==================== mem_stage
mem_stage/ff_map.png
(2 px per um) Other sequential cells in the stronger gray, the rest of the logic in the fainter gray.
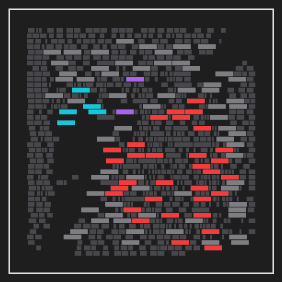

$ cat src/rtl/mem_pkg.sv
// Shared constants for the RV32I memory stage: access sizes, byte enables, FSM states.
// Helper access_size folds the undefined funct3 codes onto word accesses.
package mem_pkg;

  localparam logic [1:0] SZ_B = 2'b00;
  localparam logic [1:0] SZ_H = 2'b01;
  localparam logic [1:0] SZ_W = 2'b10;

  // funct3 bit that selects zero-extension for byte/halfword loads
  localparam int F3_UNSIGNED_BIT = 2;

  localparam logic [3:0] BE_BYTE = 4'b0001;
  localparam logic [3:0] BE_HALF = 4'b0011;
  localparam logic [3:0] BE_WORD = 4'b1111;

  typedef enum logic [1:0] {
    IDLE   = 2'd0,
    WAIT_R = 2'd1,
    DONE   = 2'd2
  } mem_state_t;

  function automatic logic [1:0] access_size(input logic [2:0] funct3);
    case (funct3[1:0])
      2'b00:   return SZ_B;
      2'b01:   return SZ_H;
      default: return SZ_W;
    endcase
  endfunction

endpackage

$ cat src/rtl/mem_lane_align.sv
// Combinational byte-lane steering: store byte enables / replicated data, load extract and extend.
// Zero latency; no flow control of its own.
module mem_lane_align
  import mem_pkg::*;
(
  input  logic [2:0]  funct3,
  input  logic [1:0]  addr_lo,
  input  logic [31:0] store_data,
  input  logic [31:0] load_word,
  output logic [3:0]  store_be,
  output logic [31:0] store_wdata,
  output logic [31:0] load_data
);

  logic [1:0]  size;
  logic        is_unsigned;
  logic [7:0]  lane_byte;
  logic [15:0] lane_half;

  always_comb begin
    size        = access_size(funct3);
    is_unsigned = funct3[F3_UNSIGNED_BIT];

    case (addr_lo)
      2'd0:    lane_byte = load_word[7:0];
      2'd1:    lane_byte = load_word[15:8];
      2'd2:    lane_byte = load_word[23:16];
      default: lane_byte = load_word[31:24];
    endcase
    lane_half = addr_lo[1] ? load_word[31:16] : load_word[15:0];

    case (size)
      SZ_B: begin
        store_be    = BE_BYTE << addr_lo;
        store_wdata = {4{store_data[7:0]}};
        load_data   = is_unsigned ? {24'b0, lane_byte} : {{24{lane_byte[7]}}, lane_byte};
      end
      SZ_H: begin
        store_be    = BE_HALF << {addr_lo[1], 1'b0};
        store_wdata = {2{store_data[15:0]}};
        load_data   = is_unsigned ? {16'b0, lane_half} : {{16{lane_half[15]}}, lane_half};
      end
      default: begin
        store_be    = BE_WORD;
        store_wdata = store_data;
        load_data   = load_word;
      end
    endcase
  end

endmodule

$ cat src/rtl/mem_stage.sv
// RV32I MEM stage: data-memory request FSM, lane alignment and MEM/WB register (one edge to MEM/WB).
// Stalls until the access completes; MEM_MISALIGN_TRAP_EN turns misaligned H/W accesses into traps.
module mem_stage
  import mem_pkg::*;
#(
  parameter int ADDR_W = 32,
  parameter int XLEN   = 32
) (
  input  logic              clk,
  input  logic              rst,
  input  logic              en,
  input  logic [XLEN-1:0]   alu_out_in,
  input  logic [XLEN-1:0]   rs2_in,
  input  logic [4:0]        rd_in,
  input  logic [2:0]        funct3_in,
  input  logic              mem_val_in,
  input  logic              mem_rw_in,
  input  logic              wb_sel_in,
  input  logic              register_write_enable_in,
  output logic              dmem_req,
  output logic              dmem_we,
  output logic [ADDR_W-1:0] dmem_addr,
  output logic [3:0]        dmem_be,
  output logic [XLEN-1:0]   dmem_wdata,
  input  logic              dmem_gnt,
  input  logic              dmem_rvalid,
  input  logic [XLEN-1:0]   dmem_rdata,
  output logic              stall,
  output logic [XLEN-1:0]   alu_out_out,
  output logic [XLEN-1:0]   mem_data_out,
  output logic [4:0]        rd_out,
  output logic              wb_sel_out,
`ifdef MEM_MISALIGN_TRAP_EN
  output logic              misalign_out,
`endif
  output logic              register_write_enable_out
);

  mem_state_t  state;
  logic [31:0] ld_buf;
  logic [3:0]  st_be;
  logic [31:0] st_wdata;
  logic [31:0] ld_ext;
  logic [31:0] ld_result;
  logic        misaligned;
  logic        access;
  logic        is_load;
  logic        is_store;
  logic        complete;

  mem_lane_align u_align (
    .funct3      (funct3_in),
    .addr_lo     (alu_out_in[1:0]),
    .store_data  (rs2_in),
    .load_word   (dmem_rdata),
    .store_be    (st_be),
    .store_wdata (st_wdata),
    .load_data   (ld_ext)
  );

`ifdef MEM_MISALIGN_TRAP_EN
  always_comb begin
    case (access_size(funct3_in))
      SZ_H:    misaligned = mem_val_in & alu_out_in[0];
      SZ_W:    misaligned = mem_val_in & (alu_out_in[1:0] != 2'b00);
      default: misaligned = 1'b0;
    endcase
  end
`else
  assign misaligned = 1'b0;
`endif

  assign access   = mem_val_in & ~misaligned;
  assign is_load  = access & ~mem_rw_in;
  assign is_store = access & mem_rw_in;

  // A trapped access counts as complete so it never holds up the pipe
  always_comb begin
    case (state)
      IDLE:    complete = misaligned | (dmem_gnt & (is_store | (is_load & dmem_rvalid)));
      WAIT_R:  complete = dmem_rvalid;
      default: complete = 1'b0;
    endcase
  end

  assign stall      = mem_val_in & ~complete & (state != DONE);
  assign dmem_req   = (state == IDLE) & access;
  assign dmem_we    = dmem_req & mem_rw_in;
  assign dmem_addr  = {alu_out_in[ADDR_W-1:2], 2'b00};
  assign dmem_be    = mem_rw_in ? st_be : BE_WORD;
  assign dmem_wdata = st_wdata;
  assign ld_result  = (state == DONE) ? ld_buf : ld_ext;

  always_ff @(posedge clk or negedge rst) begin
    if (!rst) begin
      state  <= IDLE;
      ld_buf <= '0;
    end else begin
      case (state)
        IDLE: begin
          if (access && dmem_gnt) begin
            if (!complete) begin
              state <= WAIT_R;
            end else if (!en) begin
              state  <= DONE;
              ld_buf <= ld_ext;
            end
          end
        end
        WAIT_R: begin
          if (dmem_rvalid) begin
            if (en) begin
              state <= IDLE;
            end else begin
              state  <= DONE;
              ld_buf <= ld_ext;
            end
          end
        end
        DONE: begin
          if (en) state <= IDLE;
        end
        default: state <= IDLE;
      endcase
    end
  end

  // Non-load instructions write zero into mem_data_out so stray rvalid data never leaks
  always_ff @(posedge clk or negedge rst) begin
    if (!rst) begin
      alu_out_out               <= '0;
      mem_data_out              <= '0;
      rd_out                    <= '0;
      wb_sel_out                <= 1'b0;
      register_write_enable_out <= 1'b0;
    end else if (en) begin
      if (stall) begin
        rd_out                    <= '0;
        register_write_enable_out <= 1'b0;
      end else begin
        alu_out_out               <= alu_out_in;
        mem_data_out              <= is_load ? ld_result : '0;
        rd_out                    <= rd_in;
        wb_sel_out                <= wb_sel_in;
        register_write_enable_out <= register_write_enable_in & ~misaligned;
      end
    end
  end

`ifdef MEM_MISALIGN_TRAP_EN
  always_ff @(posedge clk or negedge rst) begin
    if (!rst) begin
      misalign_out <= 1'b0;
    end else if (en) begin
      misalign_out <= ~stall & misaligned;
    end
  end
`endif

endmodule

$ cat config.mk
export PLATFORM = sky130hd
export DESIGN_NAME = mem_stage
export DESIGN_NICKNAME = d
export VERILOG_FILES = /design/src/rtl/mem_pkg.sv /design/src/rtl/mem_lane_align.sv /design/src/rtl/mem_stage.sv
export SDC_FILE = /design/constraint.sdc
export NUM_CORES = 1
export LEC_CHECK = 0
export CAP_MARGIN = 30
export CORE_MARGIN = 8
export CORE_UTILIZATION = 42
export CTS_CLUSTER_SIZE = 10
export DETAILED_ROUTE_END_ITERATION = 8
export GPL_TIMING_DRIVEN = 0
export PLACE_DENSITY = 0.9
export SETUP_SLACK_MARGIN = 0.1
export SYNTH_ARGS = -nofsm -noshare
export SYNTH_HDL_FRONTEND = slang
export SYNTH_SLANG_ARGS = --single-unit
$ cat constraint.sdc
create_clock -name clk -period 2.52 [get_ports clk]
set_input_delay 0.252 -clock clk [delete_from_list [all_inputs] [get_ports clk]]
set_output_delay 0.252 -clock clk [all_outputs]
set_load 0.02 [all_outputs]
==================== pe_pooling_window_gen
**config.mk**
```make
export PLATFORM = sky130hd
export DESIGN_NAME = pe_pooling_window_gen
export DESIGN_NICKNAME = d
export VERILOG_FILES = /design/src/rtl/pe_pooling_pkg.sv /design/src/rtl/pe_pooling_window_gen.sv
export SDC_FILE = /design/constraint.sdc
export NUM_CORES = 1
export LEC_CHECK = 0
export CORE_MARGIN = 4
export CORE_UTILIZATION = 50
export DETAILED_ROUTE_END_ITERATION = 8
export PLACE_DENSITY = 0.75
export SLEW_MARGIN = 40
export SYNTH_ARGS = -nofsm -noshare
export SYNTH_HDL_FRONTEND = slang
export SYNTH_SLANG_ARGS = --single-unit
```
**constraint.sdc**
```tcl
create_clock -name clk -period 2.5 [get_ports clk]
set_input_delay 0.5 -clock clk [delete_from_list [all_inputs] [get_ports clk]]
set_output_delay 0.5 -clock clk [all_outputs]
set_load 0.05 [all_outputs]
```
**src/rtl/pe_pooling_pkg.sv**
```systemverilog
// Shared types and sizing helpers for the pooling control blocks.
package pe_pooling_pkg;

  typedef enum logic [0:0] {
    FILL  = 1'b0,
    SLIDE = 1'b1
  } pool_win_state_e;

  // Counter width for a modulus n; never returns zero so 1-value counters stay legal.
  function automatic int unsigned cnt_w(input int unsigned n);
    return (n > 1) ? $clog2(n) : 1;
  endfunction

  localparam int unsigned POOL_ROW_LEN_DEF = 16;
  localparam int unsigned POOL_STRIDE_DEF  = 2;
  localparam int unsigned POOL_COL_W_DEF   = cnt_w(POOL_ROW_LEN_DEF);
  localparam int unsigned POOL_PHASE_W_DEF = cnt_w(POOL_STRIDE_DEF);

endpackage

```
**src/rtl/pe_pooling_window_gen.sv**
```systemverilog
// Serial-to-window front end: assembles strided 1-D windows of a row-major pixel stream.
module pe_pooling_window_gen
  import pe_pooling_pkg::*;
#(
  parameter int unsigned pDATA_WIDTH  = 8,
  parameter int unsigned pWINDOW_SIZE = 3,
  parameter int unsigned pSTRIDE      = 2,
  parameter int unsigned pROW_LEN     = 16
) (
  input  logic                                clk,
  input  logic                                rst,
  input  logic                                clear,
  input  logic                                valid_in,
  input  logic [pDATA_WIDTH-1:0]              data_in,
  output logic                                valid_out,
  output logic [pDATA_WIDTH*pWINDOW_SIZE-1:0] data_out,
  output logic                                row_done
);

  if (pWINDOW_SIZE < 1 || pSTRIDE < 1 || pROW_LEN < pWINDOW_SIZE) begin : g_param_check
    $fatal(1, "pe_pooling_window_gen: illegal parameters (need N>=1, S>=1, L>=N)");
  end

  localparam int unsigned COL_W = cnt_w(pROW_LEN);
  localparam int unsigned PH_W  = cnt_w(pSTRIDE);

  localparam logic [COL_W-1:0] COL_LAST     = COL_W'(pROW_LEN - 1);
  localparam logic [COL_W-1:0] COL_FILL_END = COL_W'((pWINDOW_SIZE >= 2) ? pWINDOW_SIZE - 2 : 0);
  localparam logic [PH_W-1:0]  PH_LAST      = PH_W'(pSTRIDE - 1);
  localparam pool_win_state_e  START_STATE  = (pWINDOW_SIZE == 1) ? SLIDE : FILL;

  typedef logic [pWINDOW_SIZE-1:0][pDATA_WIDTH-1:0] win_t;

  pool_win_state_e  state, state_nxt;
  logic [COL_W-1:0] col, col_nxt;
  logic [PH_W-1:0]  phase, phase_nxt;
  win_t             sr, sr_nxt;
  logic             emit_c;
  logic             last_c;

  // Next-state: shift register, column/phase counters and FILL/SLIDE control.
  always_comb begin
    state_nxt = state;
    col_nxt   = col;
    phase_nxt = phase;
    sr_nxt    = sr;
    emit_c    = 1'b0;
    last_c    = 1'b0;
    if (clear) begin
      state_nxt = START_STATE;
      col_nxt   = '0;
      phase_nxt = '0;
      sr_nxt    = '0;
    end else if (valid_in) begin
      for (int unsigned k = 0; k + 1 < pWINDOW_SIZE; k++) begin
        sr_nxt[k] = sr[k+1];
      end
      sr_nxt[pWINDOW_SIZE-1] = data_in;
      last_c  = (col == COL_LAST);
      col_nxt = last_c ? '0 : col + COL_W'(1);
      case (state)
        FILL: begin
          if (col == COL_FILL_END) begin
            state_nxt = SLIDE;
            phase_nxt = '0;
          end
        end
        SLIDE: begin
          emit_c    = (phase == '0);
          phase_nxt = (phase == PH_LAST) ? '0 : phase + PH_W'(1);
          // End of row: trailing columns are dropped and the next row refills.
          if (last_c) begin
            state_nxt = START_STATE;
            phase_nxt = '0;
          end
        end
        default: state_nxt = START_STATE;
      endcase
    end
  end

  always_ff @(posedge clk or posedge rst) begin
    if (rst) begin
      state <= START_STATE;
      col   <= '0;
      phase <= '0;
      sr    <= '0;
    end else begin
      state <= state_nxt;
      col   <= col_nxt;
      phase <= phase_nxt;
      sr    <= sr_nxt;
    end
  end

  // Output registers; data_out holds the last window between emissions and across clear.
  always_ff @(posedge clk or posedge rst) begin
    if (rst) begin
      valid_out <= 1'b0;
      row_done  <= 1'b0;
      data_out  <= '0;
    end else begin
      valid_out <= emit_c;
      row_done  <= last_c;
      if (emit_c) begin
        data_out <= sr_nxt;
      end
    end
  end

endmodule

```
==================== debug_cmd_player
--- src/rtl/debug_cmd_player.sv ---
// debug_cmd_player: replays a loaded table of debug command frames
// onto the pipeline debug input, with hold, gap and optional wait-for-ack.
module debug_cmd_player #(
  parameter int NB_CONTROL_FRAME = 32,
  parameter int N_ENTRIES        = 64,
  parameter int NB_IDX           = $clog2(N_ENTRIES),
  parameter int NB_HOLD          = 4,
  parameter int NB_TIMEOUT       = 16,
  parameter logic [NB_CONTROL_FRAME-1:0] IDLE_FRAME = 32'h2800_0000
) (
  input  logic                        i_clock,
  input  logic                        i_reset,
  input  logic                        i_load_we,
  input  logic [NB_IDX-1:0]           i_load_addr,
  input  logic [NB_CONTROL_FRAME-1:0] i_load_frame,
  input  logic [NB_HOLD-1:0]          i_load_hold,
  input  logic [NB_HOLD-1:0]          i_load_gap,
  input  logic                        i_load_wait,
  input  logic [NB_IDX:0]             i_num_entries,
  input  logic                        i_loop,
  input  logic [NB_TIMEOUT-1:0]       i_timeout,
  input  logic                        i_start,
  input  logic                        i_stop,
  input  logic                        i_ack,
  input  logic [NB_CONTROL_FRAME-1:0] i_frame_to_blaze,
  output logic [NB_CONTROL_FRAME-1:0] o_frame_from_blaze,
  output logic                        o_busy,
  output logic                        o_done,
  output logic                        o_timeout,
  output logic [NB_IDX-1:0]           o_entry_idx,
  output logic [NB_CONTROL_FRAME-1:0] o_resp_data,
  output logic                        o_resp_valid
);

  typedef enum logic [1:0] {
    ST_IDLE,
    ST_HOLD,
    ST_WAIT,
    ST_GAP
  } state_t;

  localparam logic [NB_HOLD-1:0]    HOLD_ONE = {{(NB_HOLD-1){1'b0}}, 1'b1};
  localparam logic [NB_TIMEOUT-1:0] TMO_ONE  = {{(NB_TIMEOUT-1){1'b0}}, 1'b1};
  localparam logic [NB_IDX:0]       IDX_ONE  = {{NB_IDX{1'b0}}, 1'b1};

  logic [NB_CONTROL_FRAME-1:0] r_tab_frame [N_ENTRIES];
  logic [NB_HOLD-1:0]          r_tab_hold  [N_ENTRIES];
  logic [NB_HOLD-1:0]          r_tab_gap   [N_ENTRIES];
  logic                        r_tab_wait  [N_ENTRIES];

  state_t                      r_state;
  logic [NB_IDX-1:0]           r_idx;
  logic [NB_HOLD-1:0]          r_cnt;
  logic [NB_TIMEOUT-1:0]       r_tcnt;
  logic [NB_IDX:0]             r_num;
  logic                        r_loop;
  logic [NB_CONTROL_FRAME-1:0] r_frame;
  logic                        r_busy;
  logic                        r_done;
  logic                        r_timeout;
  logic [NB_CONTROL_FRAME-1:0] r_resp_data;
  logic                        r_resp_valid;

  state_t                      w_state_nx;
  logic [NB_IDX-1:0]           w_idx_nx;
  logic [NB_HOLD-1:0]          w_cnt_nx;
  logic [NB_TIMEOUT-1:0]       w_tcnt_nx;
  logic [NB_IDX:0]             w_num_nx;
  logic                        w_loop_nx;
  logic [NB_CONTROL_FRAME-1:0] w_frame_nx;
  logic                        w_busy_nx;
  logic                        w_done_nx;
  logic                        w_timeout_nx;
  logic [NB_CONTROL_FRAME-1:0] w_resp_data_nx;
  logic                        w_resp_valid_nx;
  logic                        w_go_next;

  logic [NB_IDX:0]             w_idx_p1;
  logic                        w_last;
  logic [NB_IDX-1:0]           w_nidx;
  logic [NB_HOLD-1:0]          w_cur_hold;
  logic [NB_HOLD-1:0]          w_cur_gap;
  logic                        w_cur_wait;
  logic [NB_CONTROL_FRAME-1:0] w_nxt_frame;
  logic [NB_HOLD-1:0]          w_nxt_hold;

  // Table write port; the table is only writable while idle.
  always_ff @(posedge i_clock) begin
    if (i_load_we && r_state == ST_IDLE) begin
      r_tab_frame[i_load_addr] <= i_load_frame;
      r_tab_hold[i_load_addr]  <= i_load_hold;
      r_tab_gap[i_load_addr]   <= i_load_gap;
      r_tab_wait[i_load_addr]  <= i_load_wait;
    end
  end

  assign w_idx_p1    = {1'b0, r_idx} + IDX_ONE;
  assign w_last      = (w_idx_p1 >= r_num);
  assign w_nidx      = w_last ? '0 : w_idx_p1[NB_IDX-1:0];
  assign w_cur_hold  = r_tab_hold[r_idx];
  assign w_cur_gap   = r_tab_gap[r_idx];
  assign w_cur_wait  = r_tab_wait[r_idx];
  assign w_nxt_frame = r_tab_frame[w_nidx];
  assign w_nxt_hold  = r_tab_hold[w_nidx];

  // Next-state and next-output logic for the playback FSM.
  always_comb begin
    w_state_nx      = r_state;
    w_idx_nx        = r_idx;
    w_cnt_nx        = r_cnt;
    w_tcnt_nx       = r_tcnt;
    w_num_nx        = r_num;
    w_loop_nx       = r_loop;
    w_frame_nx      = r_frame;
    w_busy_nx       = r_busy;
    w_done_nx       = 1'b0;
    w_timeout_nx    = r_timeout;
    w_resp_data_nx  = r_resp_data;
    w_resp_valid_nx = 1'b0;
    w_go_next       = 1'b0;
    if (i_stop) begin
      w_state_nx = ST_IDLE;
      w_busy_nx  = 1'b0;
      w_frame_nx = IDLE_FRAME;
    end else begin
      unique case (r_state)
        ST_IDLE: begin
          if (i_start) begin
            if (i_num_entries != '0) begin
              w_state_nx   = ST_HOLD;
              w_num_nx     = i_num_entries;
              w_loop_nx    = i_loop;
              w_idx_nx     = '0;
              w_timeout_nx = 1'b0;
              w_busy_nx    = 1'b1;
              w_frame_nx   = r_tab_frame[0];
              w_cnt_nx     = r_tab_hold[0];
            end else begin
              w_done_nx = 1'b1;
            end
          end
        end
        ST_HOLD: begin
          if (r_cnt != '0) begin
            w_cnt_nx = r_cnt - HOLD_ONE;
          end else if (w_cur_wait) begin
            w_state_nx = ST_WAIT;
            w_frame_nx = IDLE_FRAME;
            w_tcnt_nx  = TMO_ONE;
          end else if (w_cur_gap != '0) begin
            w_state_nx = ST_GAP;
            w_frame_nx = IDLE_FRAME;
            w_cnt_nx   = w_cur_gap;
          end else begin
            w_go_next = 1'b1;
          end
        end
        ST_WAIT: begin
          if (i_ack) begin
            w_resp_data_nx  = i_frame_to_blaze;
            w_resp_valid_nx = 1'b1;
            if (w_cur_gap != '0) begin
              w_state_nx = ST_GAP;
              w_cnt_nx   = w_cur_gap;
            end else begin
              w_go_next = 1'b1;
            end
          end else if (i_timeout != '0 && r_tcnt == i_timeout) begin
            w_state_nx   = ST_IDLE;
            w_busy_nx    = 1'b0;
            w_done_nx    = 1'b1;
            w_timeout_nx = 1'b1;
            w_frame_nx   = IDLE_FRAME;
          end else begin
            w_tcnt_nx = r_tcnt + TMO_ONE;
          end
        end
        ST_GAP: begin
          if (r_cnt <= HOLD_ONE) begin
            w_go_next = 1'b1;
          end else begin
            w_cnt_nx = r_cnt - HOLD_ONE;
          end
        end
        default: begin
          w_state_nx = ST_IDLE;
          w_busy_nx  = 1'b0;
          w_frame_nx = IDLE_FRAME;
        end
      endcase
      // Entry finished: advance without an idle cycle, wrap, or finish.
      if (w_go_next) begin
        if (!w_last || r_loop) begin
          w_state_nx = ST_HOLD;
          w_idx_nx   = w_nidx;
          w_frame_nx = w_nxt_frame;
          w_cnt_nx   = w_nxt_hold;
        end else begin
          w_state_nx = ST_IDLE;
          w_busy_nx  = 1'b0;
          w_done_nx  = 1'b1;
          w_frame_nx = IDLE_FRAME;
        end
      end
    end
  end

  // State and output registers.
  always_ff @(posedge i_clock) begin
    if (i_reset) begin
      r_state      <= ST_IDLE;
      r_idx        <= '0;
      r_cnt        <= '0;
      r_tcnt       <= '0;
      r_num        <= '0;
      r_loop       <= 1'b0;
      r_frame      <= IDLE_FRAME;
      r_busy       <= 1'b0;
      r_done       <= 1'b0;
      r_timeout    <= 1'b0;
      r_resp_data  <= '0;
      r_resp_valid <= 1'b0;
    end else begin
      r_state      <= w_state_nx;
      r_idx        <= w_idx_nx;
      r_cnt        <= w_cnt_nx;
      r_tcnt       <= w_tcnt_nx;
      r_num        <= w_num_nx;
      r_loop       <= w_loop_nx;
      r_frame      <= w_frame_nx;
      r_busy       <= w_busy_nx;
      r_done       <= w_done_nx;
      r_timeout    <= w_timeout_nx;
      r_resp_data  <= w_resp_data_nx;
      r_resp_valid <= w_resp_valid_nx;
    end
  end

  assign o_frame_from_blaze = r_frame;
  assign o_busy             = r_busy;
  assign o_done             = r_done;
  assign o_timeout          = r_timeout;
  assign o_entry_idx        = r_idx;
  assign o_resp_data        = r_resp_data;
  assign o_resp_valid       = r_resp_valid;

endmodule

--- config.mk ---
export PLATFORM = sky130hd
export DESIGN_NAME = debug_cmd_player
export DESIGN_NICKNAME = d
export VERILOG_FILES = /design/src/rtl/debug_cmd_player.sv
export SDC_FILE = /design/constraint.sdc
export NUM_CORES = 2
export LEC_CHECK = 0
export ABC_CLOCK_PERIOD_IN_PS = 9740
export CORE_MARGIN = 8
export CORE_UTILIZATION = 55
export DETAILED_ROUTE_END_ITERATION = 7
export PLACE_DENSITY_LB_ADDON = 0.05
export RECOVER_POWER = 25
export SYNTH_ARGS = -nofsm -noshare
export SYNTH_HDL_FRONTEND = slang
export SYNTH_SLANG_ARGS = --single-unit
--- constraint.sdc ---
create_clock -name i_clock -period 9.74 [get_ports i_clock]
set_clock_uncertainty 0.2 [all_clocks]
set_input_delay 1.948 -clock i_clock [delete_from_list [all_inputs] [get_ports i_clock]]
set_output_delay 1.948 -clock i_clock [all_outputs]
set_load 0.03 [all_outputs]
debug_cmd_player/ff_map.png
(1 px per um) Other sequential cells in the stronger gray, the rest of the logic in the fainter gray.
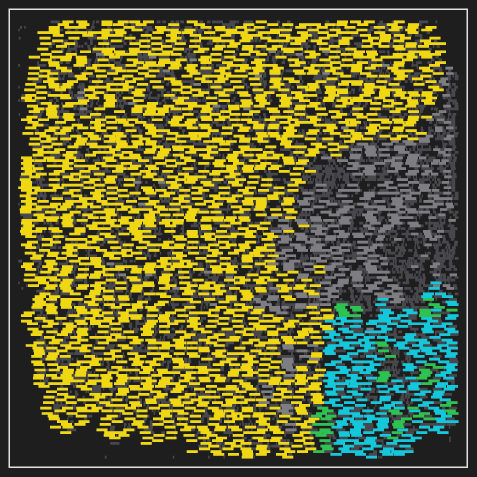
netlist name	color	flops
r_tab_gap	cyan	256
r_tab_frame	yellow	2048
r_tab_wait	green	64
not colored	366
Seq area share: 67.2%
fin util: 62.5%
Storage cell area: 81000 um2

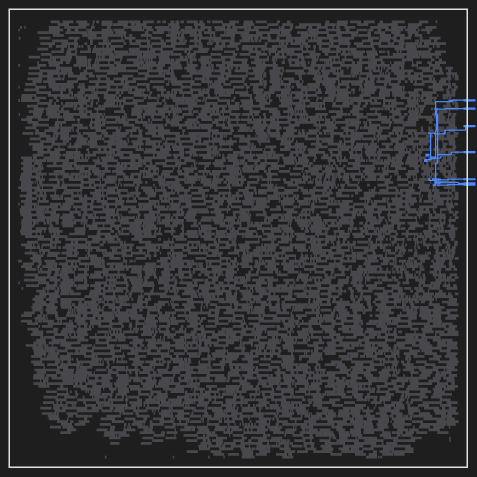
debug_cmd_player/port_trees.png
(1 px per um)
port	color	direction	end cells	buffers	wire
i_num_entries	blue	input	9	7	460 um
Ports: 183
IO Port Bufs: 182

==> impl_metrics.tcl, debug_cmd_player <==
# implementation run metrics
set metrics [dict create \
    post-route-min-period_ns 7.25 \
    top_register "r_tab_frame" \
    grt_max_degree 147 \
    crit_arrival_ns 7.80 \
    lay_top_cells "edfxtp_1 (2624), nand2_1 (887), a221oi_1 (400)" \
    hold_path_depth 2 \
    status "finished, violations left" \
    drt_iter0_drc 11600 \
    post_cts_buffers 0 \
    reg2reg_from "o_entry_idx[0]" \
    startpoint "o_entry_idx[0]" \
    p_int_uw 19300 \
    insertion_delay_ns 0.93 \
    ys_area_um2 107000 \
    grt-busiest-layer "met2" \
    topCellsByArea "edfxtp_1 (74%), a221oi_1 (3.3%), nand2_1 (3.1%)" \
    gp_congestion 0.880 \
    violations "max-capacitance violations, max-slew violations" \
    worst-slew-pin-transition_ns 3.23 \
    nFillCells 14100 \
    yosysTopAreaCellShare_pct 73.8 \
    final_max_slew_viol_count 1886 \
    max_cap_viol_count 29 \
    logic_area_um2 24400 \
    fin_cells 9783 \
    vias 69400 \
    ys.flops 2734 \
    met1_length_mm 138 \
    ir_drop_mv 0.253 \
    finalNetCount 7167 \
]
==> debug_cmd_player: worst max-delay path, cell delays in order, from the launching register on <==
cell and delay, ns:
dfxtp_4 0.72, nand3_1 0.29, xor2_4 0.59, inv_2 0.35
ha_1 0.31, a21o_1 0.17, a21oi_1 0.64, o21ai_4 0.18
buf_4 0.42, buf_4 0.46, a2111oi_0 0.45, a31oi_1 0.17
o21ai_0 0.87, o21ai_0 0.44, nor3_1 0.59, o32ai_1 0.14
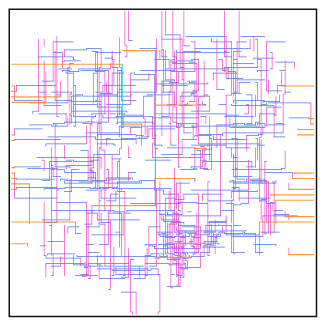
pe_pooling_window_gen/layers.png
(4 px per um)
layer	color	wire length
M2	magenta	2040 um
M1	blue	1960 um
M3	orange	228 um
M4	cyan	53.7 um
Routed WL: 4.28 mm
WL per Instance: 16.5 um
GR Util All Layers: 15.9%

==> impl_metrics.tcl, pe_pooling_window_gen <==
# implementation run metrics
set metrics [dict create \
    status "completed" \
    viasPerCell 5.41 \
    leakage_uw 0.00136 \
    ctsResizeCount 0 \
    vias 1406 \
    place_hpwl_mm 2.90 \
    slowest_stage "clkdlybuf4s50_1" \
    comb_cells 100 \
    finalNetCount 221 \
    min-delay-start "data_out[23]" \
    grt_pass1_vias 1565 \
    use_met3_pct 4.73 \
    logic_area_um2 855 \
    hold_path_end "data_out[23]" \
    mux_share_pct 25.3 \
    seqCellArea_um2 1400 \
    ys_cells 169 \
    top_area_cell "dfrtp_1" \
    remaining_drc_errors 0 \
    numPortBuffers 37 \
    dominant_cells "sequential cells" \
    max_freq_mhz 497 \
    chipHeight_um 76.5 \
    grt_max_degree 35 \
    insertion_delay_ns 0.31 \
    ir_drop_mv 0.365 \
    fp_util_pct 52.7 \
    nFillCells 348 \
    drt_pass1_iterations 4 \
    edf_count 0 \
    die_w_um 76.5 \
]
[pe_pooling_window_gen: power groups by stage]
stage / combinational, uW / clock (uW) / sequential (uW)
floorplan: 120 / 0 / 1110
global placement: 337 / 0 / 1000
detailed placement: 344 / 0 / 1010
CTS: 345 / 539 / 989
global route: 362 / 574 / 996
finish: 341 / 520 / 988
[pe_pooling_window_gen: registers in the layout, summed over array words and instances, names as in the netlist]
register   cells
col            4
state          1
sr            24
phase          1
valid_out      1
data_out      24
row_done       1
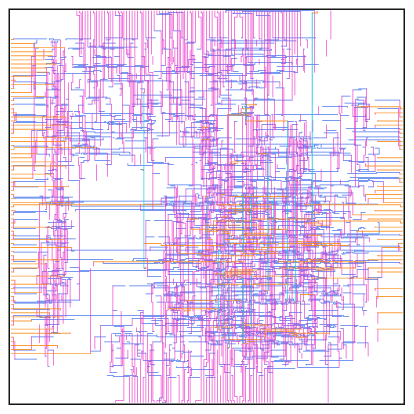
mem_stage/layers.png
(3 px per um)
layer	color	wire length
M4	cyan	463 um
M2	magenta	10100 um
M1	blue	7130 um
M3	orange	1810 um
GR Util All Layers: 22.0%
WL per Instance: 19.7 um
Via Count: 5332
Routed WL: 19.5 mm

About mem_stage/ff_map.png:
netlist name	color	flops
ld_buf	red	32
rd_out	cyan	5
state	purple	2
not colored	66
Power Sequential: 2090 uW
Seq area share: 30.5%
fin util: 65.8%
Storage cell area: 2630 um2

==> impl_metrics.tcl, mem_stage <==
# implementation run metrics
set metrics [dict create \
    hold_path_end "rd_out[4]" \
    dp_slack_ns -0.852 \
    placed_cell_area_um2 8330 \
    crit_arrival_ns 2.11 \
    ys_sh_simple_pct 11.8 \
    rr_endpoint "mem_data_out[13]" \
    cp-start-kind "primary input" \
    synth_warnings 0 \
    nFillCells 1015 \
    warning_count 26 \
    clockBufferDepth 2 \
    hold_path_depth 3 \
    viasPerCell 5.39 \
    max_freq_mhz 423 \
    fin_skew_ns 0.0131 \
    endpoint "dmem_be[2]" \
    status "completed" \
]
-- mem_stage: layout make-up --
type	instances	area, um2	area share [%]
well taps	176	220	2.56
inverters	9	33.8	0.392
repair buffers	252	2520	29.3
plain buffers	82	513	5.96
clock buffers	11	233	2.70
multi-input cells	350	2430	28.2
clock inverters	5	38.8	0.450
flip-flops and latches	105	2630	30.5
-- mem_stage: sequential cells by signal, summed over array words and instances (netlist names) --
signal                     count
mem_data_out                  32
wb_sel_out                     1
alu_out_out                   32
rd_out                         5
register_write_enable_out      1
state                          2
ld_buf                        32

==> gallery <==
I/O pins on the die edge.
shot_01.png
(4 px per um) Pins as bars across the die edge, other pins in gray.
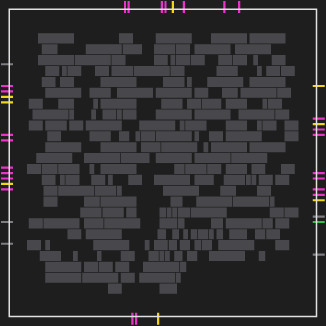
shot_02.png
(0.5 px per um) Pins as bars across the die edge, other pins in gray.
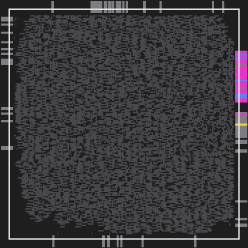
shot_03.png
(2 px per um) Pins as bars across the die edge, other pins in gray.
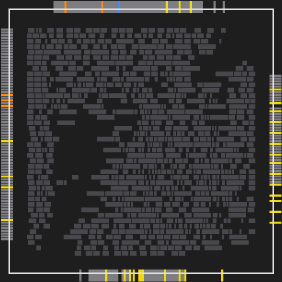
- largest die: shot_02.png
| picture | from |
|---|---|
| shot_02.png | debug_cmd_player |
| shot_01.png | pe_pooling_window_gen |
| shot_03.png | mem_stage |


==================== trx_switch_sequencer
`config.mk`:
```
export PLATFORM = sky130hd
export DESIGN_NAME = trx_switch_sequencer
export DESIGN_NICKNAME = d
export VERILOG_FILES = /design/src/rtl/trx_seq_pkg.sv /design/src/rtl/trx_seq_timer.sv /design/src/rtl/trx_switch_sequencer.sv
export SDC_FILE = /design/constraint.sdc
export NUM_CORES = 1
export LEC_CHECK = 0
export ABC_AREA = 1
export CAP_MARGIN = 20
export CORE_MARGIN = 2
export CORE_UTILIZATION = 49
export DETAILED_ROUTE_END_ITERATION = 6
export GPL_ROUTABILITY_DRIVEN = 0
export PLACE_DENSITY_LB_ADDON = 0.3
export SKIP_LAST_GASP = 1
export SLEW_MARGIN = 20
export SYNTH_ARGS = -nofsm -noshare
export SYNTH_HDL_FRONTEND = slang
export SYNTH_HIERARCHICAL = 1
export SYNTH_SLANG_ARGS = --single-unit
export TNS_END_PERCENT = 100
```
`constraint.sdc`:
```
create_clock -name clk_in -period 3.66 [get_ports clk_in]
set_input_delay 0.732 -clock clk_in [delete_from_list [all_inputs] [get_ports clk_in]]
set_output_delay 0.732 -clock clk_in [all_outputs]
set_load 0.02 [all_outputs]
```
`src/rtl/trx_seq_pkg.sv`:
```
// Shared types for the TR switch sequencer: state encoding, relay configuration
// bundle and the helper that forms the requested relay word for a given mode.
package trx_seq_pkg;

  localparam int ATT_W   = 6;
  localparam int BPF_W   = 4;
  localparam int LPF_W   = 3;
  localparam int STATE_W = 3;

  typedef enum logic [STATE_W-1:0] {
    ST_RX_ACT = 3'd0,
    ST_TX_ACT = 3'd1,
    ST_MUTE   = 3'd2,
    ST_APPLY  = 3'd3,
    ST_SETTLE = 3'd4
  } state_e;

  typedef struct packed {
    logic [ATT_W-1:0] att;
    logic             preamp;
    logic [BPF_W-1:0] bpf;
    logic [LPF_W-1:0] lpf;
  } relay_cfg_t;

  // The preamp must never be energised while transmitting.
  function automatic relay_cfg_t req_cfg(input logic [ATT_W-1:0] att,
                                         input logic             preamp,
                                         input logic [BPF_W-1:0] bpf,
                                         input logic [LPF_W-1:0] lpf,
                                         input logic             to_tx);
    relay_cfg_t c;
    c.att    = att;
    c.preamp = preamp & ~to_tx;
    c.bpf    = bpf;
    c.lpf    = lpf;
    return c;
  endfunction

endpackage

```
`src/rtl/trx_seq_timer.sv`:
```
// Loadable down-counter shared by the MUTE and SETTLE phases; done pulses for
// one cycle when a loaded count has fully elapsed (load value N gives N+1 cycles).
module trx_seq_timer #(
  parameter int CNT_W = 16
) (
  input  logic             clk_in,
  input  logic             reset_n,
  input  logic             load,
  input  logic [CNT_W-1:0] load_val,
  output logic             done
);

  logic [CNT_W-1:0] cnt_q, cnt_d;
  logic             run_q, run_d;

  always_comb begin
    // NOTE: every variable gets a default before any branch, so no latch can be inferred.
    cnt_d = cnt_q;
    run_d = run_q;
    if (load) begin
      cnt_d = load_val;
      run_d = 1'b1;
    end else if (run_q) begin
      if (cnt_q == '0) run_d = 1'b0;
      else             cnt_d = cnt_q - CNT_W'(1);
    end
  end

  always_ff @(posedge clk_in or negedge reset_n) begin
    // NOTE: state flops use non-blocking assignments so all registers update together at the edge.
    if (!reset_n) begin
      cnt_q <= '0;
      run_q <= 1'b0;
    end else begin
      cnt_q <= cnt_d;
      run_q <= run_d;
    end
  end

  assign done = run_q && (cnt_q == '0);

endmodule

```
`src/rtl/trx_switch_sequencer.sv`:
```
// Mute -> apply -> settle sequencer for the TR relay and RF relay bank.
// Optional TX watchdog enabled by defining TRX_TX_WATCHDOG_EN.
module trx_switch_sequencer
  import trx_seq_pkg::*;
#(
  parameter int MUTE_CYC       = 256,
  parameter int SETTLE_CYC     = 4096,
  parameter int CNT_W          = 16,
  parameter int TX_TIMEOUT_CYC = 600000000
) (
  input  logic             clk_in,
  input  logic             reset_n,
  input  logic             tx_req,
  input  logic [ATT_W-1:0] cfg_att,
  input  logic             cfg_preamp,
  input  logic [BPF_W-1:0] cfg_bpf,
  input  logic [LPF_W-1:0] cfg_lpf,
  output logic             rx,
  output logic             tx,
  output logic [ATT_W-1:0] att_out,
  output logic             preamp_out,
  output logic [BPF_W-1:0] bpf_out,
  output logic [LPF_W-1:0] lpf_out,
  output logic             rx_mute,
  output logic             tx_gate,
  output logic             busy,
  output logic             tx_timeout,
  output logic [STATE_W-1:0] state_debug
);

  state_e     state_q, state_d;
  logic       target_q, target_d;
  logic       rx_q, rx_d, tx_q, tx_d;
  relay_cfg_t applied_q, applied_d;
  logic       rx_mute_q, rx_mute_d;
  logic       tx_gate_q, tx_gate_d;
  logic       busy_q, busy_d;

  logic             tx_req_eff;
  logic             wd_hit;
  logic             timer_load, timer_done;
  logic [CNT_W-1:0] timer_val;
  relay_cfg_t       cfg_rx, cfg_tx, cfg_tgt;

`ifdef TRX_TX_WATCHDOG_EN
  localparam int WD_W = $clog2(TX_TIMEOUT_CYC + 1);

  logic [WD_W-1:0] wd_q, wd_d;
  logic            timeout_q, timeout_d;

  always_comb begin
    wd_hit    = (state_q == ST_TX_ACT) && (wd_q == WD_W'(TX_TIMEOUT_CYC - 1));
    wd_d      = (state_q == ST_TX_ACT) ? wd_q + WD_W'(1) : '0;
    timeout_d = wd_hit | (timeout_q & tx_req);
  end

  always_ff @(posedge clk_in or negedge reset_n) begin
    if (!reset_n) begin
      wd_q      <= '0;
      timeout_q <= 1'b0;
    end else begin
      wd_q      <= wd_d;
      timeout_q <= timeout_d;
    end
  end

  // A tripped watchdog holds the radio in RX until the host drops its request.
  assign tx_req_eff = tx_req & ~timeout_q;
  assign tx_timeout = timeout_q;
`else
  assign wd_hit     = 1'b0;
  assign tx_req_eff = tx_req;
  assign tx_timeout = 1'b0;
`endif

  assign cfg_rx  = req_cfg(cfg_att, cfg_preamp, cfg_bpf, cfg_lpf, 1'b0);
  assign cfg_tx  = req_cfg(cfg_att, cfg_preamp, cfg_bpf, cfg_lpf, 1'b1);
  assign cfg_tgt = tx_req_eff ? cfg_tx : cfg_rx;

  always_comb begin
    state_d   = state_q;
    target_d  = target_q;
    rx_d      = rx_q;
    tx_d      = tx_q;
    applied_d = applied_q;

    unique case (state_q)
      ST_RX_ACT: begin
        if (tx_req_eff) begin
          state_d  = ST_MUTE;
          target_d = 1'b1;
        end else if (cfg_rx != applied_q) begin
          state_d  = ST_MUTE;
          target_d = 1'b0;
        end
      end
      ST_TX_ACT: begin
        if (wd_hit || !tx_req_eff) begin
          state_d  = ST_MUTE;
          target_d = 1'b0;
        end else if (cfg_tx != applied_q) begin
          state_d  = ST_MUTE;
          target_d = 1'b1;
        end
      end
      ST_MUTE: begin
        if (timer_done) begin
          target_d = tx_req_eff;
          // Request withdrawn while muted: nothing to move, skip straight back.
          if ((tx_req_eff == tx_q) && (cfg_tgt == applied_q))
            state_d = tx_req_eff ? ST_TX_ACT : ST_RX_ACT;
          else
            state_d = ST_APPLY;
        end
      end
      ST_APPLY: begin
        target_d  = tx_req_eff;
        rx_d      = ~tx_req_eff;
        tx_d      = tx_req_eff;
        applied_d = cfg_tgt;
        state_d   = ST_SETTLE;
      end
      ST_SETTLE: begin
        if (timer_done) state_d = target_q ? ST_TX_ACT : ST_RX_ACT;
      end
      default: state_d = ST_APPLY;
    endcase

    timer_load = 1'b0;
    timer_val  = '0;
    if ((state_d == ST_MUTE) && (state_q != ST_MUTE)) begin
      timer_load = 1'b1;
      timer_val  = CNT_W'(MUTE_CYC - 1);
    end else if ((state_d == ST_SETTLE) && (state_q != ST_SETTLE)) begin
      timer_load = 1'b1;
      timer_val  = CNT_W'(SETTLE_CYC - 1);
    end

    rx_mute_d = (state_d != ST_RX_ACT);
    tx_gate_d = (state_d == ST_TX_ACT);
    busy_d    = (state_d != ST_RX_ACT) && (state_d != ST_TX_ACT);
  end

  trx_seq_timer #(.CNT_W(CNT_W)) u_timer (
    .clk_in   (clk_in),
    .reset_n  (reset_n),
    .load     (timer_load),
    .load_val (timer_val),
    .done     (timer_done)
  );

  always_ff @(posedge clk_in or negedge reset_n) begin
    if (!reset_n) begin
      state_q   <= ST_APPLY;
      target_q  <= 1'b0;
      rx_q      <= 1'b1;
      tx_q      <= 1'b0;
      applied_q <= '0;
      rx_mute_q <= 1'b1;
      tx_gate_q <= 1'b0;
      busy_q    <= 1'b1;
    end else begin
      state_q   <= state_d;
      target_q  <= target_d;
      rx_q      <= rx_d;
      tx_q      <= tx_d;
      applied_q <= applied_d;
      rx_mute_q <= rx_mute_d;
      tx_gate_q <= tx_gate_d;
      busy_q    <= busy_d;
    end
  end

  assign rx          = rx_q;
  assign tx          = tx_q;
  assign att_out     = applied_q.att;
  assign preamp_out  = applied_q.preamp;
  assign bpf_out     = applied_q.bpf;
  assign lpf_out     = applied_q.lpf;
  assign rx_mute     = rx_mute_q;
  assign tx_gate     = tx_gate_q;
  assign busy        = busy_q;
  assign state_debug = state_q;

endmodule

```
==================== contador_param
### config.mk
export PLATFORM = sky130hd
export DESIGN_NAME = contador_param
export DESIGN_NICKNAME = d
export VERILOG_FILES = /design/src/rtl/contador_param.sv
export SDC_FILE = /design/constraint.sdc
export NUM_CORES = 1
export LEC_CHECK = 0
export ABC_AREA = 1
export ABC_CLOCK_PERIOD_IN_PS = 1300
export CAP_MARGIN = 20
export CORE_MARGIN = 2
export CORE_UTILIZATION = 24
export DETAILED_ROUTE_END_ITERATION = 7
export GPL_TIMING_DRIVEN = 0
export PLACE_DENSITY_LB_ADDON = 0.05
export SYNTH_ARGS = -nofsm -noshare
export SYNTH_HDL_FRONTEND = slang
export SYNTH_SLANG_ARGS = --single-unit
### constraint.sdc
create_clock -name CLK -period 1.3 [get_ports CLK]
set_input_delay 0.325 -clock CLK [delete_from_list [all_inputs] [get_ports CLK]]
set_output_delay 0.325 -clock CLK [all_outputs]
set_load 0.05 [all_outputs]
### src/rtl/contador_param.sv
// rtl/contador_param.sv - parametrised up/down/step/load counter with modulus wrap and cascade carry

module contador_param #(
   parameter int WIDTH   = 4,
   parameter int MODULUS = 16,
   parameter int STEP    = 3
) (
   input  logic             CLK,
   input  logic             RST,
   input  logic             ENB,
   input  logic             RCI,
   input  logic [1:0]       MODO,
   input  logic [WIDTH-1:0] D,
   output logic [WIDTH-1:0] Q,
   output logic             RCO
);

   // One extra bit keeps Q+MODULUS-STEP and the D>=MODULUS compare exact
   // even when MODULUS == 2**WIDTH.
   localparam logic [WIDTH:0] MOD_W  = (WIDTH+1)'(MODULUS);
   localparam logic [WIDTH:0] MAX_W  = (WIDTH+1)'(MODULUS - 1);
   localparam logic [WIDTH:0] STEP_W = (WIDTH+1)'(STEP);

   logic [WIDTH-1:0] q_q, q_d;
   logic             rco_q, rco_d;
   logic [WIDTH:0]   q_ext, d_ext, nxt_ext;

   // Next count and wrap flag; an idle cycle holds Q and drops RCO.
   always_comb begin
      q_ext   = {1'b0, q_q};
      d_ext   = {1'b0, D};
      nxt_ext = q_ext;
      rco_d   = 1'b0;
      if (ENB && RCI) begin
         case (MODO)
            2'b00: begin
               if (q_ext == MAX_W) begin
                  nxt_ext = '0;
                  rco_d   = 1'b1;
               end else begin
                  nxt_ext = q_ext + 1'b1;
               end
            end
            2'b01: begin
               if (q_ext == '0) begin
                  nxt_ext = MAX_W;
                  rco_d   = 1'b1;
               end else begin
                  nxt_ext = q_ext - 1'b1;
               end
            end
            2'b10: begin
               if (q_ext < STEP_W) begin
                  nxt_ext = q_ext + MOD_W - STEP_W;
                  rco_d   = 1'b1;
               end else begin
                  nxt_ext = q_ext - STEP_W;
               end
            end
            default: begin
               // Out-of-range loads saturate so Q never leaves 0..MODULUS-1.
               nxt_ext = (d_ext < MOD_W) ? d_ext : MAX_W;
            end
         endcase
      end
      q_d = WIDTH'(nxt_ext);
   end

   // Count and carry registers with synchronous reset taking priority.
   always_ff @(posedge CLK) begin
      if (RST) begin
         q_q   <= '0;
         rco_q <= 1'b0;
      end else begin
         q_q   <= q_d;
         rco_q <= rco_d;
      end
   end

   assign Q   = q_q;
   assign RCO = rco_q;

endmodule

trx_switch_sequencer/layers.png
(4 px per um)
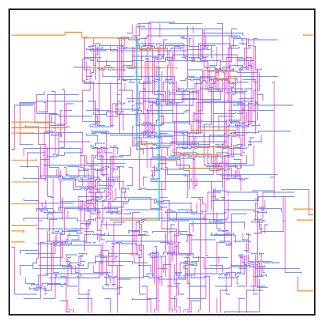
layer	color	wire length
M1	blue	2660 um
M4	cyan	66.0 um
M3	orange	219 um
M2	magenta	2540 um
Routed WL: 5.49 mm
WL per Instance: 11.2 um
GR Util All Layers: 21.2%
Via Count: 2389

==> impl_metrics.tcl, trx_switch_sequencer <==
# implementation run metrics
set metrics [dict create \
    crit_fanout 16 \
    logic_area_um2 1300 \
    comb_share_pct 42.3 \
    power_frac_seq_pct 53.2 \
    reg2reg_from "u_timer/cnt_q[0]" \
    rows 26 \
    synth.most_common_cell "nand2_1" \
    ys.flops 40 \
    seqCellArea_um2 1010 \
    coreArea_um2 5040 \
    flop-count 40 \
    status "completed" \
    max_cap_viol_count 0 \
    comb_cells 281 \
    combPwrFrac_pct 11.5 \
    rsz0062_at_grt "no" \
    ctsHoldBuffers 0 \
    yosysTopAreaCellShare_pct 34.5 \
    viasPerCell 4.88 \
    seq_area_share_pct 32.7 \
    top_area_cell "dfrtp_1" \
    warning_count 26 \
    comb_power_uw 100 \
    cts_tree "done" \
    slowest_stage "dfrtp_1" \
    tap_cells 70 \
]
[trx_switch_sequencer: worst max path at each step]
stage | depth (start not counted) | end | start | slack [ns]
after detailed placement | 18 | u_timer/cnt_q[0] | u_timer/cnt_q[0] | 0.54
after CTS | 18 | u_timer/cnt_q[1] | u_timer/cnt_q[0] | 0.50
after floorplan | 16 | u_timer/cnt_q[2] | u_timer/cnt_q[0] | 0.24
after global placement | 16 | u_timer/cnt_q[0] | cfg_att[1] | 0.63
final | 18 | u_timer/cnt_q[4] | u_timer/cnt_q[0] | 0.50
after global routing | 18 | u_timer/cnt_q[1] | u_timer/cnt_q[0] | 0.01
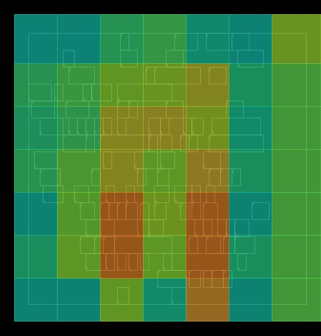
contador_param/congestion_map.png
met1 usage: 14.2%
gr busiest metal: met2

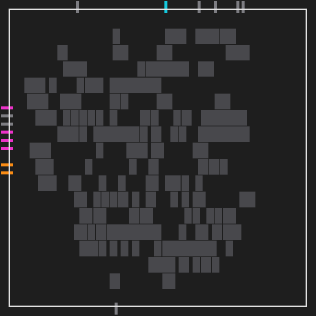
contador_param/pinout.png
(6 px per um) Pins as bars across the die edge, other pins in gray.
port	color	pins	direction	edge
RST	cyan	1	input	top
D	magenta	4	input	left
MODO	orange	2	input	left
all pins by edge	8 left, 6 top, 1 bottom
die height: 49.3 um
die boundary width: 49.3 um
IO Port Bufs: 14

==> impl_metrics.tcl, contador_param <==
# implementation run metrics
set metrics [dict create \
    status "completed" \
    power_uw 574 \
    netlist_top_cells_count "nand2_1 (24), nor2_1 (13), inv_1 (10)" \
    nFillCells 225 \
    finalNetCount 120 \
    clockBufferDepth 2 \
    critPathMaxStageDelay_ns 0.41 \
    yosysTopAreaCellShare_pct 20.4 \
    fin_area_um2 756 \
    post-route-min-period_ns 1.26 \
    antenna_found_initial 0 \
    topCellsByArea "dfxtp_1 (20%), nand2_1 (18%), nor2_1 (9.9%)" \
    whs_ns 0.532 \
    topCombFamilyByArea "simple AND/OR/NAND/NOR gates" \
    layout_top_cell "nand2_1" \
    finalSetupTns_ns 0 \
    grt_max_degree 11 \
    max_cap_viol_count 0 \
    powerDensity_nw_per_um2 760 \
    cts_root_buffer "clkbuf_4" \
    startpoint "Q[1]" \
    hp-class "reg2reg" \
]
[contador_param: sequential cells by signal (all words and copies together) (netlist names)]
name,cells
Q,4
RCO,1
[contador_param: layout make-up]
class | count | area, um2 | share of cell area (%)
multi-input combinational | 67 | 373 | 49.3
sequential | 5 | 110 | 14.6
buffer | 2 | 18.8 | 2.48
timing repair buffer | 17 | 150 | 19.9
inverter | 11 | 43.8 | 5.79
tap | 27 | 33.8 | 4.47
clock buffer | 4 | 26.3 | 3.48

==================== seq_pattern_gen
seq_pattern_gen/pinout.png
(4 px per um) Pins as bars across the die edge, other pins in gray.
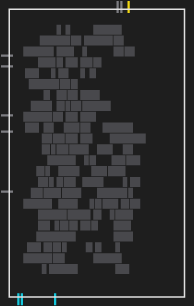

==> src/rtl/seq_gen_pkg.sv <==
// Purpose: shared types and helpers for the x/y/z sequence pattern generator.
// Latency: n/a (package only).
// Backpressure: n/a (package only).
package seq_gen_pkg;

    // Pattern phases. Each phase drives at most one of x/y/z.
    typedef enum logic [2:0] {
        IDLE = 3'd0,
        X    = 3'd1,
        GAP1 = 3'd2,
        Y    = 3'd3,
        GAP2 = 3'd4,
        Z    = 3'd5
    } state_e;

    function automatic int max3(input int a, input int b, input int c);
        int m;
        m = (a > b) ? a : b;
        return (m > c) ? m : c;
    endfunction

    // Width of the shared phase counter: it has to hold the longest phase length.
    function automatic int cnt_w(input int d1, input int d2, input int max_rep);
        return $clog2(max3(d1, d2, max_rep) + 1);
    endfunction

    // Out-of-range repetition requests are clamped rather than rejected.
    function automatic int clamp_rep(input int v, input int min_rep, input int max_rep);
        if (v < min_rep) return min_rep;
        if (v > max_rep) return max_rep;
        return v;
    endfunction

endpackage

==> src/rtl/seq_gen_cnt.sv <==
// Purpose: loadable down-counter timing each pattern phase; flags count==1.
// Latency: load_val visible on count one cycle after load; one is combinational from count.
// Backpressure: none; load has priority over dec, and the count holds at zero (no wrap).
//
// Ports:
//   clk, rst_n  clock and synchronous active-low reset
//   load        load load_val this cycle
//   load_val    value loaded on phase entry
//   dec         decrement (ignored while loading or at zero)
//   one         high when the count is exactly 1, i.e. the last cycle of the phase
module seq_gen_cnt #(
    parameter int W = 2
) (
    input  logic         clk,
    input  logic         rst_n,
    input  logic         load,
    input  logic [W-1:0] load_val,
    input  logic         dec,
    output logic         one
);

    logic [W-1:0] count;

    always_ff @(posedge clk) begin
        if (!rst_n) begin
            count <= '0;
        end else if (load) begin
            count <= load_val;
        end else if (dec && (count != '0)) begin
            count <= count - 1'b1;
        end
    end

    assign one = (count == W'(1));

endmodule

==> src/rtl/seq_pattern_gen.sv <==
// Purpose: on an accepted start, emit one x ##DELAY1 y[*rep] ##DELAY2 z pattern.
// Latency: x one cycle after accept, z at x+DELAY1+rep-1+DELAY2, done coincident with z.
// Backpressure: start is taken only when ready (IDLE or Z); otherwise it is dropped, not queued.
//
// Ports:
//   clk, rst_n  clock and synchronous active-low reset (abandons any pattern in flight)
//   err_inj     only when SEQ_GEN_ERR_INJECT_EN is defined: suppress z of this pattern
//   start       pattern request
//   rep_len     y repetition count, clamped to [MIN_REP:MAX_REP] and latched on accept
//   ready       a start is accepted this cycle
//   x, y, z     registered stimulus outputs
//   done        one-cycle pulse in the z cycle
//
// Optional feature macro: SEQ_GEN_ERR_INJECT_EN
module seq_pattern_gen
    import seq_gen_pkg::*;
#(
    parameter int DELAY1  = 2,
    parameter int DELAY2  = 1,
    parameter int MIN_REP = 3,
    parameter int MAX_REP = 4,
    parameter int REP_W   = $clog2(MAX_REP + 1)
) (
    input  logic             clk,
    input  logic             rst_n,
`ifdef SEQ_GEN_ERR_INJECT_EN
    input  logic             err_inj,
`endif
    input  logic             start,
    input  logic [REP_W-1:0] rep_len,
    output logic             ready,
    output logic             x,
    output logic             y,
    output logic             z,
    output logic             done
);

    if (DELAY1 < 1) begin : g_bad_delay1
        $error("seq_pattern_gen: DELAY1 must be >= 1");
    end
    if (DELAY2 < 1) begin : g_bad_delay2
        $error("seq_pattern_gen: DELAY2 must be >= 1");
    end
    if (MIN_REP < 1) begin : g_bad_min_rep
        $error("seq_pattern_gen: MIN_REP must be >= 1");
    end
    if (MAX_REP < MIN_REP) begin : g_bad_max_rep
        $error("seq_pattern_gen: MAX_REP must be >= MIN_REP");
    end

    localparam int CW = cnt_w(DELAY1, DELAY2, MAX_REP);

    // Gap phases hold one cycle less than their delay: the x / last-y cycle supplies the other.
    localparam logic [CW-1:0] GAP1_LEN = CW'(DELAY1 - 1);
    localparam logic [CW-1:0] GAP2_LEN = CW'(DELAY2 - 1);
    localparam logic [CW-1:0] ONE_LEN  = CW'(1);

    state_e          state;
    state_e          nxt;
    logic [CW-1:0]   rep_q;
    logic [CW-1:0]   rep_clamped;
    logic            accept;
    logic            cnt_load;
    logic [CW-1:0]   cnt_val;
    logic            cnt_one;
`ifdef SEQ_GEN_ERR_INJECT_EN
    logic            err_q;
`endif

    assign ready       = (state == IDLE) || (state == Z);
    assign accept      = start && ready;
    assign rep_clamped = CW'(clamp_rep(int'(rep_len), MIN_REP, MAX_REP));

    // Next phase plus a counter load on every phase entry; each timed phase
    // leaves on the cycle its counter reads 1.
    always_comb begin
        nxt      = state;
        cnt_load = 1'b0;
        cnt_val  = '0;
        case (state)
            IDLE: begin
                if (start) begin
                    nxt      = X;
                    cnt_load = 1'b1;
                    cnt_val  = ONE_LEN;
                end
            end
            X: begin
                cnt_load = 1'b1;
                if (DELAY1 > 1) begin
                    nxt     = GAP1;
                    cnt_val = GAP1_LEN;
                end else begin
                    nxt     = Y;
                    cnt_val = rep_q;
                end
            end
            GAP1: begin
                if (cnt_one) begin
                    nxt      = Y;
                    cnt_load = 1'b1;
                    cnt_val  = rep_q;
                end
            end
            Y: begin
                if (cnt_one) begin
                    cnt_load = 1'b1;
                    if (DELAY2 > 1) begin
                        nxt     = GAP2;
                        cnt_val = GAP2_LEN;
                    end else begin
                        nxt     = Z;
                        cnt_val = ONE_LEN;
                    end
                end
            end
            GAP2: begin
                if (cnt_one) begin
                    nxt      = Z;
                    cnt_load = 1'b1;
                    cnt_val  = ONE_LEN;
                end
            end
            Z: begin
                cnt_load = 1'b1;
                if (start) begin
                    nxt     = X;
                    cnt_val = ONE_LEN;
                end else begin
                    nxt     = IDLE;
                    cnt_val = '0;
                end
            end
            default: begin
                nxt      = IDLE;
                cnt_load = 1'b1;
                cnt_val  = '0;
            end
        endcase
    end

    seq_gen_cnt #(
        .W (CW)
    ) u_cnt (
        .clk      (clk),
        .rst_n    (rst_n),
        .load     (cnt_load),
        .load_val (cnt_val),
        .dec      (!cnt_load),
        .one      (cnt_one)
    );

    // Outputs are decoded from the next state so they line up with the state register.
    always_ff @(posedge clk) begin
        if (!rst_n) begin
            state <= IDLE;
            x     <= 1'b0;
            y     <= 1'b0;
            z     <= 1'b0;
            done  <= 1'b0;
            rep_q <= CW'(MIN_REP);
`ifdef SEQ_GEN_ERR_INJECT_EN
            err_q <= 1'b0;
`endif
        end else begin
            state <= nxt;
            x     <= (nxt == X);
            y     <= (nxt == Y);
            done  <= (nxt == Z);
`ifdef SEQ_GEN_ERR_INJECT_EN
            // Suppressed z is the deliberate violation; done still marks the slot.
            z     <= (nxt == Z) && !err_q;
`else
            z     <= (nxt == Z);
`endif
            if (accept) begin
                rep_q <= rep_clamped;
`ifdef SEQ_GEN_ERR_INJECT_EN
                err_q <= err_inj;
`endif
            end
        end
    end

endmodule

==> config.mk <==
export PLATFORM = sky130hd
export DESIGN_NAME = seq_pattern_gen
export DESIGN_NICKNAME = d
export VERILOG_FILES = /design/src/rtl/seq_gen_pkg.sv /design/src/rtl/seq_gen_cnt.sv /design/src/rtl/seq_pattern_gen.sv
export SDC_FILE = /design/constraint.sdc
export NUM_CORES = 1
export LEC_CHECK = 0
export ABC_AREA = 0
export CORE_ASPECT_RATIO = 1.75
export CORE_MARGIN = 3
export CORE_UTILIZATION = 30
export CTS_CLUSTER_SIZE = 24
export DETAILED_ROUTE_END_ITERATION = 8
export HOLD_SLACK_MARGIN = 0.12
export MAX_ROUTING_LAYER = met4
export PLACE_DENSITY_LB_ADDON = 0.2
export SETUP_SLACK_MARGIN = 0.2
export SLEW_MARGIN = 5
export SYNTH_ARGS = -nofsm -noshare
export SYNTH_HDL_FRONTEND = slang
export SYNTH_HIERARCHICAL = 1
export SYNTH_SLANG_ARGS = --single-unit
==> constraint.sdc <==
create_clock -name clk -period 1.8 [get_ports clk]
set_clock_uncertainty 0.2 [all_clocks]
set_input_delay 0.27 -clock clk [delete_from_list [all_inputs] [get_ports clk]]
set_output_delay 0.27 -clock clk [all_outputs]
set_load 0.05 [all_outputs]
==================== lcd_pixel_fetcher
## src/rtl/lcd_pixel_fetcher.sv

```systemverilog
// Prefetches framebuffer pixels in fixed-length bursts into a small FIFO for the LCD writer.
// IDLE: wait for burst space | REQ: hold mem_req until grant | READ: collect beats | DRAIN: discard rest of burst
module lcd_pixel_fetcher #(
  parameter int H_ACTIVE   = 480,
  parameter int V_ACTIVE   = 272,
  parameter int BURST_LEN  = 4,
  parameter int FIFO_DEPTH = 8,
  parameter int ADDR_W     = 17
) (
  input  logic              clk_12mhz,
  input  logic              rst,
  input  logic              frame_start,
  input  logic              data_req,
  output logic [23:0]       rgb,
  output logic              data_valid,
  output logic              mem_req,
  output logic [ADDR_W-1:0] mem_addr,
  input  logic              mem_gnt,
  input  logic [23:0]       mem_rdata,
  input  logic              mem_rvalid,
  output logic              underflow
);

  localparam int PTR_W  = $clog2(FIFO_DEPTH);
  localparam int CNT_W  = PTR_W + 1;
  localparam int BEAT_W = $clog2(BURST_LEN + 1);

  localparam logic [CNT_W-1:0]  START_LVL = CNT_W'(FIFO_DEPTH - BURST_LEN);
  localparam logic [BEAT_W-1:0] LAST_BEAT = BEAT_W'(BURST_LEN - 1);
  localparam logic [ADDR_W-1:0] LAST_ADDR = ADDR_W'(H_ACTIVE * V_ACTIVE - BURST_LEN);
  localparam logic [ADDR_W-1:0] ADDR_STEP = ADDR_W'(BURST_LEN);

  typedef enum logic [1:0] {IDLE, REQ, READ, DRAIN} state_t;

  state_t              state_q, state_d;
  logic                mem_req_q, mem_req_d;
  logic [ADDR_W-1:0]   mem_addr_q, mem_addr_d;
  logic [ADDR_W-1:0]   fetch_addr_q, fetch_addr_d;
  logic [BEAT_W-1:0]   beat_q, beat_d;
  logic [PTR_W-1:0]    wr_ptr_q, wr_ptr_d;
  logic [PTR_W-1:0]    rd_ptr_q, rd_ptr_d;
  logic [CNT_W-1:0]    count_q, count_d;
  logic                underflow_q, underflow_d;
  logic [23:0]         fifo_mem_q [FIFO_DEPTH];

  logic gnt_acc, flush, fifo_clr, push, pop;

  assign gnt_acc    = mem_req_q && mem_gnt;
  assign data_valid = (count_q != '0) && (state_q != DRAIN);
  assign rgb        = data_valid ? fifo_mem_q[rd_ptr_q] : 24'h0;
  assign mem_req    = mem_req_q;
  assign mem_addr   = mem_addr_q;
  assign underflow  = underflow_q;

  // frame_start beats both the incoming beat and any pop in the same cycle
  assign push = (state_q == READ) && mem_rvalid && !frame_start;
  assign pop  = data_req && data_valid && !frame_start;

  always_comb begin
    state_d      = state_q;
    mem_req_d    = mem_req_q;
    mem_addr_d   = mem_addr_q;
    fetch_addr_d = fetch_addr_q;
    beat_d       = beat_q;
    flush        = 1'b0;
    fifo_clr     = 1'b0;
    case (state_q)
      IDLE: begin
        if (frame_start) begin
          flush = 1'b1;
        end else if (count_q <= START_LVL) begin
          state_d    = REQ;
          mem_addr_d = fetch_addr_q;
        end
      end
      REQ: begin
        if (gnt_acc) begin
          mem_req_d = 1'b0;
          beat_d    = '0;
          if (frame_start) begin
            state_d  = DRAIN;
            fifo_clr = 1'b1;
          end else begin
            state_d = READ;
          end
        end else if (frame_start) begin
          flush = 1'b1;
        end else begin
          mem_req_d = 1'b1;
        end
      end
      READ: begin
        if (mem_rvalid && (beat_q == LAST_BEAT)) begin
          if (frame_start) begin
            flush = 1'b1;
          end else begin
            state_d      = IDLE;
            fetch_addr_d = (fetch_addr_q == LAST_ADDR) ? '0 : fetch_addr_q + ADDR_STEP;
          end
        end else begin
          if (mem_rvalid) beat_d = beat_q + BEAT_W'(1);
          if (frame_start) begin
            state_d  = DRAIN;
            fifo_clr = 1'b1;
          end
        end
      end
      DRAIN: begin
        if (mem_rvalid) begin
          if (beat_q == LAST_BEAT) flush = 1'b1;
          else                     beat_d = beat_q + BEAT_W'(1);
        end
      end
      default: state_d = IDLE;
    endcase
    if (flush) begin
      state_d      = IDLE;
      mem_req_d    = 1'b0;
      mem_addr_d   = '0;
      fetch_addr_d = '0;
      fifo_clr     = 1'b1;
    end
  end

  always_comb begin
    wr_ptr_d    = wr_ptr_q;
    rd_ptr_d    = rd_ptr_q;
    count_d     = count_q;
    underflow_d = underflow_q;
    if (fifo_clr) begin
      wr_ptr_d = '0;
      rd_ptr_d = '0;
      count_d  = '0;
    end else begin
      if (push) wr_ptr_d = wr_ptr_q + PTR_W'(1);
      if (pop)  rd_ptr_d = rd_ptr_q + PTR_W'(1);
      count_d = count_q + CNT_W'(push) - CNT_W'(pop);
    end
    if (flush) begin
      underflow_d = 1'b0;
    end else if (data_req && !data_valid && !frame_start && (state_q != DRAIN)) begin
      underflow_d = 1'b1;
    end
  end

  always_ff @(posedge clk_12mhz or negedge rst) begin
    if (!rst) begin
      state_q      <= IDLE;
      mem_req_q    <= 1'b0;
      mem_addr_q   <= '0;
      fetch_addr_q <= '0;
      beat_q       <= '0;
      wr_ptr_q     <= '0;
      rd_ptr_q     <= '0;
      count_q      <= '0;
      underflow_q  <= 1'b0;
    end else begin
      state_q      <= state_d;
      mem_req_q    <= mem_req_d;
      mem_addr_q   <= mem_addr_d;
      fetch_addr_q <= fetch_addr_d;
      beat_q       <= beat_d;
      wr_ptr_q     <= wr_ptr_d;
      rd_ptr_q     <= rd_ptr_d;
      count_q      <= count_d;
      underflow_q  <= underflow_d;
    end
  end

  // Storage needs no reset: rgb is gated by the count
  always_ff @(posedge clk_12mhz) begin
    if (push) fifo_mem_q[wr_ptr_q] <= mem_rdata;
  end

endmodule

```

## config.mk

```make
export PLATFORM = sky130hd
export DESIGN_NAME = lcd_pixel_fetcher
export DESIGN_NICKNAME = d
export VERILOG_FILES = /design/src/rtl/lcd_pixel_fetcher.sv
export SDC_FILE = /design/constraint.sdc
export NUM_CORES = 1
export LEC_CHECK = 0
export ABC_AREA = 1
export CORE_ASPECT_RATIO = 1.1
export CORE_MARGIN = 5
export CORE_UTILIZATION = 59
export CTS_CLUSTER_SIZE = 8
export DETAILED_ROUTE_END_ITERATION = 10
export GPL_ROUTABILITY_DRIVEN = 0
export GPL_TIMING_DRIVEN = 0
export PLACE_DENSITY_LB_ADDON = 0.08
export SYNTH_ARGS = -nofsm -noshare
export SYNTH_HDL_FRONTEND = slang
export SYNTH_SLANG_ARGS = --single-unit
```

## constraint.sdc

```tcl
create_clock -name clk_12mhz -period 3.38 [get_ports clk_12mhz]
set_input_delay 0.676 -clock clk_12mhz [delete_from_list [all_inputs] [get_ports clk_12mhz]]
set_output_delay 0.676 -clock clk_12mhz [all_outputs]
set_load 0.03 [all_outputs]
```

seq_pattern_gen/congestion_map.png
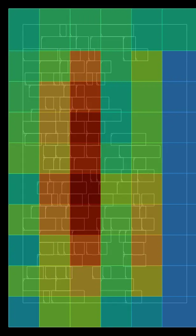
met2 Use GR: 27.3%
met3 GRT Util: 2.26%

About seq_pattern_gen/pinout.png:
port	color	pins	direction	edge
y	yellow	1	output	top
rep_len	cyan	3	input	bottom
die boundary width: 43.5 um
die height: 71.6 um
IO Port Bufs: 8

==> impl_metrics.tcl, seq_pattern_gen <==
# implementation run metrics
set metrics [dict create \
    antenna_left 0 \
    worst_setup_path_end_kind "flip-flop" \
    insertion_delay_ns 0.24 \
    p_clk_uw 299 \
    crit_cells 7 \
    nFillCells 219 \
    viasPerCell 5.25 \
    comb_share_pct 47.1 \
    ctsHoldBuffers 0 \
    use_met1_pct 12.7 \
    topCellsByArea "dfxtp_1 (33%), ha_1 (5.1%), inv_1 (4.1%)" \
    clk_pin_slew_ns 0.06 \
    logic_area_um2 529 \
    leakage_uw 0.000491 \
    reg2reg_from "u_cnt/count[1]" \
    ir_drop_mv 0.758 \
    top_area_cell "dfxtp_1" \
    ys_area_um2 737 \
    antenna_found_initial 0 \
    synth_warnings 6 \
    postLayoutCoreUtil_pct 48.8 \
    combPwrFrac_pct 41.3 \
    finalSetupTns_ns 0 \
    status "completed" \
    finalSetupViolCount 0 \
    worst-slew-pin-transition_ns 0.258 \
    hp-class "reg2reg" \
    fp_nets 94 \
    layout-drive-gt1-share_pct 53.6 \
    syn_area_um2 737 \
    grt_max_degree 9 \
    crit_arrival_ns 1.68 \
]
## seq_pattern_gen: synth_stat cells, types with 2 or more instances
library cell / n
a21oi_1: 5
a31oi_1: 2
and2b_2: 3
and3_1: 3
buf_6: 2
dfxtp_1: 12
ha_1: 3
inv_1: 8
nand2_1: 8
nand3_1: 3
nor2_1: 4
o21ai_0: 4
## seq_pattern_gen: flip-flops by register name, summed over array words and instances (netlist names)
signal / count
x: 1
u_cnt/count: 3
done: 1
y: 1
state: 3
rep_q: 3
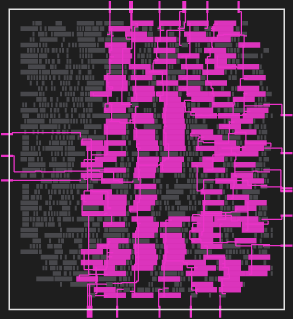
lcd_pixel_fetcher/port_trees.png
(2 px per um)
port	color	direction	end cells	buffers	wire
mem_rdata	magenta	input	192	24	2090 um
Ports: 74
IO Port Bufs: 73

==> impl_metrics.tcl, lcd_pixel_fetcher <==
# implementation run metrics
set metrics [dict create \
    status "completed" \
    post-route-min-period_ns 3.24 \
    powerDensity_nw_per_um2 795 \
    startpoint "rd_ptr_q[1]" \
    layout_top_cell "nor2_1" \
    leakage_uw 0.00490 \
    async_flop_share_pct 20.0 \
    synthAoiAreaFrac_pct 9.34 \
    die_area_um2 20400 \
    remaining_drc_errors 0 \
    max_cap_viol_count 0 \
    inv_count 60 \
    rrSetupSlack_ns 0.54 \
    cp_cell_sequence "buf_2, inv_1, buf_2, o21ai_0, o22ai_1, nor2_1, nor2_1, clkdlybuf4s15_1" \
    grt_use_total_pct 24.6 \
    cts_tree "done" \
    crit_arrival_ns 2.56 \
    synth_warnings 0 \
    n_antenna_cell 0 \
    lay_top_cells "nor2_1 (218), edfxtp_1 (192), nand2_1 (167)" \
    fin_cells 1357 \
    finalNetCount 1141 \
    seqCellArea_um2 6970 \
    clock-sinks 240 \
    largest_reg_flops 192 \
    layout-drive-gt1-share_pct 9.03 \
    path_buffers 4 \
    power_frac_seq_pct 33.7 \
    rows 51 \
    period_used_pct 95.9 \
    dp_slack_ns 0.0545 \
    seq_area_share_pct 55.6 \
    tap_cells 238 \
    chipHeight_um 149 \
]
[lcd_pixel_fetcher: metal layers]
layer / up-vias / GRT usage (%) / wire length [um]
li1: 3598 / - / -
met1: 3591 / 32.1 / 10300
met2: 240 / 41.7 / 12500
met3: 43 / 4.67 / 1490
met4: 0 / 8.47 / 474
met5: - / 0 / 0
[lcd_pixel_fetcher: what timing repair did]
action,4_1_cts,5_1_grt
hold buffers,0,0
resized,43,6
pin swaps,0,0
endpoints found under the setup margin,25,3

==> notes/layouts.md <==
Pictures saved along the way, in no particular order.

Wiring by layer.
picture 1
(2 px per um)
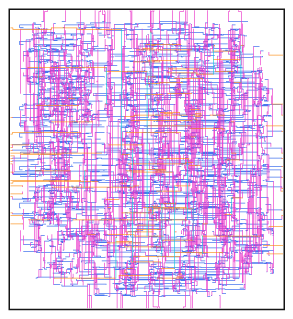
picture 2
(6 px per um)
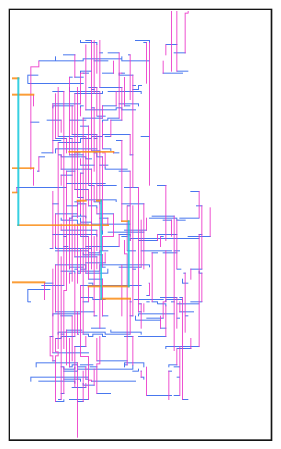
- picture 2 = seq_pattern_gen
- picture 1 = lcd_pixel_fetcher
The one with the most wire is picture 1.
The one with the largest die is picture 1.


==================== uart_rx
uart_rx/pinout.png
(4 px per um) Pins as bars across the die edge, other pins in gray.
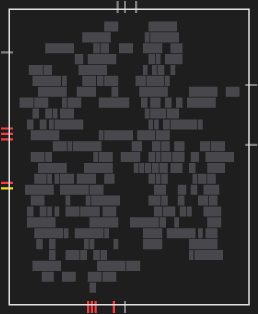

File: src/rtl/uart_pkg.sv
// Shared UART definitions: receiver/transmitter FSM states and default frame geometry.
package uart_pkg;
  localparam int DATA_BITS_DEF  = 8;
  localparam int OVERSAMPLE_DEF = 16;

  typedef enum logic [2:0] {
    ST_IDLE,
    ST_START,
    ST_DATA,
    ST_PARITY,
    ST_STOP,
    ST_WAIT_HIGH
  } uart_state_e;
endpackage

File: src/rtl/uart_rx_sync2.sv
// Two-flop synchroniser for asynchronous single-bit inputs; RST_VAL sets the reset level.
module sync2 #(
  parameter logic RST_VAL = 1'b1
) (
  input  logic clk,
  input  logic reset_n,
  input  logic d,
  output logic q
);
  logic meta;

  always_ff @(posedge clk) begin
    if (!reset_n) begin
      meta <= RST_VAL;
      q    <= RST_VAL;
    end else begin
      meta <= d;
      q    <= meta;
    end
  end
endmodule

File: src/rtl/uart_rx.sv
// UART receiver: 16x oversampled 8N1 frames into a valid/ready byte register.
// Define UART_RX_PARITY_EN for an even-parity bit between data and stop.
module uart_rx
  import uart_pkg::*;
#(
  parameter int DATA_BITS  = DATA_BITS_DEF,
  parameter int OVERSAMPLE = OVERSAMPLE_DEF
) (
  input  logic                 clk,
  input  logic                 reset_n,
  input  logic                 rx_en,
  input  logic                 rx,
  output logic [DATA_BITS-1:0] rx_data,
  output logic                 rx_valid,
  input  logic                 rx_ready,
  output logic                 frame_err,
  output logic                 overrun
`ifdef UART_RX_PARITY_EN
  ,
  output logic                 parity_err
`endif
);
  localparam int CW = $clog2(OVERSAMPLE);
  localparam int BW = (DATA_BITS > 1) ? $clog2(DATA_BITS) : 1;

  logic                 rx_s;
  uart_state_e          state, state_nxt;
  logic [CW-1:0]        cnt;
  logic [BW-1:0]        bit_idx;
  logic [DATA_BITS-1:0] shreg;
  logic                 cnt_clr, cnt_inc, shift, stop_ok, stop_bad, half, full;

  sync2 #(.RST_VAL(1'b1)) u_sync (.clk(clk), .reset_n(reset_n), .d(rx), .q(rx_s));

  assign half = (cnt == CW'(OVERSAMPLE/2 - 1));
  assign full = (cnt == CW'(OVERSAMPLE - 1));

  always_ff @(posedge clk) begin
    if (!reset_n) state <= ST_IDLE;
    else          state <= state_nxt;
  end

  always_comb begin
    state_nxt = state;
    cnt_clr   = 1'b0;
    cnt_inc   = 1'b0;
    shift     = 1'b0;
    stop_ok   = 1'b0;
    stop_bad  = 1'b0;
    if (rx_en) begin
      unique case (state)
        ST_IDLE: if (!rx_s) begin state_nxt = ST_START; cnt_clr = 1'b1; end
        // Mid-bit recheck of the start bit rejects short low glitches.
        ST_START: if (half) begin
          cnt_clr   = 1'b1;
          state_nxt = rx_s ? ST_IDLE : ST_DATA;
        end else cnt_inc = 1'b1;
        ST_DATA: if (full) begin
          cnt_clr = 1'b1;
          shift   = 1'b1;
`ifdef UART_RX_PARITY_EN
          if (bit_idx == BW'(DATA_BITS - 1)) state_nxt = ST_PARITY;
`else
          if (bit_idx == BW'(DATA_BITS - 1)) state_nxt = ST_STOP;
`endif
        end else cnt_inc = 1'b1;
        ST_PARITY: if (full) begin cnt_clr = 1'b1; state_nxt = ST_STOP; end
                   else cnt_inc = 1'b1;
        ST_STOP: if (full) begin
          cnt_clr = 1'b1;
          if (rx_s) begin stop_ok  = 1'b1; state_nxt = ST_IDLE;      end
          else      begin stop_bad = 1'b1; state_nxt = ST_WAIT_HIGH; end
        end else cnt_inc = 1'b1;
        // A held-low break must see the line high before a new start is armed.
        ST_WAIT_HIGH: if (rx_s) state_nxt = ST_IDLE;
        default: state_nxt = ST_IDLE;
      endcase
    end
  end

  always_ff @(posedge clk) begin
    if (!reset_n) begin
      cnt     <= '0;
      bit_idx <= '0;
      shreg   <= '0;
    end else begin
      if (cnt_clr)      cnt <= '0;
      else if (cnt_inc) cnt <= cnt + 1'b1;
      if (shift) begin
        shreg   <= {rx_s, shreg[DATA_BITS-1:1]};
        bit_idx <= bit_idx + 1'b1;
      end else if (state != ST_DATA) begin
        bit_idx <= '0;
      end
    end
  end

`ifdef UART_RX_PARITY_EN
  logic par_bit;
  always_ff @(posedge clk) begin
    if (!reset_n) begin
      par_bit    <= 1'b0;
      parity_err <= 1'b0;
    end else begin
      if (rx_en && state == ST_PARITY && full) par_bit <= rx_s;
      parity_err <= stop_ok & (par_bit ^ (^shreg));
    end
  end
`endif

  always_ff @(posedge clk) begin
    if (!reset_n) begin
      rx_data   <= '0;
      rx_valid  <= 1'b0;
      frame_err <= 1'b0;
      overrun   <= 1'b0;
    end else begin
      frame_err <= stop_bad;
      overrun   <= 1'b0;
      if (stop_ok) begin
        if (!rx_valid || rx_ready) begin
          rx_data  <= shreg;
          rx_valid <= 1'b1;
        end else begin
          overrun  <= 1'b1;
        end
      end else if (rx_valid && rx_ready) begin
        rx_valid <= 1'b0;
      end
    end
  end
endmodule
File: config.mk
export PLATFORM = sky130hd
export DESIGN_NAME = uart_rx
export DESIGN_NICKNAME = d
export VERILOG_FILES = /design/src/rtl/uart_pkg.sv /design/src/rtl/uart_rx_sync2.sv /design/src/rtl/uart_rx.sv
export SDC_FILE = /design/constraint.sdc
export NUM_CORES = 1
export LEC_CHECK = 0
export CAP_MARGIN = 5
export CORE_ASPECT_RATIO = 1.25
export CORE_MARGIN = 2
export CORE_UTILIZATION = 38
export CTS_CLUSTER_DIAMETER = 30
export CTS_CLUSTER_SIZE = 10
export DETAILED_ROUTE_END_ITERATION = 10
export PLACE_DENSITY_LB_ADDON = 0.15
export RECOVER_POWER = 100
export SYNTH_ARGS = -nofsm -noshare
export SYNTH_HDL_FRONTEND = slang
export SYNTH_SLANG_ARGS = --single-unit
File: constraint.sdc
create_clock -name clk -period 2.2 [get_ports clk]
set_clock_uncertainty 0.2 [all_clocks]
set_input_delay 0.22 -clock clk [delete_from_list [all_inputs] [get_ports clk]]
set_output_delay 0.22 -clock clk [all_outputs]
set_load 0.01 [all_outputs]
==================== mem_access_stage
**config.mk**
```make
export PLATFORM = sky130hd
export DESIGN_NAME = mem_access_stage
export DESIGN_NICKNAME = d
export VERILOG_FILES = /design/src/rtl/mem_access_stage.sv
export SDC_FILE = /design/constraint.sdc
export NUM_CORES = 1
export LEC_CHECK = 0
export CAP_MARGIN = 20
export CELL_PAD_IN_SITES_DETAIL_PLACEMENT = 0
export CELL_PAD_IN_SITES_GLOBAL_PLACEMENT = 1
export CORE_MARGIN = 4
export CORE_UTILIZATION = 25
export DETAILED_ROUTE_END_ITERATION = 8
export PLACE_DENSITY_LB_ADDON = 0.2
export SLEW_MARGIN = 0
export SYNTH_ARGS = -nofsm -noshare
export SYNTH_HDL_FRONTEND = slang
export SYNTH_SLANG_ARGS = --single-unit
```
**constraint.sdc**
```tcl
create_clock -name clk -period 2.04 [get_ports clk]
set_input_delay 0.612 -clock clk [delete_from_list [all_inputs] [get_ports clk]]
set_output_delay 0.612 -clock clk [all_outputs]
set_load 0.03 [all_outputs]
```
**src/rtl/mem_access_stage.sv**
```systemverilog
// mem_access_stage: MEM stage of the five-stage pipeline.
//
// Accepts the registered EX-stage outputs. ALU ops pass straight through to WB
// with one cycle of latency. Loads and stores go out on a req/ack data-memory
// port with variable latency. EX is stalled for as long as an access is
// outstanding. An access with no ack within TIMEOUT_CYCLES cycles is aborted
// with a bus_err pulse.
//
// Ports:
//   clk, reset            rising-edge clock, synchronous active-high reset
//   *_2_mem               EX-stage instruction fields (sampled only when idle)
//   stall_2_ex            high while a memory access is outstanding
//   dmem_req/we/addr/wdata  data-memory request, held stable until ack
//   dmem_rdata/ack        data-memory response
//   valid_2_wb            one-cycle result strobe to WB
//   wb_data_2_wb, rd_add_value_2_wb, reg_write_2_wb   write-back fields
//   misalign_err, bus_err one-cycle error pulses
module mem_access_stage #(
  parameter int unsigned TIMEOUT_CYCLES = 16
) (
  input  logic        clk,
  input  logic        reset,
  input  logic        valid_2_mem,
  input  logic [31:0] alu_rd_2_mem,
  input  logic [31:0] addr_2_mem,
  input  logic [31:0] store_data_2_mem,
  input  logic        mem_read_2_mem,
  input  logic        mem_write_2_mem,
  input  logic        mem_to_reg_2_mem,
  input  logic [4:0]  rd_add_value_2_mem,
  output logic        stall_2_ex,
  output logic        dmem_req,
  output logic        dmem_we,
  output logic [31:0] dmem_addr,
  output logic [31:0] dmem_wdata,
  input  logic [31:0] dmem_rdata,
  input  logic        dmem_ack,
  output logic        valid_2_wb,
  output logic [31:0] wb_data_2_wb,
  output logic [4:0]  rd_add_value_2_wb,
  output logic        reg_write_2_wb,
  output logic        misalign_err,
  output logic        bus_err
);

  localparam int unsigned CntW = $clog2(TIMEOUT_CYCLES + 1);

  typedef enum logic [0:0] {StIdle, StAccess} state_e;

  state_e            state_q, state_d;
  logic [CntW-1:0]   cnt_q, cnt_d;
  logic              req_q, req_d;
  logic              we_q, we_d;
  logic [31:0]       addr_q, addr_d;
  logic [31:0]       wdata_q, wdata_d;
  logic [4:0]        rd_lat_q, rd_lat_d;
  logic              valid_wb_q, valid_wb_d;
  logic [31:0]       wb_data_q, wb_data_d;
  logic [4:0]        rd_wb_q, rd_wb_d;
  logic              reg_write_q, reg_write_d;
  logic              misalign_q, misalign_d;
  logic              bus_err_q, bus_err_d;

  logic is_mem_op;
  logic aligned;

  // Loads always write back the memory data, so the mux select from EX is redundant here.
  logic unused_mem_to_reg;
  assign unused_mem_to_reg = mem_to_reg_2_mem;

  assign is_mem_op = mem_read_2_mem | mem_write_2_mem;
  assign aligned   = (addr_2_mem[1:0] == 2'b00);

  always_comb begin
    state_d     = state_q;
    cnt_d       = cnt_q;
    req_d       = req_q;
    we_d        = we_q;
    addr_d      = addr_q;
    wdata_d     = wdata_q;
    rd_lat_d    = rd_lat_q;
    wb_data_d   = wb_data_q;
    rd_wb_d     = rd_wb_q;
    // Strobes and the write enable are only ever high for one cycle.
    valid_wb_d  = 1'b0;
    reg_write_d = 1'b0;
    misalign_d  = 1'b0;
    bus_err_d   = 1'b0;

    unique case (state_q)
      StIdle: begin
        if (valid_2_mem) begin
          if (!is_mem_op) begin
            valid_wb_d  = 1'b1;
            wb_data_d   = alu_rd_2_mem;
            rd_wb_d     = rd_add_value_2_mem;
            reg_write_d = (rd_add_value_2_mem != 5'd0);
          end else if (!aligned) begin
            valid_wb_d = 1'b1;
            misalign_d = 1'b1;
          end else begin
            addr_d   = addr_2_mem;
            wdata_d  = store_data_2_mem;
            we_d     = mem_write_2_mem;  // write wins when both are set
            rd_lat_d = rd_add_value_2_mem;
            req_d    = 1'b1;
            cnt_d    = '0;
            state_d  = StAccess;
          end
        end
      end

      StAccess: begin
        // Ack is checked first so a response on the final cycle beats the timeout.
        if (dmem_ack) begin
          req_d      = 1'b0;
          state_d    = StIdle;
          valid_wb_d = 1'b1;
          rd_wb_d    = rd_lat_q;
          if (!we_q) begin
            wb_data_d   = dmem_rdata;
            reg_write_d = (rd_lat_q != 5'd0);
          end
        end else if (cnt_q == CntW'(TIMEOUT_CYCLES - 1)) begin
          req_d      = 1'b0;
          state_d    = StIdle;
          valid_wb_d = 1'b1;
          bus_err_d  = 1'b1;
        end else begin
          cnt_d = cnt_q + CntW'(1);
        end
      end

      default: state_d = StIdle;
    endcase
  end

  always_ff @(posedge clk) begin
    if (reset) begin
      state_q     <= StIdle;
      cnt_q       <= '0;
      req_q       <= 1'b0;
      we_q        <= 1'b0;
      addr_q      <= '0;
      wdata_q     <= '0;
      rd_lat_q    <= '0;
      valid_wb_q  <= 1'b0;
      wb_data_q   <= '0;
      rd_wb_q     <= '0;
      reg_write_q <= 1'b0;
      misalign_q  <= 1'b0;
      bus_err_q   <= 1'b0;
    end else begin
      state_q     <= state_d;
      cnt_q       <= cnt_d;
      req_q       <= req_d;
      we_q        <= we_d;
      addr_q      <= addr_d;
      wdata_q     <= wdata_d;
      rd_lat_q    <= rd_lat_d;
      valid_wb_q  <= valid_wb_d;
      wb_data_q   <= wb_data_d;
      rd_wb_q     <= rd_wb_d;
      reg_write_q <= reg_write_d;
      misalign_q  <= misalign_d;
      bus_err_q   <= bus_err_d;
    end
  end

  assign stall_2_ex        = (state_q == StAccess);
  assign dmem_req          = req_q;
  assign dmem_we           = we_q;
  assign dmem_addr         = addr_q;
  assign dmem_wdata        = wdata_q;
  assign valid_2_wb        = valid_wb_q;
  assign wb_data_2_wb      = wb_data_q;
  assign rd_add_value_2_wb = rd_wb_q;
  assign reg_write_2_wb    = reg_write_q;
  assign misalign_err      = misalign_q;
  assign bus_err           = bus_err_q;

endmodule
```
mem_access_stage/pinout.png
(2 px per um) Pins as bars across the die edge, other pins in gray.
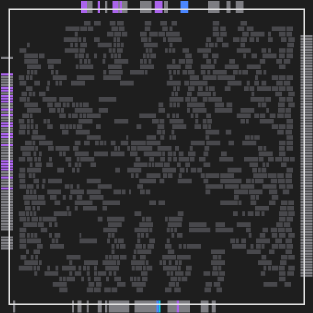
port	color	pins	direction	edge
addr_2_mem	purple	32	input	19 left, 12 top, 1 bottom
rd_add_value_2_mem	blue	5	input	4 top, 1 bottom
valid_2_mem	cyan	1	input	bottom
all pins by edge	89 right, 64 left, 51 bottom, 44 top
die height: 147 um
IO Port Bufs: 246
die boundary width: 147 um

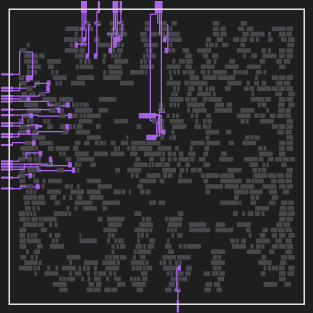
mem_access_stage/port_trees.png
(2 px per um)
port	color	direction	end cells	buffers	wire
addr_2_mem	purple	input	33	34	761 um
Ports: 248

==> impl_metrics.tcl, mem_access_stage <==
# implementation run metrics
set metrics [dict create \
    use_met2_pct 25.8 \
    insertion_delay_ns 0.41 \
    max_freq_mhz 521 \
    combPwrFrac_pct 15.9 \
    rr_worst_depth 6 \
    rsz0062_at_grt "no" \
    final-nonclk-buf-share_pct 34.2 \
    grt_first_pass_wirelength_mm 27.5 \
    cp_cell_sequence "buf_12, buf_4" \
    syn_avg_cell_area_um2 8.79 \
    use_met3_pct 8.05 \
    seq_power_uw 2440 \
    gp_congestion 0.795 \
    fp_nets 689 \
    areaGrowthSynthToFinish_pct 73.8 \
    critPathMaxStageDelay_ns 0.35 \
    top_power_group "clock" \
    cp.required_ns 1.43 \
    die_area_um2 21500 \
    netlist_top_cells_count "dfxtp_1 (118), a21oi_1 (73), o21ai_0 (72)" \
    antenna_left 0 \
    place_hpwl_mm 12.8 \
    post_cts_buffers 0 \
    setup_slack_ns 0.122 \
    dominant_cells "buffers" \
    status "completed" \
    warning_count 27 \
    finalSetupTns_ns 0 \
    top_area_cell "dfxtp_1" \
    synthAoiAreaFrac_pct 22.2 \
]
## mem_access_stage: timing repair
| action | 4_1_cts | 5_1_grt |
|---|---|---|
| gates cloned | 0 | 0 |
| pin swaps | 0 | 1 |
| resized | 97 | 17 |
| endpoints found under the setup margin | 98 | 40 |
| endpoints found under the hold margin | 0 | 0 |
## mem_access_stage: registers in the layout (all words and copies together), names as in the netlist, 5 cells and up
name / count
dmem_wdata: 32
dmem_addr: 32
cnt_q: 5
rd_add_value_2_wb: 5
rd_lat_q: 5
wb_data_2_wb: 32
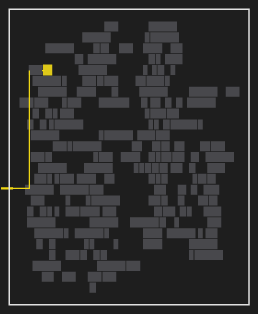
uart_rx/port_trees.png
(4 px per um)
port	color	direction	end cells	buffers	wire
rx	yellow	input	1	1	34.2 um
Ports: 16
IO Port Bufs: 15

Notes on uart_rx/pinout.png above:
port	color	pins	direction	edge
rx	yellow	1	input	left
rx_data	red	8	output	4 bottom, 4 left
all pins by edge	6 left, 5 bottom, 3 top, 2 right
die boundary width: 59.6 um
die height: 73.5 um

==> impl_metrics.tcl, uart_rx <==
# implementation run metrics
set metrics [dict create \
    setup_slack_ns 0.247 \
    synthCells 157 \
    post_cts_buffers 0 \
    cts_max_level 2 \
    ys_cells 157 \
    hold_violations 0 \
    ctsHoldBuffers 0 \
    top_area_cell "dfxtp_1" \
    coreArea_um2 3750 \
    layout_top_cell "dfxtp_1" \
    period_used_pct 88.8 \
    comb_cells 115 \
    synthAoiAreaFrac_pct 15.0 \
    buffers 18 \
    switchingPower_uw 238 \
    warning_count 26 \
    power_uw 1100 \
    fp_util_pct 39.1 \
    slowest_stage "dfxtp_1" \
    clock-sinks 31 \
    power_frac_seq_pct 51.5 \
    crit_fanout 8 \
    ctsResizeCount 0 \
    crit_arrival_ns 1.93 \
    use_met1_pct 17.4 \
    post-route-min-period_ns 1.95 \
    seq_power_uw 568 \
    met1_length_mm 1.24 \
    status "completed" \
    mux_share_pct 6.14 \
    grt_max_degree 19 \
    synth_cell_types 40 \
    viasPerCell 5.36 \
    drt-total-wl_mm 2.88 \
    max_freq_mhz 512 \
    cp-start-kind "flip-flop" \
]
==> uart_rx: worst paths after layout <==
kind | from | to | slack (ns) | depth (start not counted)
min | u_sync.meta | u_sync.q | 0.21 | 1
max reg2reg | cnt[0] | shreg[5] | 0.25 | 6
max | cnt[0] | shreg[5] | 0.25 | 6
min reg2reg | u_sync.meta | u_sync.q | 0.21 | 1
==> uart_rx: worst max-delay path: cells and delay by family (launching register included) <==
family        cells  cell delay, ns
flops             1            0.37
fa+ha+maj         1            0.25
simple gates      4            0.77
mux               1            0.25

==================== rr_arbiter_8
rr_arbiter_8/congestion_map.png
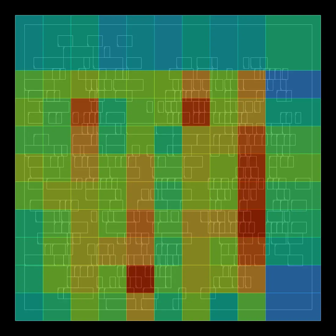

`config.mk`:
```
export PLATFORM = sky130hd
export DESIGN_NAME = rr_arbiter_8
export DESIGN_NICKNAME = d
export VERILOG_FILES = /design/src/rtl/rr_arbiter_8.sv
export SDC_FILE = /design/constraint.sdc
export NUM_CORES = 1
export LEC_CHECK = 0
export ABC_AREA = 1
export CAP_MARGIN = 20
export CORE_MARGIN = 2
export CORE_UTILIZATION = 38
export DETAILED_ROUTE_END_ITERATION = 7
export GPL_TIMING_DRIVEN = 0
export SLEW_MARGIN = 20
export SYNTH_ARGS = -nofsm -noshare
export SYNTH_HDL_FRONTEND = slang
export SYNTH_SLANG_ARGS = --single-unit
```
`constraint.sdc`:
```
create_clock -name clk -period 6.6 [get_ports clk]
set_input_delay 1.98 -clock clk [delete_from_list [all_inputs] [get_ports clk]]
set_output_delay 1.98 -clock clk [all_outputs]
set_load 0.05 [all_outputs]
```
`src/rtl/rr_arbiter_8.sv`:
```
// rr_arbiter_8: 8-way round-robin arbiter with registered one-hot grant,
// binary grant index and an optional per-ownership hold timeout.
module rr_arbiter_8 #(
    parameter int MAX_HOLD = 16
) (
    input  logic       clk,
    input  logic       rst,
    input  logic [7:0] req,
    output logic [7:0] gnt,
    output logic [2:0] gnt_idx,
    output logic       gnt_valid,
    output logic       preempt
);

    typedef enum logic {S_IDLE, S_GRANT} state_t;

    localparam logic [7:0] HOLD_LIM = 8'(MAX_HOLD);
    localparam bit         HOLD_EN  = (MAX_HOLD != 0);

    state_t     r_state, w_state_nxt;
    logic [2:0] r_ptr,   w_ptr_nxt;
    logic [7:0] r_hold,  w_hold_nxt;
    logic [7:0] r_gnt,   w_gnt_nxt;
    logic [2:0] r_idx,   w_idx_nxt;
    logic       r_valid, w_valid_nxt;
    logic       r_pre,   w_pre_nxt;

    logic [2:0] w_win;
    logic       w_any;
    logic       w_own_req;
    logic       w_timeout;
    logic [7:0] w_hold_inc;

    // Cyclic priority search starting at r_ptr; first set request wins.
    // After any grant r_ptr = owner+1, so the owner is automatically lowest.
    always_comb begin
        logic [2:0] cand;
        logic       found;
        w_win = r_ptr;
        found = 1'b0;
        cand  = r_ptr;
        for (int k = 0; k < 8; k++) begin
            cand = r_ptr + 3'(k);
            if (!found && req[cand]) begin
                w_win = cand;
                found = 1'b1;
            end
        end
    end

    assign w_any      = |req;
    assign w_own_req  = req[r_idx];
    assign w_timeout  = HOLD_EN && (r_hold == HOLD_LIM);
    assign w_hold_inc = (r_hold == 8'hFF) ? r_hold : r_hold + 8'd1;

    // Next-state and output decode: grant, release hand-off, timeout, hold.
    always_comb begin
        w_state_nxt = r_state;
        w_ptr_nxt   = r_ptr;
        w_hold_nxt  = r_hold;
        w_gnt_nxt   = r_gnt;
        w_idx_nxt   = r_idx;
        w_valid_nxt = r_valid;
        w_pre_nxt   = 1'b0;

        unique case (r_state)
            S_IDLE: begin
                if (w_any) begin
                    w_state_nxt = S_GRANT;
                    w_gnt_nxt   = 8'd1 << w_win;
                    w_idx_nxt   = w_win;
                    w_valid_nxt = 1'b1;
                    w_ptr_nxt   = w_win + 3'd1;
                    w_hold_nxt  = 8'd1;
                end
            end
            S_GRANT: begin
                if (!w_own_req) begin
                    // Release: hand off in the same edge, or drop to idle.
                    if (w_any) begin
                        w_gnt_nxt   = 8'd1 << w_win;
                        w_idx_nxt   = w_win;
                        w_ptr_nxt   = w_win + 3'd1;
                        w_hold_nxt  = 8'd1;
                    end else begin
                        w_state_nxt = S_IDLE;
                        w_gnt_nxt   = 8'h00;
                        w_valid_nxt = 1'b0;
                    end
                end else if (w_timeout) begin
                    // Forced rotation; may re-grant the same owner if alone.
                    w_gnt_nxt  = 8'd1 << w_win;
                    w_idx_nxt  = w_win;
                    w_ptr_nxt  = w_win + 3'd1;
                    w_hold_nxt = 8'd1;
                    w_pre_nxt  = 1'b1;
                end else begin
                    w_hold_nxt = w_hold_inc;
                end
            end
            default: w_state_nxt = S_IDLE;
        endcase
    end

    // State and output registers with synchronous reset.
    always_ff @(posedge clk) begin
        if (rst) begin
            r_state <= S_IDLE;
            r_ptr   <= 3'd0;
            r_hold  <= 8'd0;
            r_gnt   <= 8'h00;
            r_idx   <= 3'd0;
            r_valid <= 1'b0;
            r_pre   <= 1'b0;
        end else begin
            r_state <= w_state_nxt;
            r_ptr   <= w_ptr_nxt;
            r_hold  <= w_hold_nxt;
            r_gnt   <= w_gnt_nxt;
            r_idx   <= w_idx_nxt;
            r_valid <= w_valid_nxt;
            r_pre   <= w_pre_nxt;
        end
    end

    assign gnt       = r_gnt;
    assign gnt_idx   = r_idx;
    assign gnt_valid = r_valid;
    assign preempt   = r_pre;

endmodule

```
==================== data_sram_128x8
$ cat src/rtl/data_sram_pkg.sv
// Shared constants and the word type for the 128x8 data SRAM.
package data_sram_pkg;

  localparam int DATA_W = 8;
  localparam int ADDR_W = 7;
  localparam int DEPTH  = 2 ** ADDR_W;

  typedef logic [DATA_W-1:0] word_t;

endpackage : data_sram_pkg

$ cat src/rtl/data_sram_mem.sv
// Storage array with a single synchronous write port and an asynchronous read tap.
// DATA_SRAM_CLR_EN: when defined, reset also clears every word to zero.
module data_sram_mem #(
  parameter int DATA_W = data_sram_pkg::DATA_W,
  parameter int ADDR_W = data_sram_pkg::ADDR_W
) (
  input  logic              clk,
  input  logic              rst_n,
  input  logic              we_i,
  input  logic [ADDR_W-1:0] addr_i,
  input  logic [DATA_W-1:0] wdata_i,
  output logic [DATA_W-1:0] rdata_o
);

  localparam int DEPTH = 2 ** ADDR_W;

  logic [DATA_W-1:0] mem_q [DEPTH];
  logic              wr_en;

  // Writes are dropped while reset is held, whether or not the array is cleared.
  assign wr_en = we_i & rst_n;

`ifdef DATA_SRAM_CLR_EN
  always_ff @(posedge clk or negedge rst_n) begin
    if (!rst_n) begin
      for (int i = 0; i < DEPTH; i++) begin
        mem_q[i] <= '0;
      end
    end else if (wr_en) begin
      mem_q[addr_i] <= wdata_i;
    end
  end
`else
  // NOTE: the array carries no reset so it maps onto block RAM; unwritten words hold their power-up value.
  always_ff @(posedge clk) begin
    if (wr_en) begin
      mem_q[addr_i] <= wdata_i;
    end
  end
`endif

  assign rdata_o = mem_q[addr_i];

endmodule : data_sram_mem

$ cat src/rtl/data_sram_128x8.sv
// 128x8 single-port SRAM: active-low chip select, write-first reads, registered DOUT.
// DATA_SRAM_CLR_EN: when defined, reset also clears the storage array.
module data_sram_128x8 #(
  parameter int DATA_W = data_sram_pkg::DATA_W,
  parameter int ADDR_W = data_sram_pkg::ADDR_W
) (
  input  logic              clk,
  input  logic              rst_n,
  input  logic              CS_D,
  input  logic              WD,
  input  logic              RD,
  input  logic [DATA_W-1:0] DIN,
  input  logic [ADDR_W-1:0] ADDR,
  output logic [DATA_W-1:0] DOUT
);

  logic              wr_en;
  logic              rd_en;
  logic [DATA_W-1:0] rd_data;
  logic [DATA_W-1:0] dout_d;
  logic [DATA_W-1:0] dout_q;

  assign wr_en = ~CS_D & WD;
  assign rd_en = ~CS_D & RD;

  data_sram_mem #(
    .DATA_W (DATA_W),
    .ADDR_W (ADDR_W)
  ) u_mem (
    .clk     (clk),
    .rst_n   (rst_n),
    .we_i    (wr_en),
    .addr_i  (ADDR),
    .wdata_i (DIN),
    .rdata_o (rd_data)
  );

  // NOTE: default assignment first so no path through this block can infer a latch.
  always_comb begin
    dout_d = dout_q;
    if (rd_en) begin
      dout_d = wr_en ? DIN : rd_data;
    end
  end

  // NOTE: sequential state uses non-blocking assignments so every flop samples pre-edge values.
  always_ff @(posedge clk or negedge rst_n) begin
    if (!rst_n) begin
      dout_q <= '0;
    end else begin
      dout_q <= dout_d;
    end
  end

  assign DOUT = dout_q;

endmodule : data_sram_128x8

$ cat config.mk
export PLATFORM = sky130hd
export DESIGN_NAME = data_sram_128x8
export DESIGN_NICKNAME = d
export VERILOG_FILES = /design/src/rtl/data_sram_pkg.sv /design/src/rtl/data_sram_mem.sv /design/src/rtl/data_sram_128x8.sv
export SDC_FILE = /design/constraint.sdc
export NUM_CORES = 1
export LEC_CHECK = 0
export CORE_MARGIN = 2
export CORE_UTILIZATION = 40
export CTS_CLUSTER_SIZE = 24
export DETAILED_ROUTE_END_ITERATION = 16
export PLACE_DENSITY_LB_ADDON = 0.08
export SLEW_MARGIN = 20
export SYNTH_ARGS = -nofsm -noshare
export SYNTH_HDL_FRONTEND = slang
export SYNTH_SLANG_ARGS = --single-unit
$ cat constraint.sdc
create_clock -name clk -period 2.35 [get_ports clk]
set_input_delay 0.235 -clock clk [delete_from_list [all_inputs] [get_ports clk]]
set_output_delay 0.235 -clock clk [all_outputs]
set_load 0.02 [all_outputs]
==================== booth_wallace_mult_32
## src/rtl/mult_pkg.sv

```systemverilog
// Shared constants, Booth digit type and elaboration helpers for the 32x32 multiplier.
// The MULT_SIGNED_EN macro (used by booth_wallace_mult_32) selects two's-complement operands.
// Pure definitions: no logic, no latency, no backpressure.
package mult_pkg;

  localparam int OP_W   = 32;
  localparam int PROD_W = 64;
  localparam int NUM_PP = 17;
  localparam int PP_W   = OP_W + 2;   // extended multiplicand / partial-product row width
  localparam int NUM_OPS = NUM_PP + 2; // PP rows + neg-bit row + sign-extension constant

  // Radix-4 Booth digit: magnitude one-hot (one/two) plus sign
  typedef struct packed {
    logic neg;
    logic one;
    logic two;
  } booth_dig_t;

  // Recode triplet {b[2i+1], b[2i], b[2i-1]}; zero digits (000, 111) never assert neg
  function automatic booth_dig_t booth_enc(input logic [2:0] t);
    booth_dig_t d;
    d.one = t[1] ^ t[0];
    d.two = (t == 3'b011) || (t == 3'b100);
    d.neg = t[2] & ~(t[1] & t[0]);
    return d;
  endfunction

  // Each row carries an inverted sign bit, i.e. it is biased by +2^(PP_W-1) at its
  // own weight; this constant removes the sum of all those biases (mod 2^64).
  function automatic logic [PROD_W-1:0] sext_const();
    logic [PROD_W-1:0] acc;
    acc = '0;
    for (int i = 0; i < NUM_PP; i++) begin
      acc = acc + (PROD_W'(1) << (PP_W - 1 + 2 * i));
    end
    return ~acc + PROD_W'(1);
  endfunction

  // Operand count after one layer of 3:2 compression
  function automatic int csa_next(input int n);
    return (n / 3) * 2 + (n % 3);
  endfunction

  // Operand count after l layers starting from n
  function automatic int csa_count(input int n, input int l);
    int m;
    m = n;
    for (int j = 0; j < l; j++) begin
      m = csa_next(m);
    end
    return m;
  endfunction

  // Layers needed to reach two vectors
  function automatic int csa_levels(input int n);
    int m;
    int l;
    m = n;
    l = 0;
    while (m > 2) begin
      m = csa_next(m);
      l++;
    end
    return l;
  endfunction

endpackage

```

## src/rtl/booth_pp_gen.sv

```systemverilog
// One radix-4 Booth partial-product row: selects 0, +-a or +-2a from a 3-bit triplet.
// Purely combinational, zero latency.
// No handshake; row is emitted with its sign bit inverted and the +1 of negation as pp_neg.
module booth_pp_gen
  import mult_pkg::*;
(
  input  logic [2:0]      trip,
  input  logic [PP_W-1:0] a_ext,
  output logic [PP_W-1:0] pp_row,
  output logic            pp_neg
);

  booth_dig_t          dig;
  logic [PP_W-1:0]     mag;
  logic [PP_W-1:0]     raw;

  // Magnitude select, one's-complement on negative digits, sign bit inverted for
  // the constant sign-extension scheme
  always_comb begin
    dig = booth_enc(trip);
    mag = '0;
    if (dig.two) begin
      mag = {a_ext[PP_W-2:0], 1'b0};
    end else if (dig.one) begin
      mag = a_ext;
    end
    raw    = mag ^ {PP_W{dig.neg}};
    pp_row = {~raw[PP_W-1], raw[PP_W-2:0]};
    pp_neg = dig.neg;
  end

endmodule

```

## src/rtl/booth_wallace_mult_32.sv

```systemverilog
// 32x32->64 radix-4 Booth / Wallace-tree multiplier; MULT_SIGNED_EN selects signed operands.
// Latency 3 clocks (input reg, carry-save reg, result reg), one product per cycle.
// No backpressure: every cycle is accepted; valid_in travels with the data to valid_out.
module booth_wallace_mult_32
  import mult_pkg::*;
(
  input  logic              clk,
  input  logic              rst,
  input  logic              valid_in,
  input  logic [OP_W-1:0]   a,
  input  logic [OP_W-1:0]   b,
  output logic              valid_out,
  output logic [PROD_W-1:0] result
);

  localparam int TREE_LVLS = csa_levels(NUM_OPS);
  localparam logic [PROD_W-1:0] SEXT_C = sext_const();

  // Pipeline state
  logic [OP_W-1:0]   a_q, a_d;
  logic [OP_W-1:0]   b_q, b_d;
  logic              vld0_q, vld0_d;
  logic [PROD_W-1:0] sum_q, sum_d;
  logic [PROD_W-1:0] cry_q, cry_d;
  logic              vld1_q, vld1_d;
  logic [PROD_W-1:0] result_q, result_d;
  logic              vld2_q, vld2_d;

  // Operand extension and Booth partial products
  logic [PP_W-1:0]   a_ext;
  logic [PP_W-1:0]   b_ext;
  logic [PP_W:0]     b_pad;
  logic [PP_W-1:0]   pp_row [NUM_PP];
  logic [NUM_PP-1:0] pp_neg;
  logic [PROD_W-1:0] neg_vec;

  // Reduction tree: level 0 holds all operands, last level holds sum/carry
  logic [PROD_W-1:0] tree [TREE_LVLS+1][NUM_OPS];

  // Two-bit extension of both operands; b also gets the implicit b[-1] = 0
  always_comb begin
`ifdef MULT_SIGNED_EN
    a_ext = {{2{a_q[OP_W-1]}}, a_q};
    b_ext = {{2{b_q[OP_W-1]}}, b_q};
`else
    a_ext = {2'b00, a_q};
    b_ext = {2'b00, b_q};
`endif
    b_pad = {b_ext, 1'b0};
  end

  for (genvar i = 0; i < NUM_PP; i++) begin : g_pp
    booth_pp_gen u_pp (
      .trip   (b_pad[2*i+2 -: 3]),
      .a_ext  (a_ext),
      .pp_row (pp_row[i]),
      .pp_neg (pp_neg[i])
    );
    assign tree[0][i] = PROD_W'(pp_row[i]) << (2 * i);
  end

  // Negation +1 bits land on each row's LSB column; the columns are disjoint so one row holds them all
  always_comb begin
    neg_vec = '0;
    for (int i = 0; i < NUM_PP; i++) begin
      neg_vec[2*i] = pp_neg[i];
    end
  end

  assign tree[0][NUM_PP]   = neg_vec;
  assign tree[0][NUM_PP+1] = SEXT_C;

  // Wallace layers: each group of three rows becomes sum + shifted carry via per-column full adders
  for (genvar l = 0; l < TREE_LVLS; l++) begin : g_lvl
    localparam int N_IN  = csa_count(NUM_OPS, l);
    localparam int N_OUT = csa_count(NUM_OPS, l + 1);
    localparam int N_GRP = N_IN / 3;

    for (genvar g = 0; g < N_GRP; g++) begin : g_csa
      logic [PROD_W-1:0] s_v;
      logic [PROD_W-1:1] c_v;
      for (genvar c = 0; c < PROD_W; c++) begin : g_col
        assign s_v[c] = tree[l][3*g][c] ^ tree[l][3*g+1][c] ^ tree[l][3*g+2][c];
        // carry out of column 63 falls outside the 64-bit product and is dropped
        if (c < PROD_W - 1) begin : g_cy
          assign c_v[c+1] = (tree[l][3*g][c]   & tree[l][3*g+1][c]) |
                            (tree[l][3*g][c]   & tree[l][3*g+2][c]) |
                            (tree[l][3*g+1][c] & tree[l][3*g+2][c]);
        end
      end
      assign tree[l+1][2*g]   = s_v;
      assign tree[l+1][2*g+1] = {c_v, 1'b0};
    end

    for (genvar k = 3 * N_GRP; k < N_IN; k++) begin : g_pass
      assign tree[l+1][2*N_GRP + k - 3*N_GRP] = tree[l][k];
    end

    for (genvar k = N_OUT; k < NUM_OPS; k++) begin : g_idle
      assign tree[l+1][k] = '0;
    end
  end

  // Next-state for all pipeline stages, including the final carry-propagate add
  always_comb begin
    a_d      = a;
    b_d      = b;
    vld0_d   = valid_in;
    sum_d    = tree[TREE_LVLS][0];
    cry_d    = tree[TREE_LVLS][1];
    vld1_d   = vld0_q;
    result_d = sum_q + cry_q;
    vld2_d   = vld1_q;
  end

  // Stage 0: operand capture
  always_ff @(posedge clk) begin
    if (rst) begin
      a_q    <= '0;
      b_q    <= '0;
      vld0_q <= 1'b0;
    end else begin
      a_q    <= a_d;
      b_q    <= b_d;
      vld0_q <= vld0_d;
    end
  end

  // Stage 1: carry-save pair from the tree
  always_ff @(posedge clk) begin
    if (rst) begin
      sum_q  <= '0;
      cry_q  <= '0;
      vld1_q <= 1'b0;
    end else begin
      sum_q  <= sum_d;
      cry_q  <= cry_d;
      vld1_q <= vld1_d;
    end
  end

  // Stage 2: resolved product
  always_ff @(posedge clk) begin
    if (rst) begin
      result_q <= '0;
      vld2_q   <= 1'b0;
    end else begin
      result_q <= result_d;
      vld2_q   <= vld2_d;
    end
  end

  assign result    = result_q;
  assign valid_out = vld2_q;

endmodule

```

## config.mk

```make
export PLATFORM = sky130hd
export DESIGN_NAME = booth_wallace_mult_32
export DESIGN_NICKNAME = d
export VERILOG_FILES = /design/src/rtl/mult_pkg.sv /design/src/rtl/booth_pp_gen.sv /design/src/rtl/booth_wallace_mult_32.sv
export SDC_FILE = /design/constraint.sdc
export NUM_CORES = 2
export LEC_CHECK = 0
export CORE_UTILIZATION = 45
export CTS_CLUSTER_DIAMETER = 200
export DETAILED_ROUTE_END_ITERATION = 7
export PLACE_DENSITY = 0.64
export SYNTH_ARGS = -nofsm -noshare
export SYNTH_HDL_FRONTEND = slang
export SYNTH_SLANG_ARGS = --single-unit
```

## constraint.sdc

```tcl
create_clock -name clk -period 12 [get_ports clk]
set_clock_uncertainty 0.05 [all_clocks]
set_input_delay 2.4 -clock clk [delete_from_list [all_inputs] [get_ports clk]]
set_output_delay 2.4 -clock clk [all_outputs]
set_load 0.05 [all_outputs]
```

rr_arbiter_8/ff_map.png
(4 px per um) Other sequential cells in the stronger gray, the rest of the logic in the fainter gray.
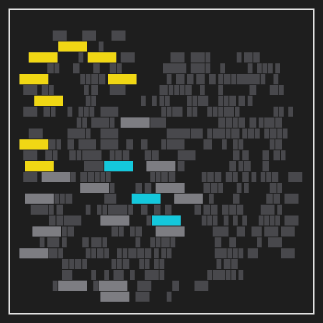
netlist name	color	flops
gnt	yellow	8
gnt_idx	cyan	3
Storage cell area: 500 um2
Seq area share: 21.8%
Power Sequential: 208 uW
fin util: 45.6%

## Picture notes: rr_arbiter_8/congestion_map.png
met1 usage: 23.3%
met2 Use GR: 30.5%
WL per Instance: 11.7 um
gr busiest metal: met2

==> impl_metrics.tcl, rr_arbiter_8 <==
# implementation run metrics
set metrics [dict create \
    status "completed" \
    use_met3_pct 1.32 \
    path_buffers 3 \
    syn_area_um2 1960 \
    cp.required_ns 6.76 \
    synthXorXnorAreaFrac_pct 1.73 \
    cts_max_level 1 \
    critPathMaxStageDelay_ns 0.55 \
    hold_path_depth 2 \
    path_delay_family "simple AND/OR/NAND/NOR gates" \
    leakage_uw 0.000993 \
    synth_cell_types 34 \
    rows 26 \
    grt_use_total_pct 17.7 \
    vias 2036 \
    synth_warnings 0 \
    topCombFamilyByArea "simple AND/OR/NAND/NOR gates" \
    cp-start-kind "primary input" \
    endpoint "gnt[7]" \
    netlist_top_cells_count "nand2_1 (84), nand3_1 (41), nor2_1 (31)" \
]
[rr_arbiter_8: layer usage]
metal,up-vias,routed length [um]
li1,1090,-
met1,894,2340
met2,43,2170
met3,9,208
met4,0,87
met5,-,0
[rr_arbiter_8: power breakdown]
group	leakage, uW	total (uW)	internal (uW)	switching (uW)
sequential	0.000205	208	185	23.3
clock	0.0000228	87.9	43.0	44.8
combinational	0.000765	922	302	620
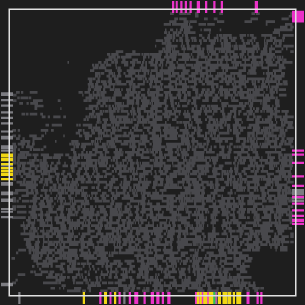
booth_wallace_mult_32/pinout.png
(1 px per um) Pins as bars across the die edge, other pins in gray.
port	color	pins	direction	edge
b	yellow	32	input	22 bottom, 10 left
valid_in	green	1	input	bottom
result	magenta	64	output	32 bottom, 20 right, 12 top
IO Port Bufs: 131
die boundary width: 285 um
die height: 285 um

==> impl_metrics.tcl, booth_wallace_mult_32 <==
# implementation run metrics
set metrics [dict create \
    status "completed" \
    mux_share_pct 1.13 \
    hold_path_depth 1 \
    yosysTopAreaCellShare_pct 25.8 \
    max_freq_mhz 162 \
    warning_count 43 \
    die_area_um2 81200 \
    ctsResizeCount 0 \
    synthAoiAreaFrac_pct 12.7 \
    grt_first_pass_wirelength_mm 178 \
    cp.required_ns 12.41 \
    grt-busiest-layer "met2" \
    synthCells 4223 \
    seqCellArea_um2 5100 \
    drt-total-wl_mm 116 \
    slowest_stage "buf_4" \
    max_cap_viol_count 0 \
    synth_sequential_area_ratio_pct 14.1 \
    rrSetupSlack_ns 5.83 \
    cts_max_level 2 \
    grt_use_total_pct 28.6 \
    drt_pass1_iterations 6 \
    fp_util_pct 45.6 \
    syn_avg_cell_area_um2 8.54 \
    crit_cells 18 \
    worst_setup_path_end_kind "flip-flop" \
    insertion_delay_ns 0.60 \
    ys.flops 254 \
    drt_iter0_drc 3185 \
    topCellsByArea "fa_1 (26%), dfxtp_1 (14%), xnor2_1 (12%)" \
    top_power_group "combinational cells" \
    cts_made_buffers 34 \
    final-nonclk-buf-share_pct 4.71 \
    endpoint "sum_q[25]" \
]
## booth_wallace_mult_32: registers in the layout, summed over array words and instances (netlist names)
| signal | cells |
|---|---|
| result | 64 |
| sum_q | 64 |
| cry_q | 59 |
| a_q | 32 |
| b_q | 32 |
| valid_out | 1 |
| vld0_q | 1 |
| vld1_q | 1 |
## booth_wallace_mult_32: per-stage QoR
step	instances	setup slack (ns)	hold WS, ns
3_3_place_gp	5132	5.93	0.366
6_report	5193	5.83	0.388
3_5_place_dp	5132	5.88	0.378
2_1_floorplan	4223	6.71	0.364
5_1_grt	5193	5.52	0.410
4_1_cts	5193	5.87	0.393
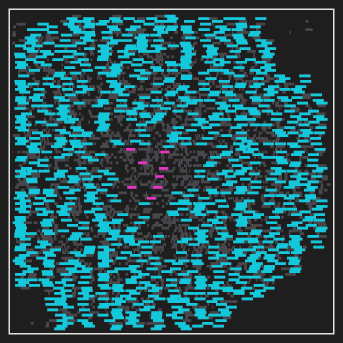
data_sram_128x8/ff_map.png
(1 px per um) Other cells in gray.
netlist name	color	flops	where
DOUT	magenta	8	middle
u_mem.mem_q	cyan	1024	widely spread
Storage cell area: 30900 um2
Seq area share: 61.4%
fin util: 50.2%

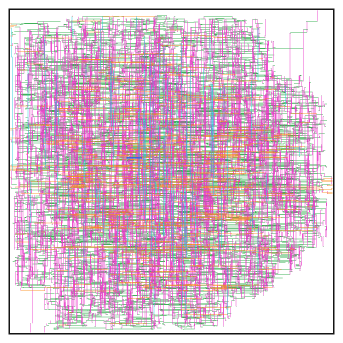
data_sram_128x8/layers.png
(1 px per um)
layer	color	wire length
M4	cyan	4890 um
M1	green	61.2 mm
M3	orange	12100 um
M5	blue	13.8 um
M2	magenta	65.7 mm
GR Util All Layers: 27.7%
Routed WL: 144 mm
WL per Instance: 32.8 um

==> impl_metrics.tcl, data_sram_128x8 <==
# implementation run metrics
set metrics [dict create \
    top_layer "met5" \
    comb_share_pct 17.4 \
    edf_count 1024 \
    viasPerCell 5.91 \
    synth_warnings 0 \
    synthAdderAreaFrac_pct 0 \
    finalNetCount 2961 \
    final_max_slew_viol_count 0 \
    status "completed" \
    largest_reg_flops 1024 \
    cp-start-kind "flip-flop" \
    use_met1_pct 39.5 \
    fin_cells 4389 \
    placed_cell_area_um2 46900 \
    leakage_uw 0.0172 \
    dominant_cells "sequential cells" \
    ys_cells 2384 \
    warning_count 29 \
]
data_sram_128x8: final timing paths:
kind,start,endpoint,slack [ns],depth (start not counted)
max,u_mem.mem_q[12][4],DOUT[4],0.1,8
max reg2reg,u_mem.mem_q[12][4],DOUT[4],0.1,8
min reg2reg,DOUT[4],DOUT[4],0.72,2
max in group asynchronous,rst_n,DOUT[7],2.08,2
min,DIN[4],u_mem.mem_q[31][4],0.03,1
min in group asynchronous,rst_n,DOUT[5],0.12,2
data_sram_128x8: report_power, final:
part,internal (uW),switching [uW]
registers,20300,67.3
logic,1090,1860
clock network,9650,7190

==================== fbuf_sprite_blit
fbuf_sprite_blit/layers.png
(4 px per um)
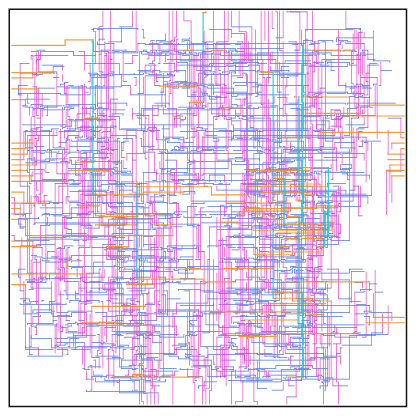
fbuf_sprite_blit/congestion_map.png
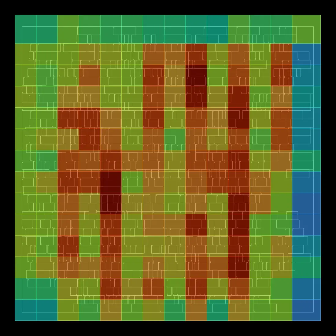
===== src/rtl/fbuf_sprite_blit.sv =====
// Chip-8 DXYN sprite blitter: XOR-draws sprite rows into a 128x64 word framebuffer.
// Define FBUF_SPRITE_WRAP_EN to wrap at screen edges instead of clipping.
module fbuf_sprite_blit #(
  parameter int unsigned SPR_AW = 5
) (
  input  logic              clk,
  input  logic              res,
  input  logic              start,
  input  logic              hires,
  input  logic [6:0]        pos_x,
  input  logic [5:0]        pos_y,
  input  logic [3:0]        rows,
  output logic              busy,
  output logic              done,
  output logic              collision,
  output logic [SPR_AW-1:0] spr_addr,
  input  logic [7:0]        spr_data,
  output logic [8:0]        fb_addr,
  input  logic [15:0]       fb_rdata,
  output logic [15:0]       fb_wdata,
  output logic              fb_we
);

`ifdef FBUF_SPRITE_WRAP_EN
  localparam bit Wrap = 1'b1;
`else
  localparam bit Wrap = 1'b0;
`endif

  typedef enum logic [2:0] {
    StIdle, StFetch0, StFetch1, StRdL, StRdR, StWrL, StWrR, StNext
  } state_e;

  state_e            state_q, state_d;
  logic              hires_q, hires_d;
  logic [6:0]        x_q, x_d;
  logic [6:0]        row_q, row_d;
  logic [3:0]        rows_q, rows_d;
  logic [3:0]        r_q, r_d;
  logic              sub_q, sub_d;
  logic [7:0]        byte0_q, byte0_d, byte1_q, byte1_d;
  logic              cap0_q, cap0_d, cap1_q, cap1_d;
  logic [15:0]       old_l_q, old_l_d, old_r_q, old_r_d;
  logic              busy_q, busy_d, done_q, done_d, collision_q, collision_d;
  logic [SPR_AW-1:0] spr_addr_q, spr_addr_d;
  logic [8:0]        fb_addr_q, fb_addr_d;
  logic              fb_we_q, fb_we_d;

  logic        wide, wide_n, last_row, skip_r;
  logic [2:0]  word_l, word_r;
  logic [6:0]  row_inc;
  logic [15:0] dbl, pat, wr_old, wr_pat;
  logic [31:0] span;

  assign wide     = hires_q && (rows_q == 4'd0);
  assign last_row = (r_q == rows_q - 4'd1);
  assign word_l   = x_q[6:4];
  assign word_r   = word_l + 3'd1;
  assign skip_r   = (x_q[3:0] == 4'd0) || (!Wrap && (word_l == 3'd7));
  assign row_inc  = row_q + 7'd1;

  // Row pattern: lores doubles each sprite bit, then the pattern is placed across words L and R.
  always_comb begin
    dbl = '0;
    for (int i = 0; i < 8; i++) begin
      dbl[2*i]   = byte0_q[i];
      dbl[2*i+1] = byte0_q[i];
    end
    if (!hires_q)  pat = dbl;
    else if (wide) pat = {byte0_q, byte1_q};
    else           pat = {byte0_q, 8'h00};
    span = {pat, 16'h0000} >> x_q[3:0];
  end

  // With R skipped the L read data arrives directly in WR_L; otherwise it was held from RD_R.
  always_comb begin
    wr_old = '0;
    wr_pat = '0;
    if (state_q == StWrL) begin
      wr_old = skip_r ? fb_rdata : old_l_q;
      wr_pat = span[31:16];
    end else if (state_q == StWrR) begin
      wr_old = old_r_q;
      wr_pat = span[15:0];
    end
  end

  assign fb_wdata = wr_old ^ wr_pat;

  always_comb begin
    state_d     = state_q;
    hires_d     = hires_q;
    x_d         = x_q;
    row_d       = row_q;
    rows_d      = rows_q;
    r_d         = r_q;
    sub_d       = sub_q;
    old_l_d     = old_l_q;
    old_r_d     = old_r_q;
    busy_d      = busy_q;
    done_d      = 1'b0;
    collision_d = collision_q;
    cap0_d      = (state_q == StFetch0);
    cap1_d      = (state_q == StFetch1);
    byte0_d     = cap0_q ? spr_data : byte0_q;
    byte1_d     = cap1_q ? spr_data : byte1_q;

    unique case (state_q)
      StIdle: begin
        // The done cycle still counts as busy for start acceptance.
        if (start && !done_q) begin
          hires_d     = hires;
          x_d         = hires ? pos_x : {pos_x[5:0], 1'b0};
          row_d       = hires ? {1'b0, pos_y} : {1'b0, pos_y[4:0], 1'b0};
          rows_d      = rows;
          r_d         = 4'd0;
          sub_d       = 1'b0;
          collision_d = 1'b0;
          busy_d      = 1'b1;
          state_d     = StFetch0;
        end
      end
      StFetch0: state_d = wide ? StFetch1 : StRdL;
      StFetch1: state_d = StRdL;
      StRdL:    state_d = skip_r ? StWrL : StRdR;
      StRdR: begin
        old_l_d = fb_rdata;
        state_d = StWrL;
      end
      StWrL: begin
        old_r_d = fb_rdata;
        if (|(wr_old & wr_pat)) collision_d = 1'b1;
        state_d = skip_r ? StNext : StWrR;
      end
      StWrR: begin
        if (|(wr_old & wr_pat)) collision_d = 1'b1;
        state_d = StNext;
      end
      StNext: begin
        row_d = row_inc;
        if (!hires_q && !sub_q) begin
          sub_d   = 1'b1;
          state_d = StRdL;
        end else begin
          sub_d   = 1'b0;
          r_d     = r_q + 4'd1;
          state_d = StFetch0;
        end
        // Rows only increase, so the first clipped row ends the draw.
        if (((hires_q || sub_q) && last_row) || (!Wrap && row_inc[6])) begin
          state_d = StIdle;
          busy_d  = 1'b0;
          done_d  = 1'b1;
        end
      end
      default: state_d = StIdle;
    endcase

    wide_n     = hires_d && (rows_d == 4'd0);
    spr_addr_d = spr_addr_q;
    if (state_d == StFetch0)      spr_addr_d = wide_n ? SPR_AW'({r_d, 1'b0}) : SPR_AW'(r_d);
    else if (state_d == StFetch1) spr_addr_d = SPR_AW'({r_d, 1'b1});

    fb_addr_d = fb_addr_q;
    if (state_d == StRdL || state_d == StWrL)      fb_addr_d = {row_d[5:0], word_l};
    else if (state_d == StRdR || state_d == StWrR) fb_addr_d = {row_d[5:0], word_r};
    fb_we_d = (state_d == StWrL) || (state_d == StWrR);
  end

  always_ff @(posedge clk) begin
    if (res) begin
      state_q     <= StIdle;
      hires_q     <= 1'b0;
      x_q         <= '0;
      row_q       <= '0;
      rows_q      <= '0;
      r_q         <= '0;
      sub_q       <= 1'b0;
      byte0_q     <= '0;
      byte1_q     <= '0;
      cap0_q      <= 1'b0;
      cap1_q      <= 1'b0;
      old_l_q     <= '0;
      old_r_q     <= '0;
      busy_q      <= 1'b0;
      done_q      <= 1'b0;
      collision_q <= 1'b0;
      spr_addr_q  <= '0;
      fb_addr_q   <= '0;
      fb_we_q     <= 1'b0;
    end else begin
      state_q     <= state_d;
      hires_q     <= hires_d;
      x_q         <= x_d;
      row_q       <= row_d;
      rows_q      <= rows_d;
      r_q         <= r_d;
      sub_q       <= sub_d;
      byte0_q     <= byte0_d;
      byte1_q     <= byte1_d;
      cap0_q      <= cap0_d;
      cap1_q      <= cap1_d;
      old_l_q     <= old_l_d;
      old_r_q     <= old_r_d;
      busy_q      <= busy_d;
      done_q      <= done_d;
      collision_q <= collision_d;
      spr_addr_q  <= spr_addr_d;
      fb_addr_q   <= fb_addr_d;
      fb_we_q     <= fb_we_d;
    end
  end

  assign busy      = busy_q;
  assign done      = done_q;
  assign collision = collision_q;
  assign spr_addr  = spr_addr_q;
  assign fb_addr   = fb_addr_q;
  assign fb_we     = fb_we_q;

endmodule


===== config.mk =====
export PLATFORM = sky130hd
export DESIGN_NAME = fbuf_sprite_blit
export DESIGN_NICKNAME = d
export VERILOG_FILES = /design/src/rtl/fbuf_sprite_blit.sv
export SDC_FILE = /design/constraint.sdc
export NUM_CORES = 1
export LEC_CHECK = 0
export CAP_MARGIN = 20
export CORE_MARGIN = 2
export CORE_UTILIZATION = 62
export DETAILED_ROUTE_END_ITERATION = 10
export DONT_BUFFER_PORTS = 1
export HOLD_SLACK_MARGIN = 0.15
export MAX_ROUTING_LAYER = met4
export PLACE_DENSITY = 0.78
export RECOVER_POWER = 25
export SYNTH_ARGS = -nofsm -noshare
export SYNTH_HDL_FRONTEND = slang
export SYNTH_SLANG_ARGS = --single-unit

===== constraint.sdc =====
create_clock -name clk -period 4.1 [get_ports clk]
set_input_delay 1.025 -clock clk [delete_from_list [all_inputs] [get_ports clk]]
set_output_delay 1.025 -clock clk [all_outputs]
set_load 0.05 [all_outputs]

==> impl_metrics.tcl <==
# implementation run metrics
set metrics [dict create \
    status "completed" \
    synthCells 693 \
    clockBufferDepth 2 \
    powerDensity_nw_per_um2 372 \
    power_frac_seq_pct 49.2 \
    logic_area_um2 3480 \
    finalNetCount 747 \
    post-route-min-period_ns 4.00 \
    grt.overflow.total 0 \
    worst_setup_path_end_kind "primary output" \
    hp-class "reg2reg" \
    worst-slew-pin-transition_ns 1.01 \
    switchingPower_uw 832 \
    areaGrowthSynthToFinish_pct 9.52 \
    finalSetupTns_ns 0 \
    synth.most_common_cell "nand2_1" \
    top_power_group "registers" \
    cts_made_buffers 9 \
    async_flop_share_pct 0 \
    insertion_delay_ns 0.37 \
    synth_cell_types 72 \
    max_freq_mhz 250 \
    clock-sinks 95 \
    drt_iter0_drc 346 \
    n_clock_buffer 9 \
    dominant_cells "combinational gates" \
    final_max_slew_viol_count 0 \
    cts_max_level 3 \
]
## Picture notes: fbuf_sprite_blit/layers.png
layer	color	wire length
M1	blue	5930 um
M2	magenta	7070 um
M3	orange	1050 um
M4	cyan	333 um
Routed WL: 14.4 mm
WL per Instance: 18.1 um
Via Count: 5082
GR Util All Layers: 29.9%

## Picture notes: fbuf_sprite_blit/congestion_map.png
fin util: 70.2%
gr busiest metal: met2
met3 GRT Util: 5.18%
met1 usage: 38.3%

-- stage by stage --
| step | cells | hold slack (ns) | setup slack (ns) |
|---|---|---|---|
| finish | 794 | 0.453 | 0.103 |
| global route | 794 | 0.466 | -0.0145 |
| CTS | 793 | 0.454 | 0.00715 |
| detailed placement | 777 | 0.440 | 0.415 |
| global placement | 777 | 0.436 | 0.516 |
| floorplan | 693 | 0.436 | 0.668 |
-- logic make-up after synthesis --
logic type	Yosys count	share of synthesized area, %
xor+xnor	8	1.50
compound gates	164	18.1
mux	86	16.1
simple gates	259	20.9
flops	95	34.0
fa+ha+maj	21	4.70
buf+inv	60	4.64


==> gallery <==
I/O pins on the die edge.
(a)
(2 px per um) Pins as bars across the die edge, other pins in gray.
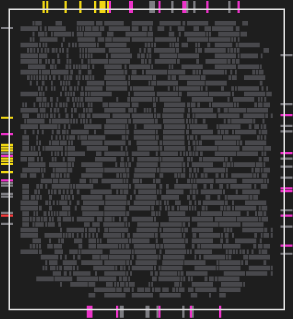
(b)
(4 px per um) Pins as bars across the die edge, other pins in gray.
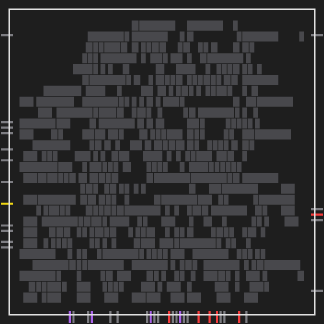
(c)
(3 px per um) Pins as bars across the die edge, other pins in gray.
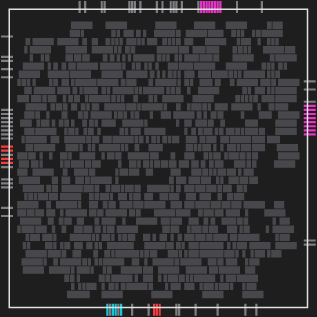
(d)
(4 px per um) Pins as bars across the die edge, other pins in gray.
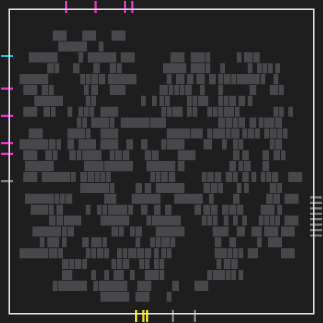
(e)
Pins as bars across the die edge, other pins in gray.
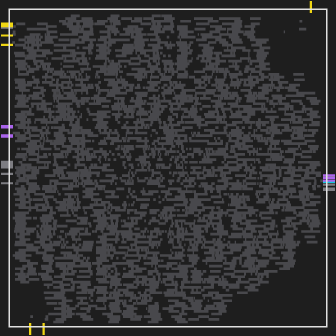
- (a) = lcd_pixel_fetcher
- (e) = data_sram_128x8
- (d) = rr_arbiter_8
- (c) = fbuf_sprite_blit
- (b) = trx_switch_sequencer
Of these, largest die: (e)


==> layout pictures side by side <==
Wiring by layer.
image #1
(8 px per um)
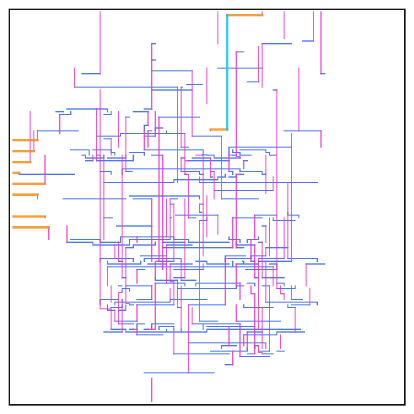
image #2
(1 px per um)
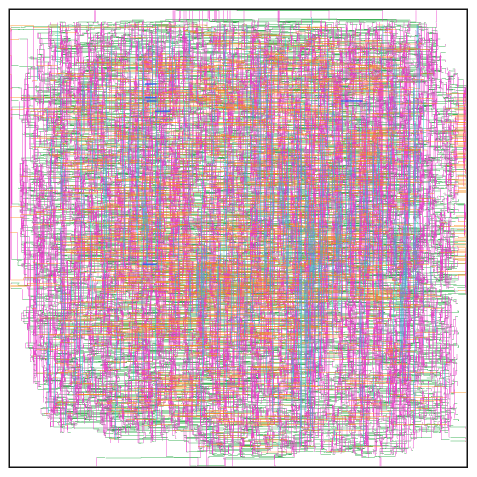
image #3
(1.5 px per um)
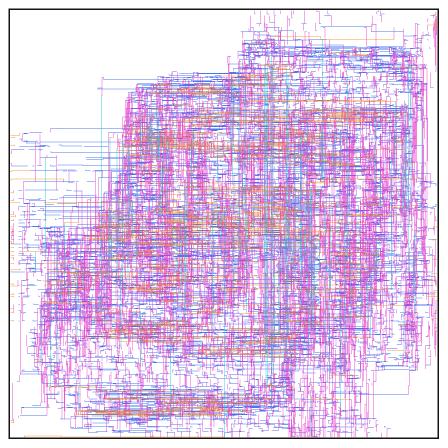
image #4
(4 px per um)
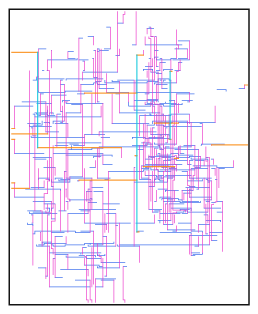
image #5
(2 px per um)
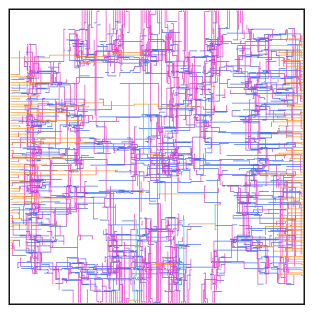
image #6
(4 px per um)
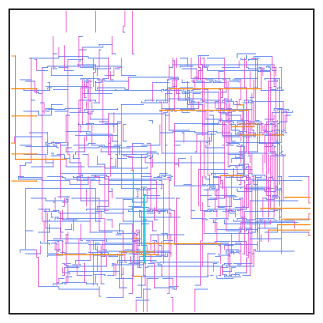
The one with the least wire is image #1.
The one with the most wire is image #2.
debug_cmd_player: image #2
mem_access_stage: image #5
rr_arbiter_8: image #6
booth_wallace_mult_32: image #3
contador_param: image #1
uart_rx: image #4

Key to image #6:
layer	color	wire length
M2	magenta	2170 um
M4	cyan	87.0 um
M1	blue	2340 um
M3	orange	208 um

Power is estimated from default activity; no workload was simulated.
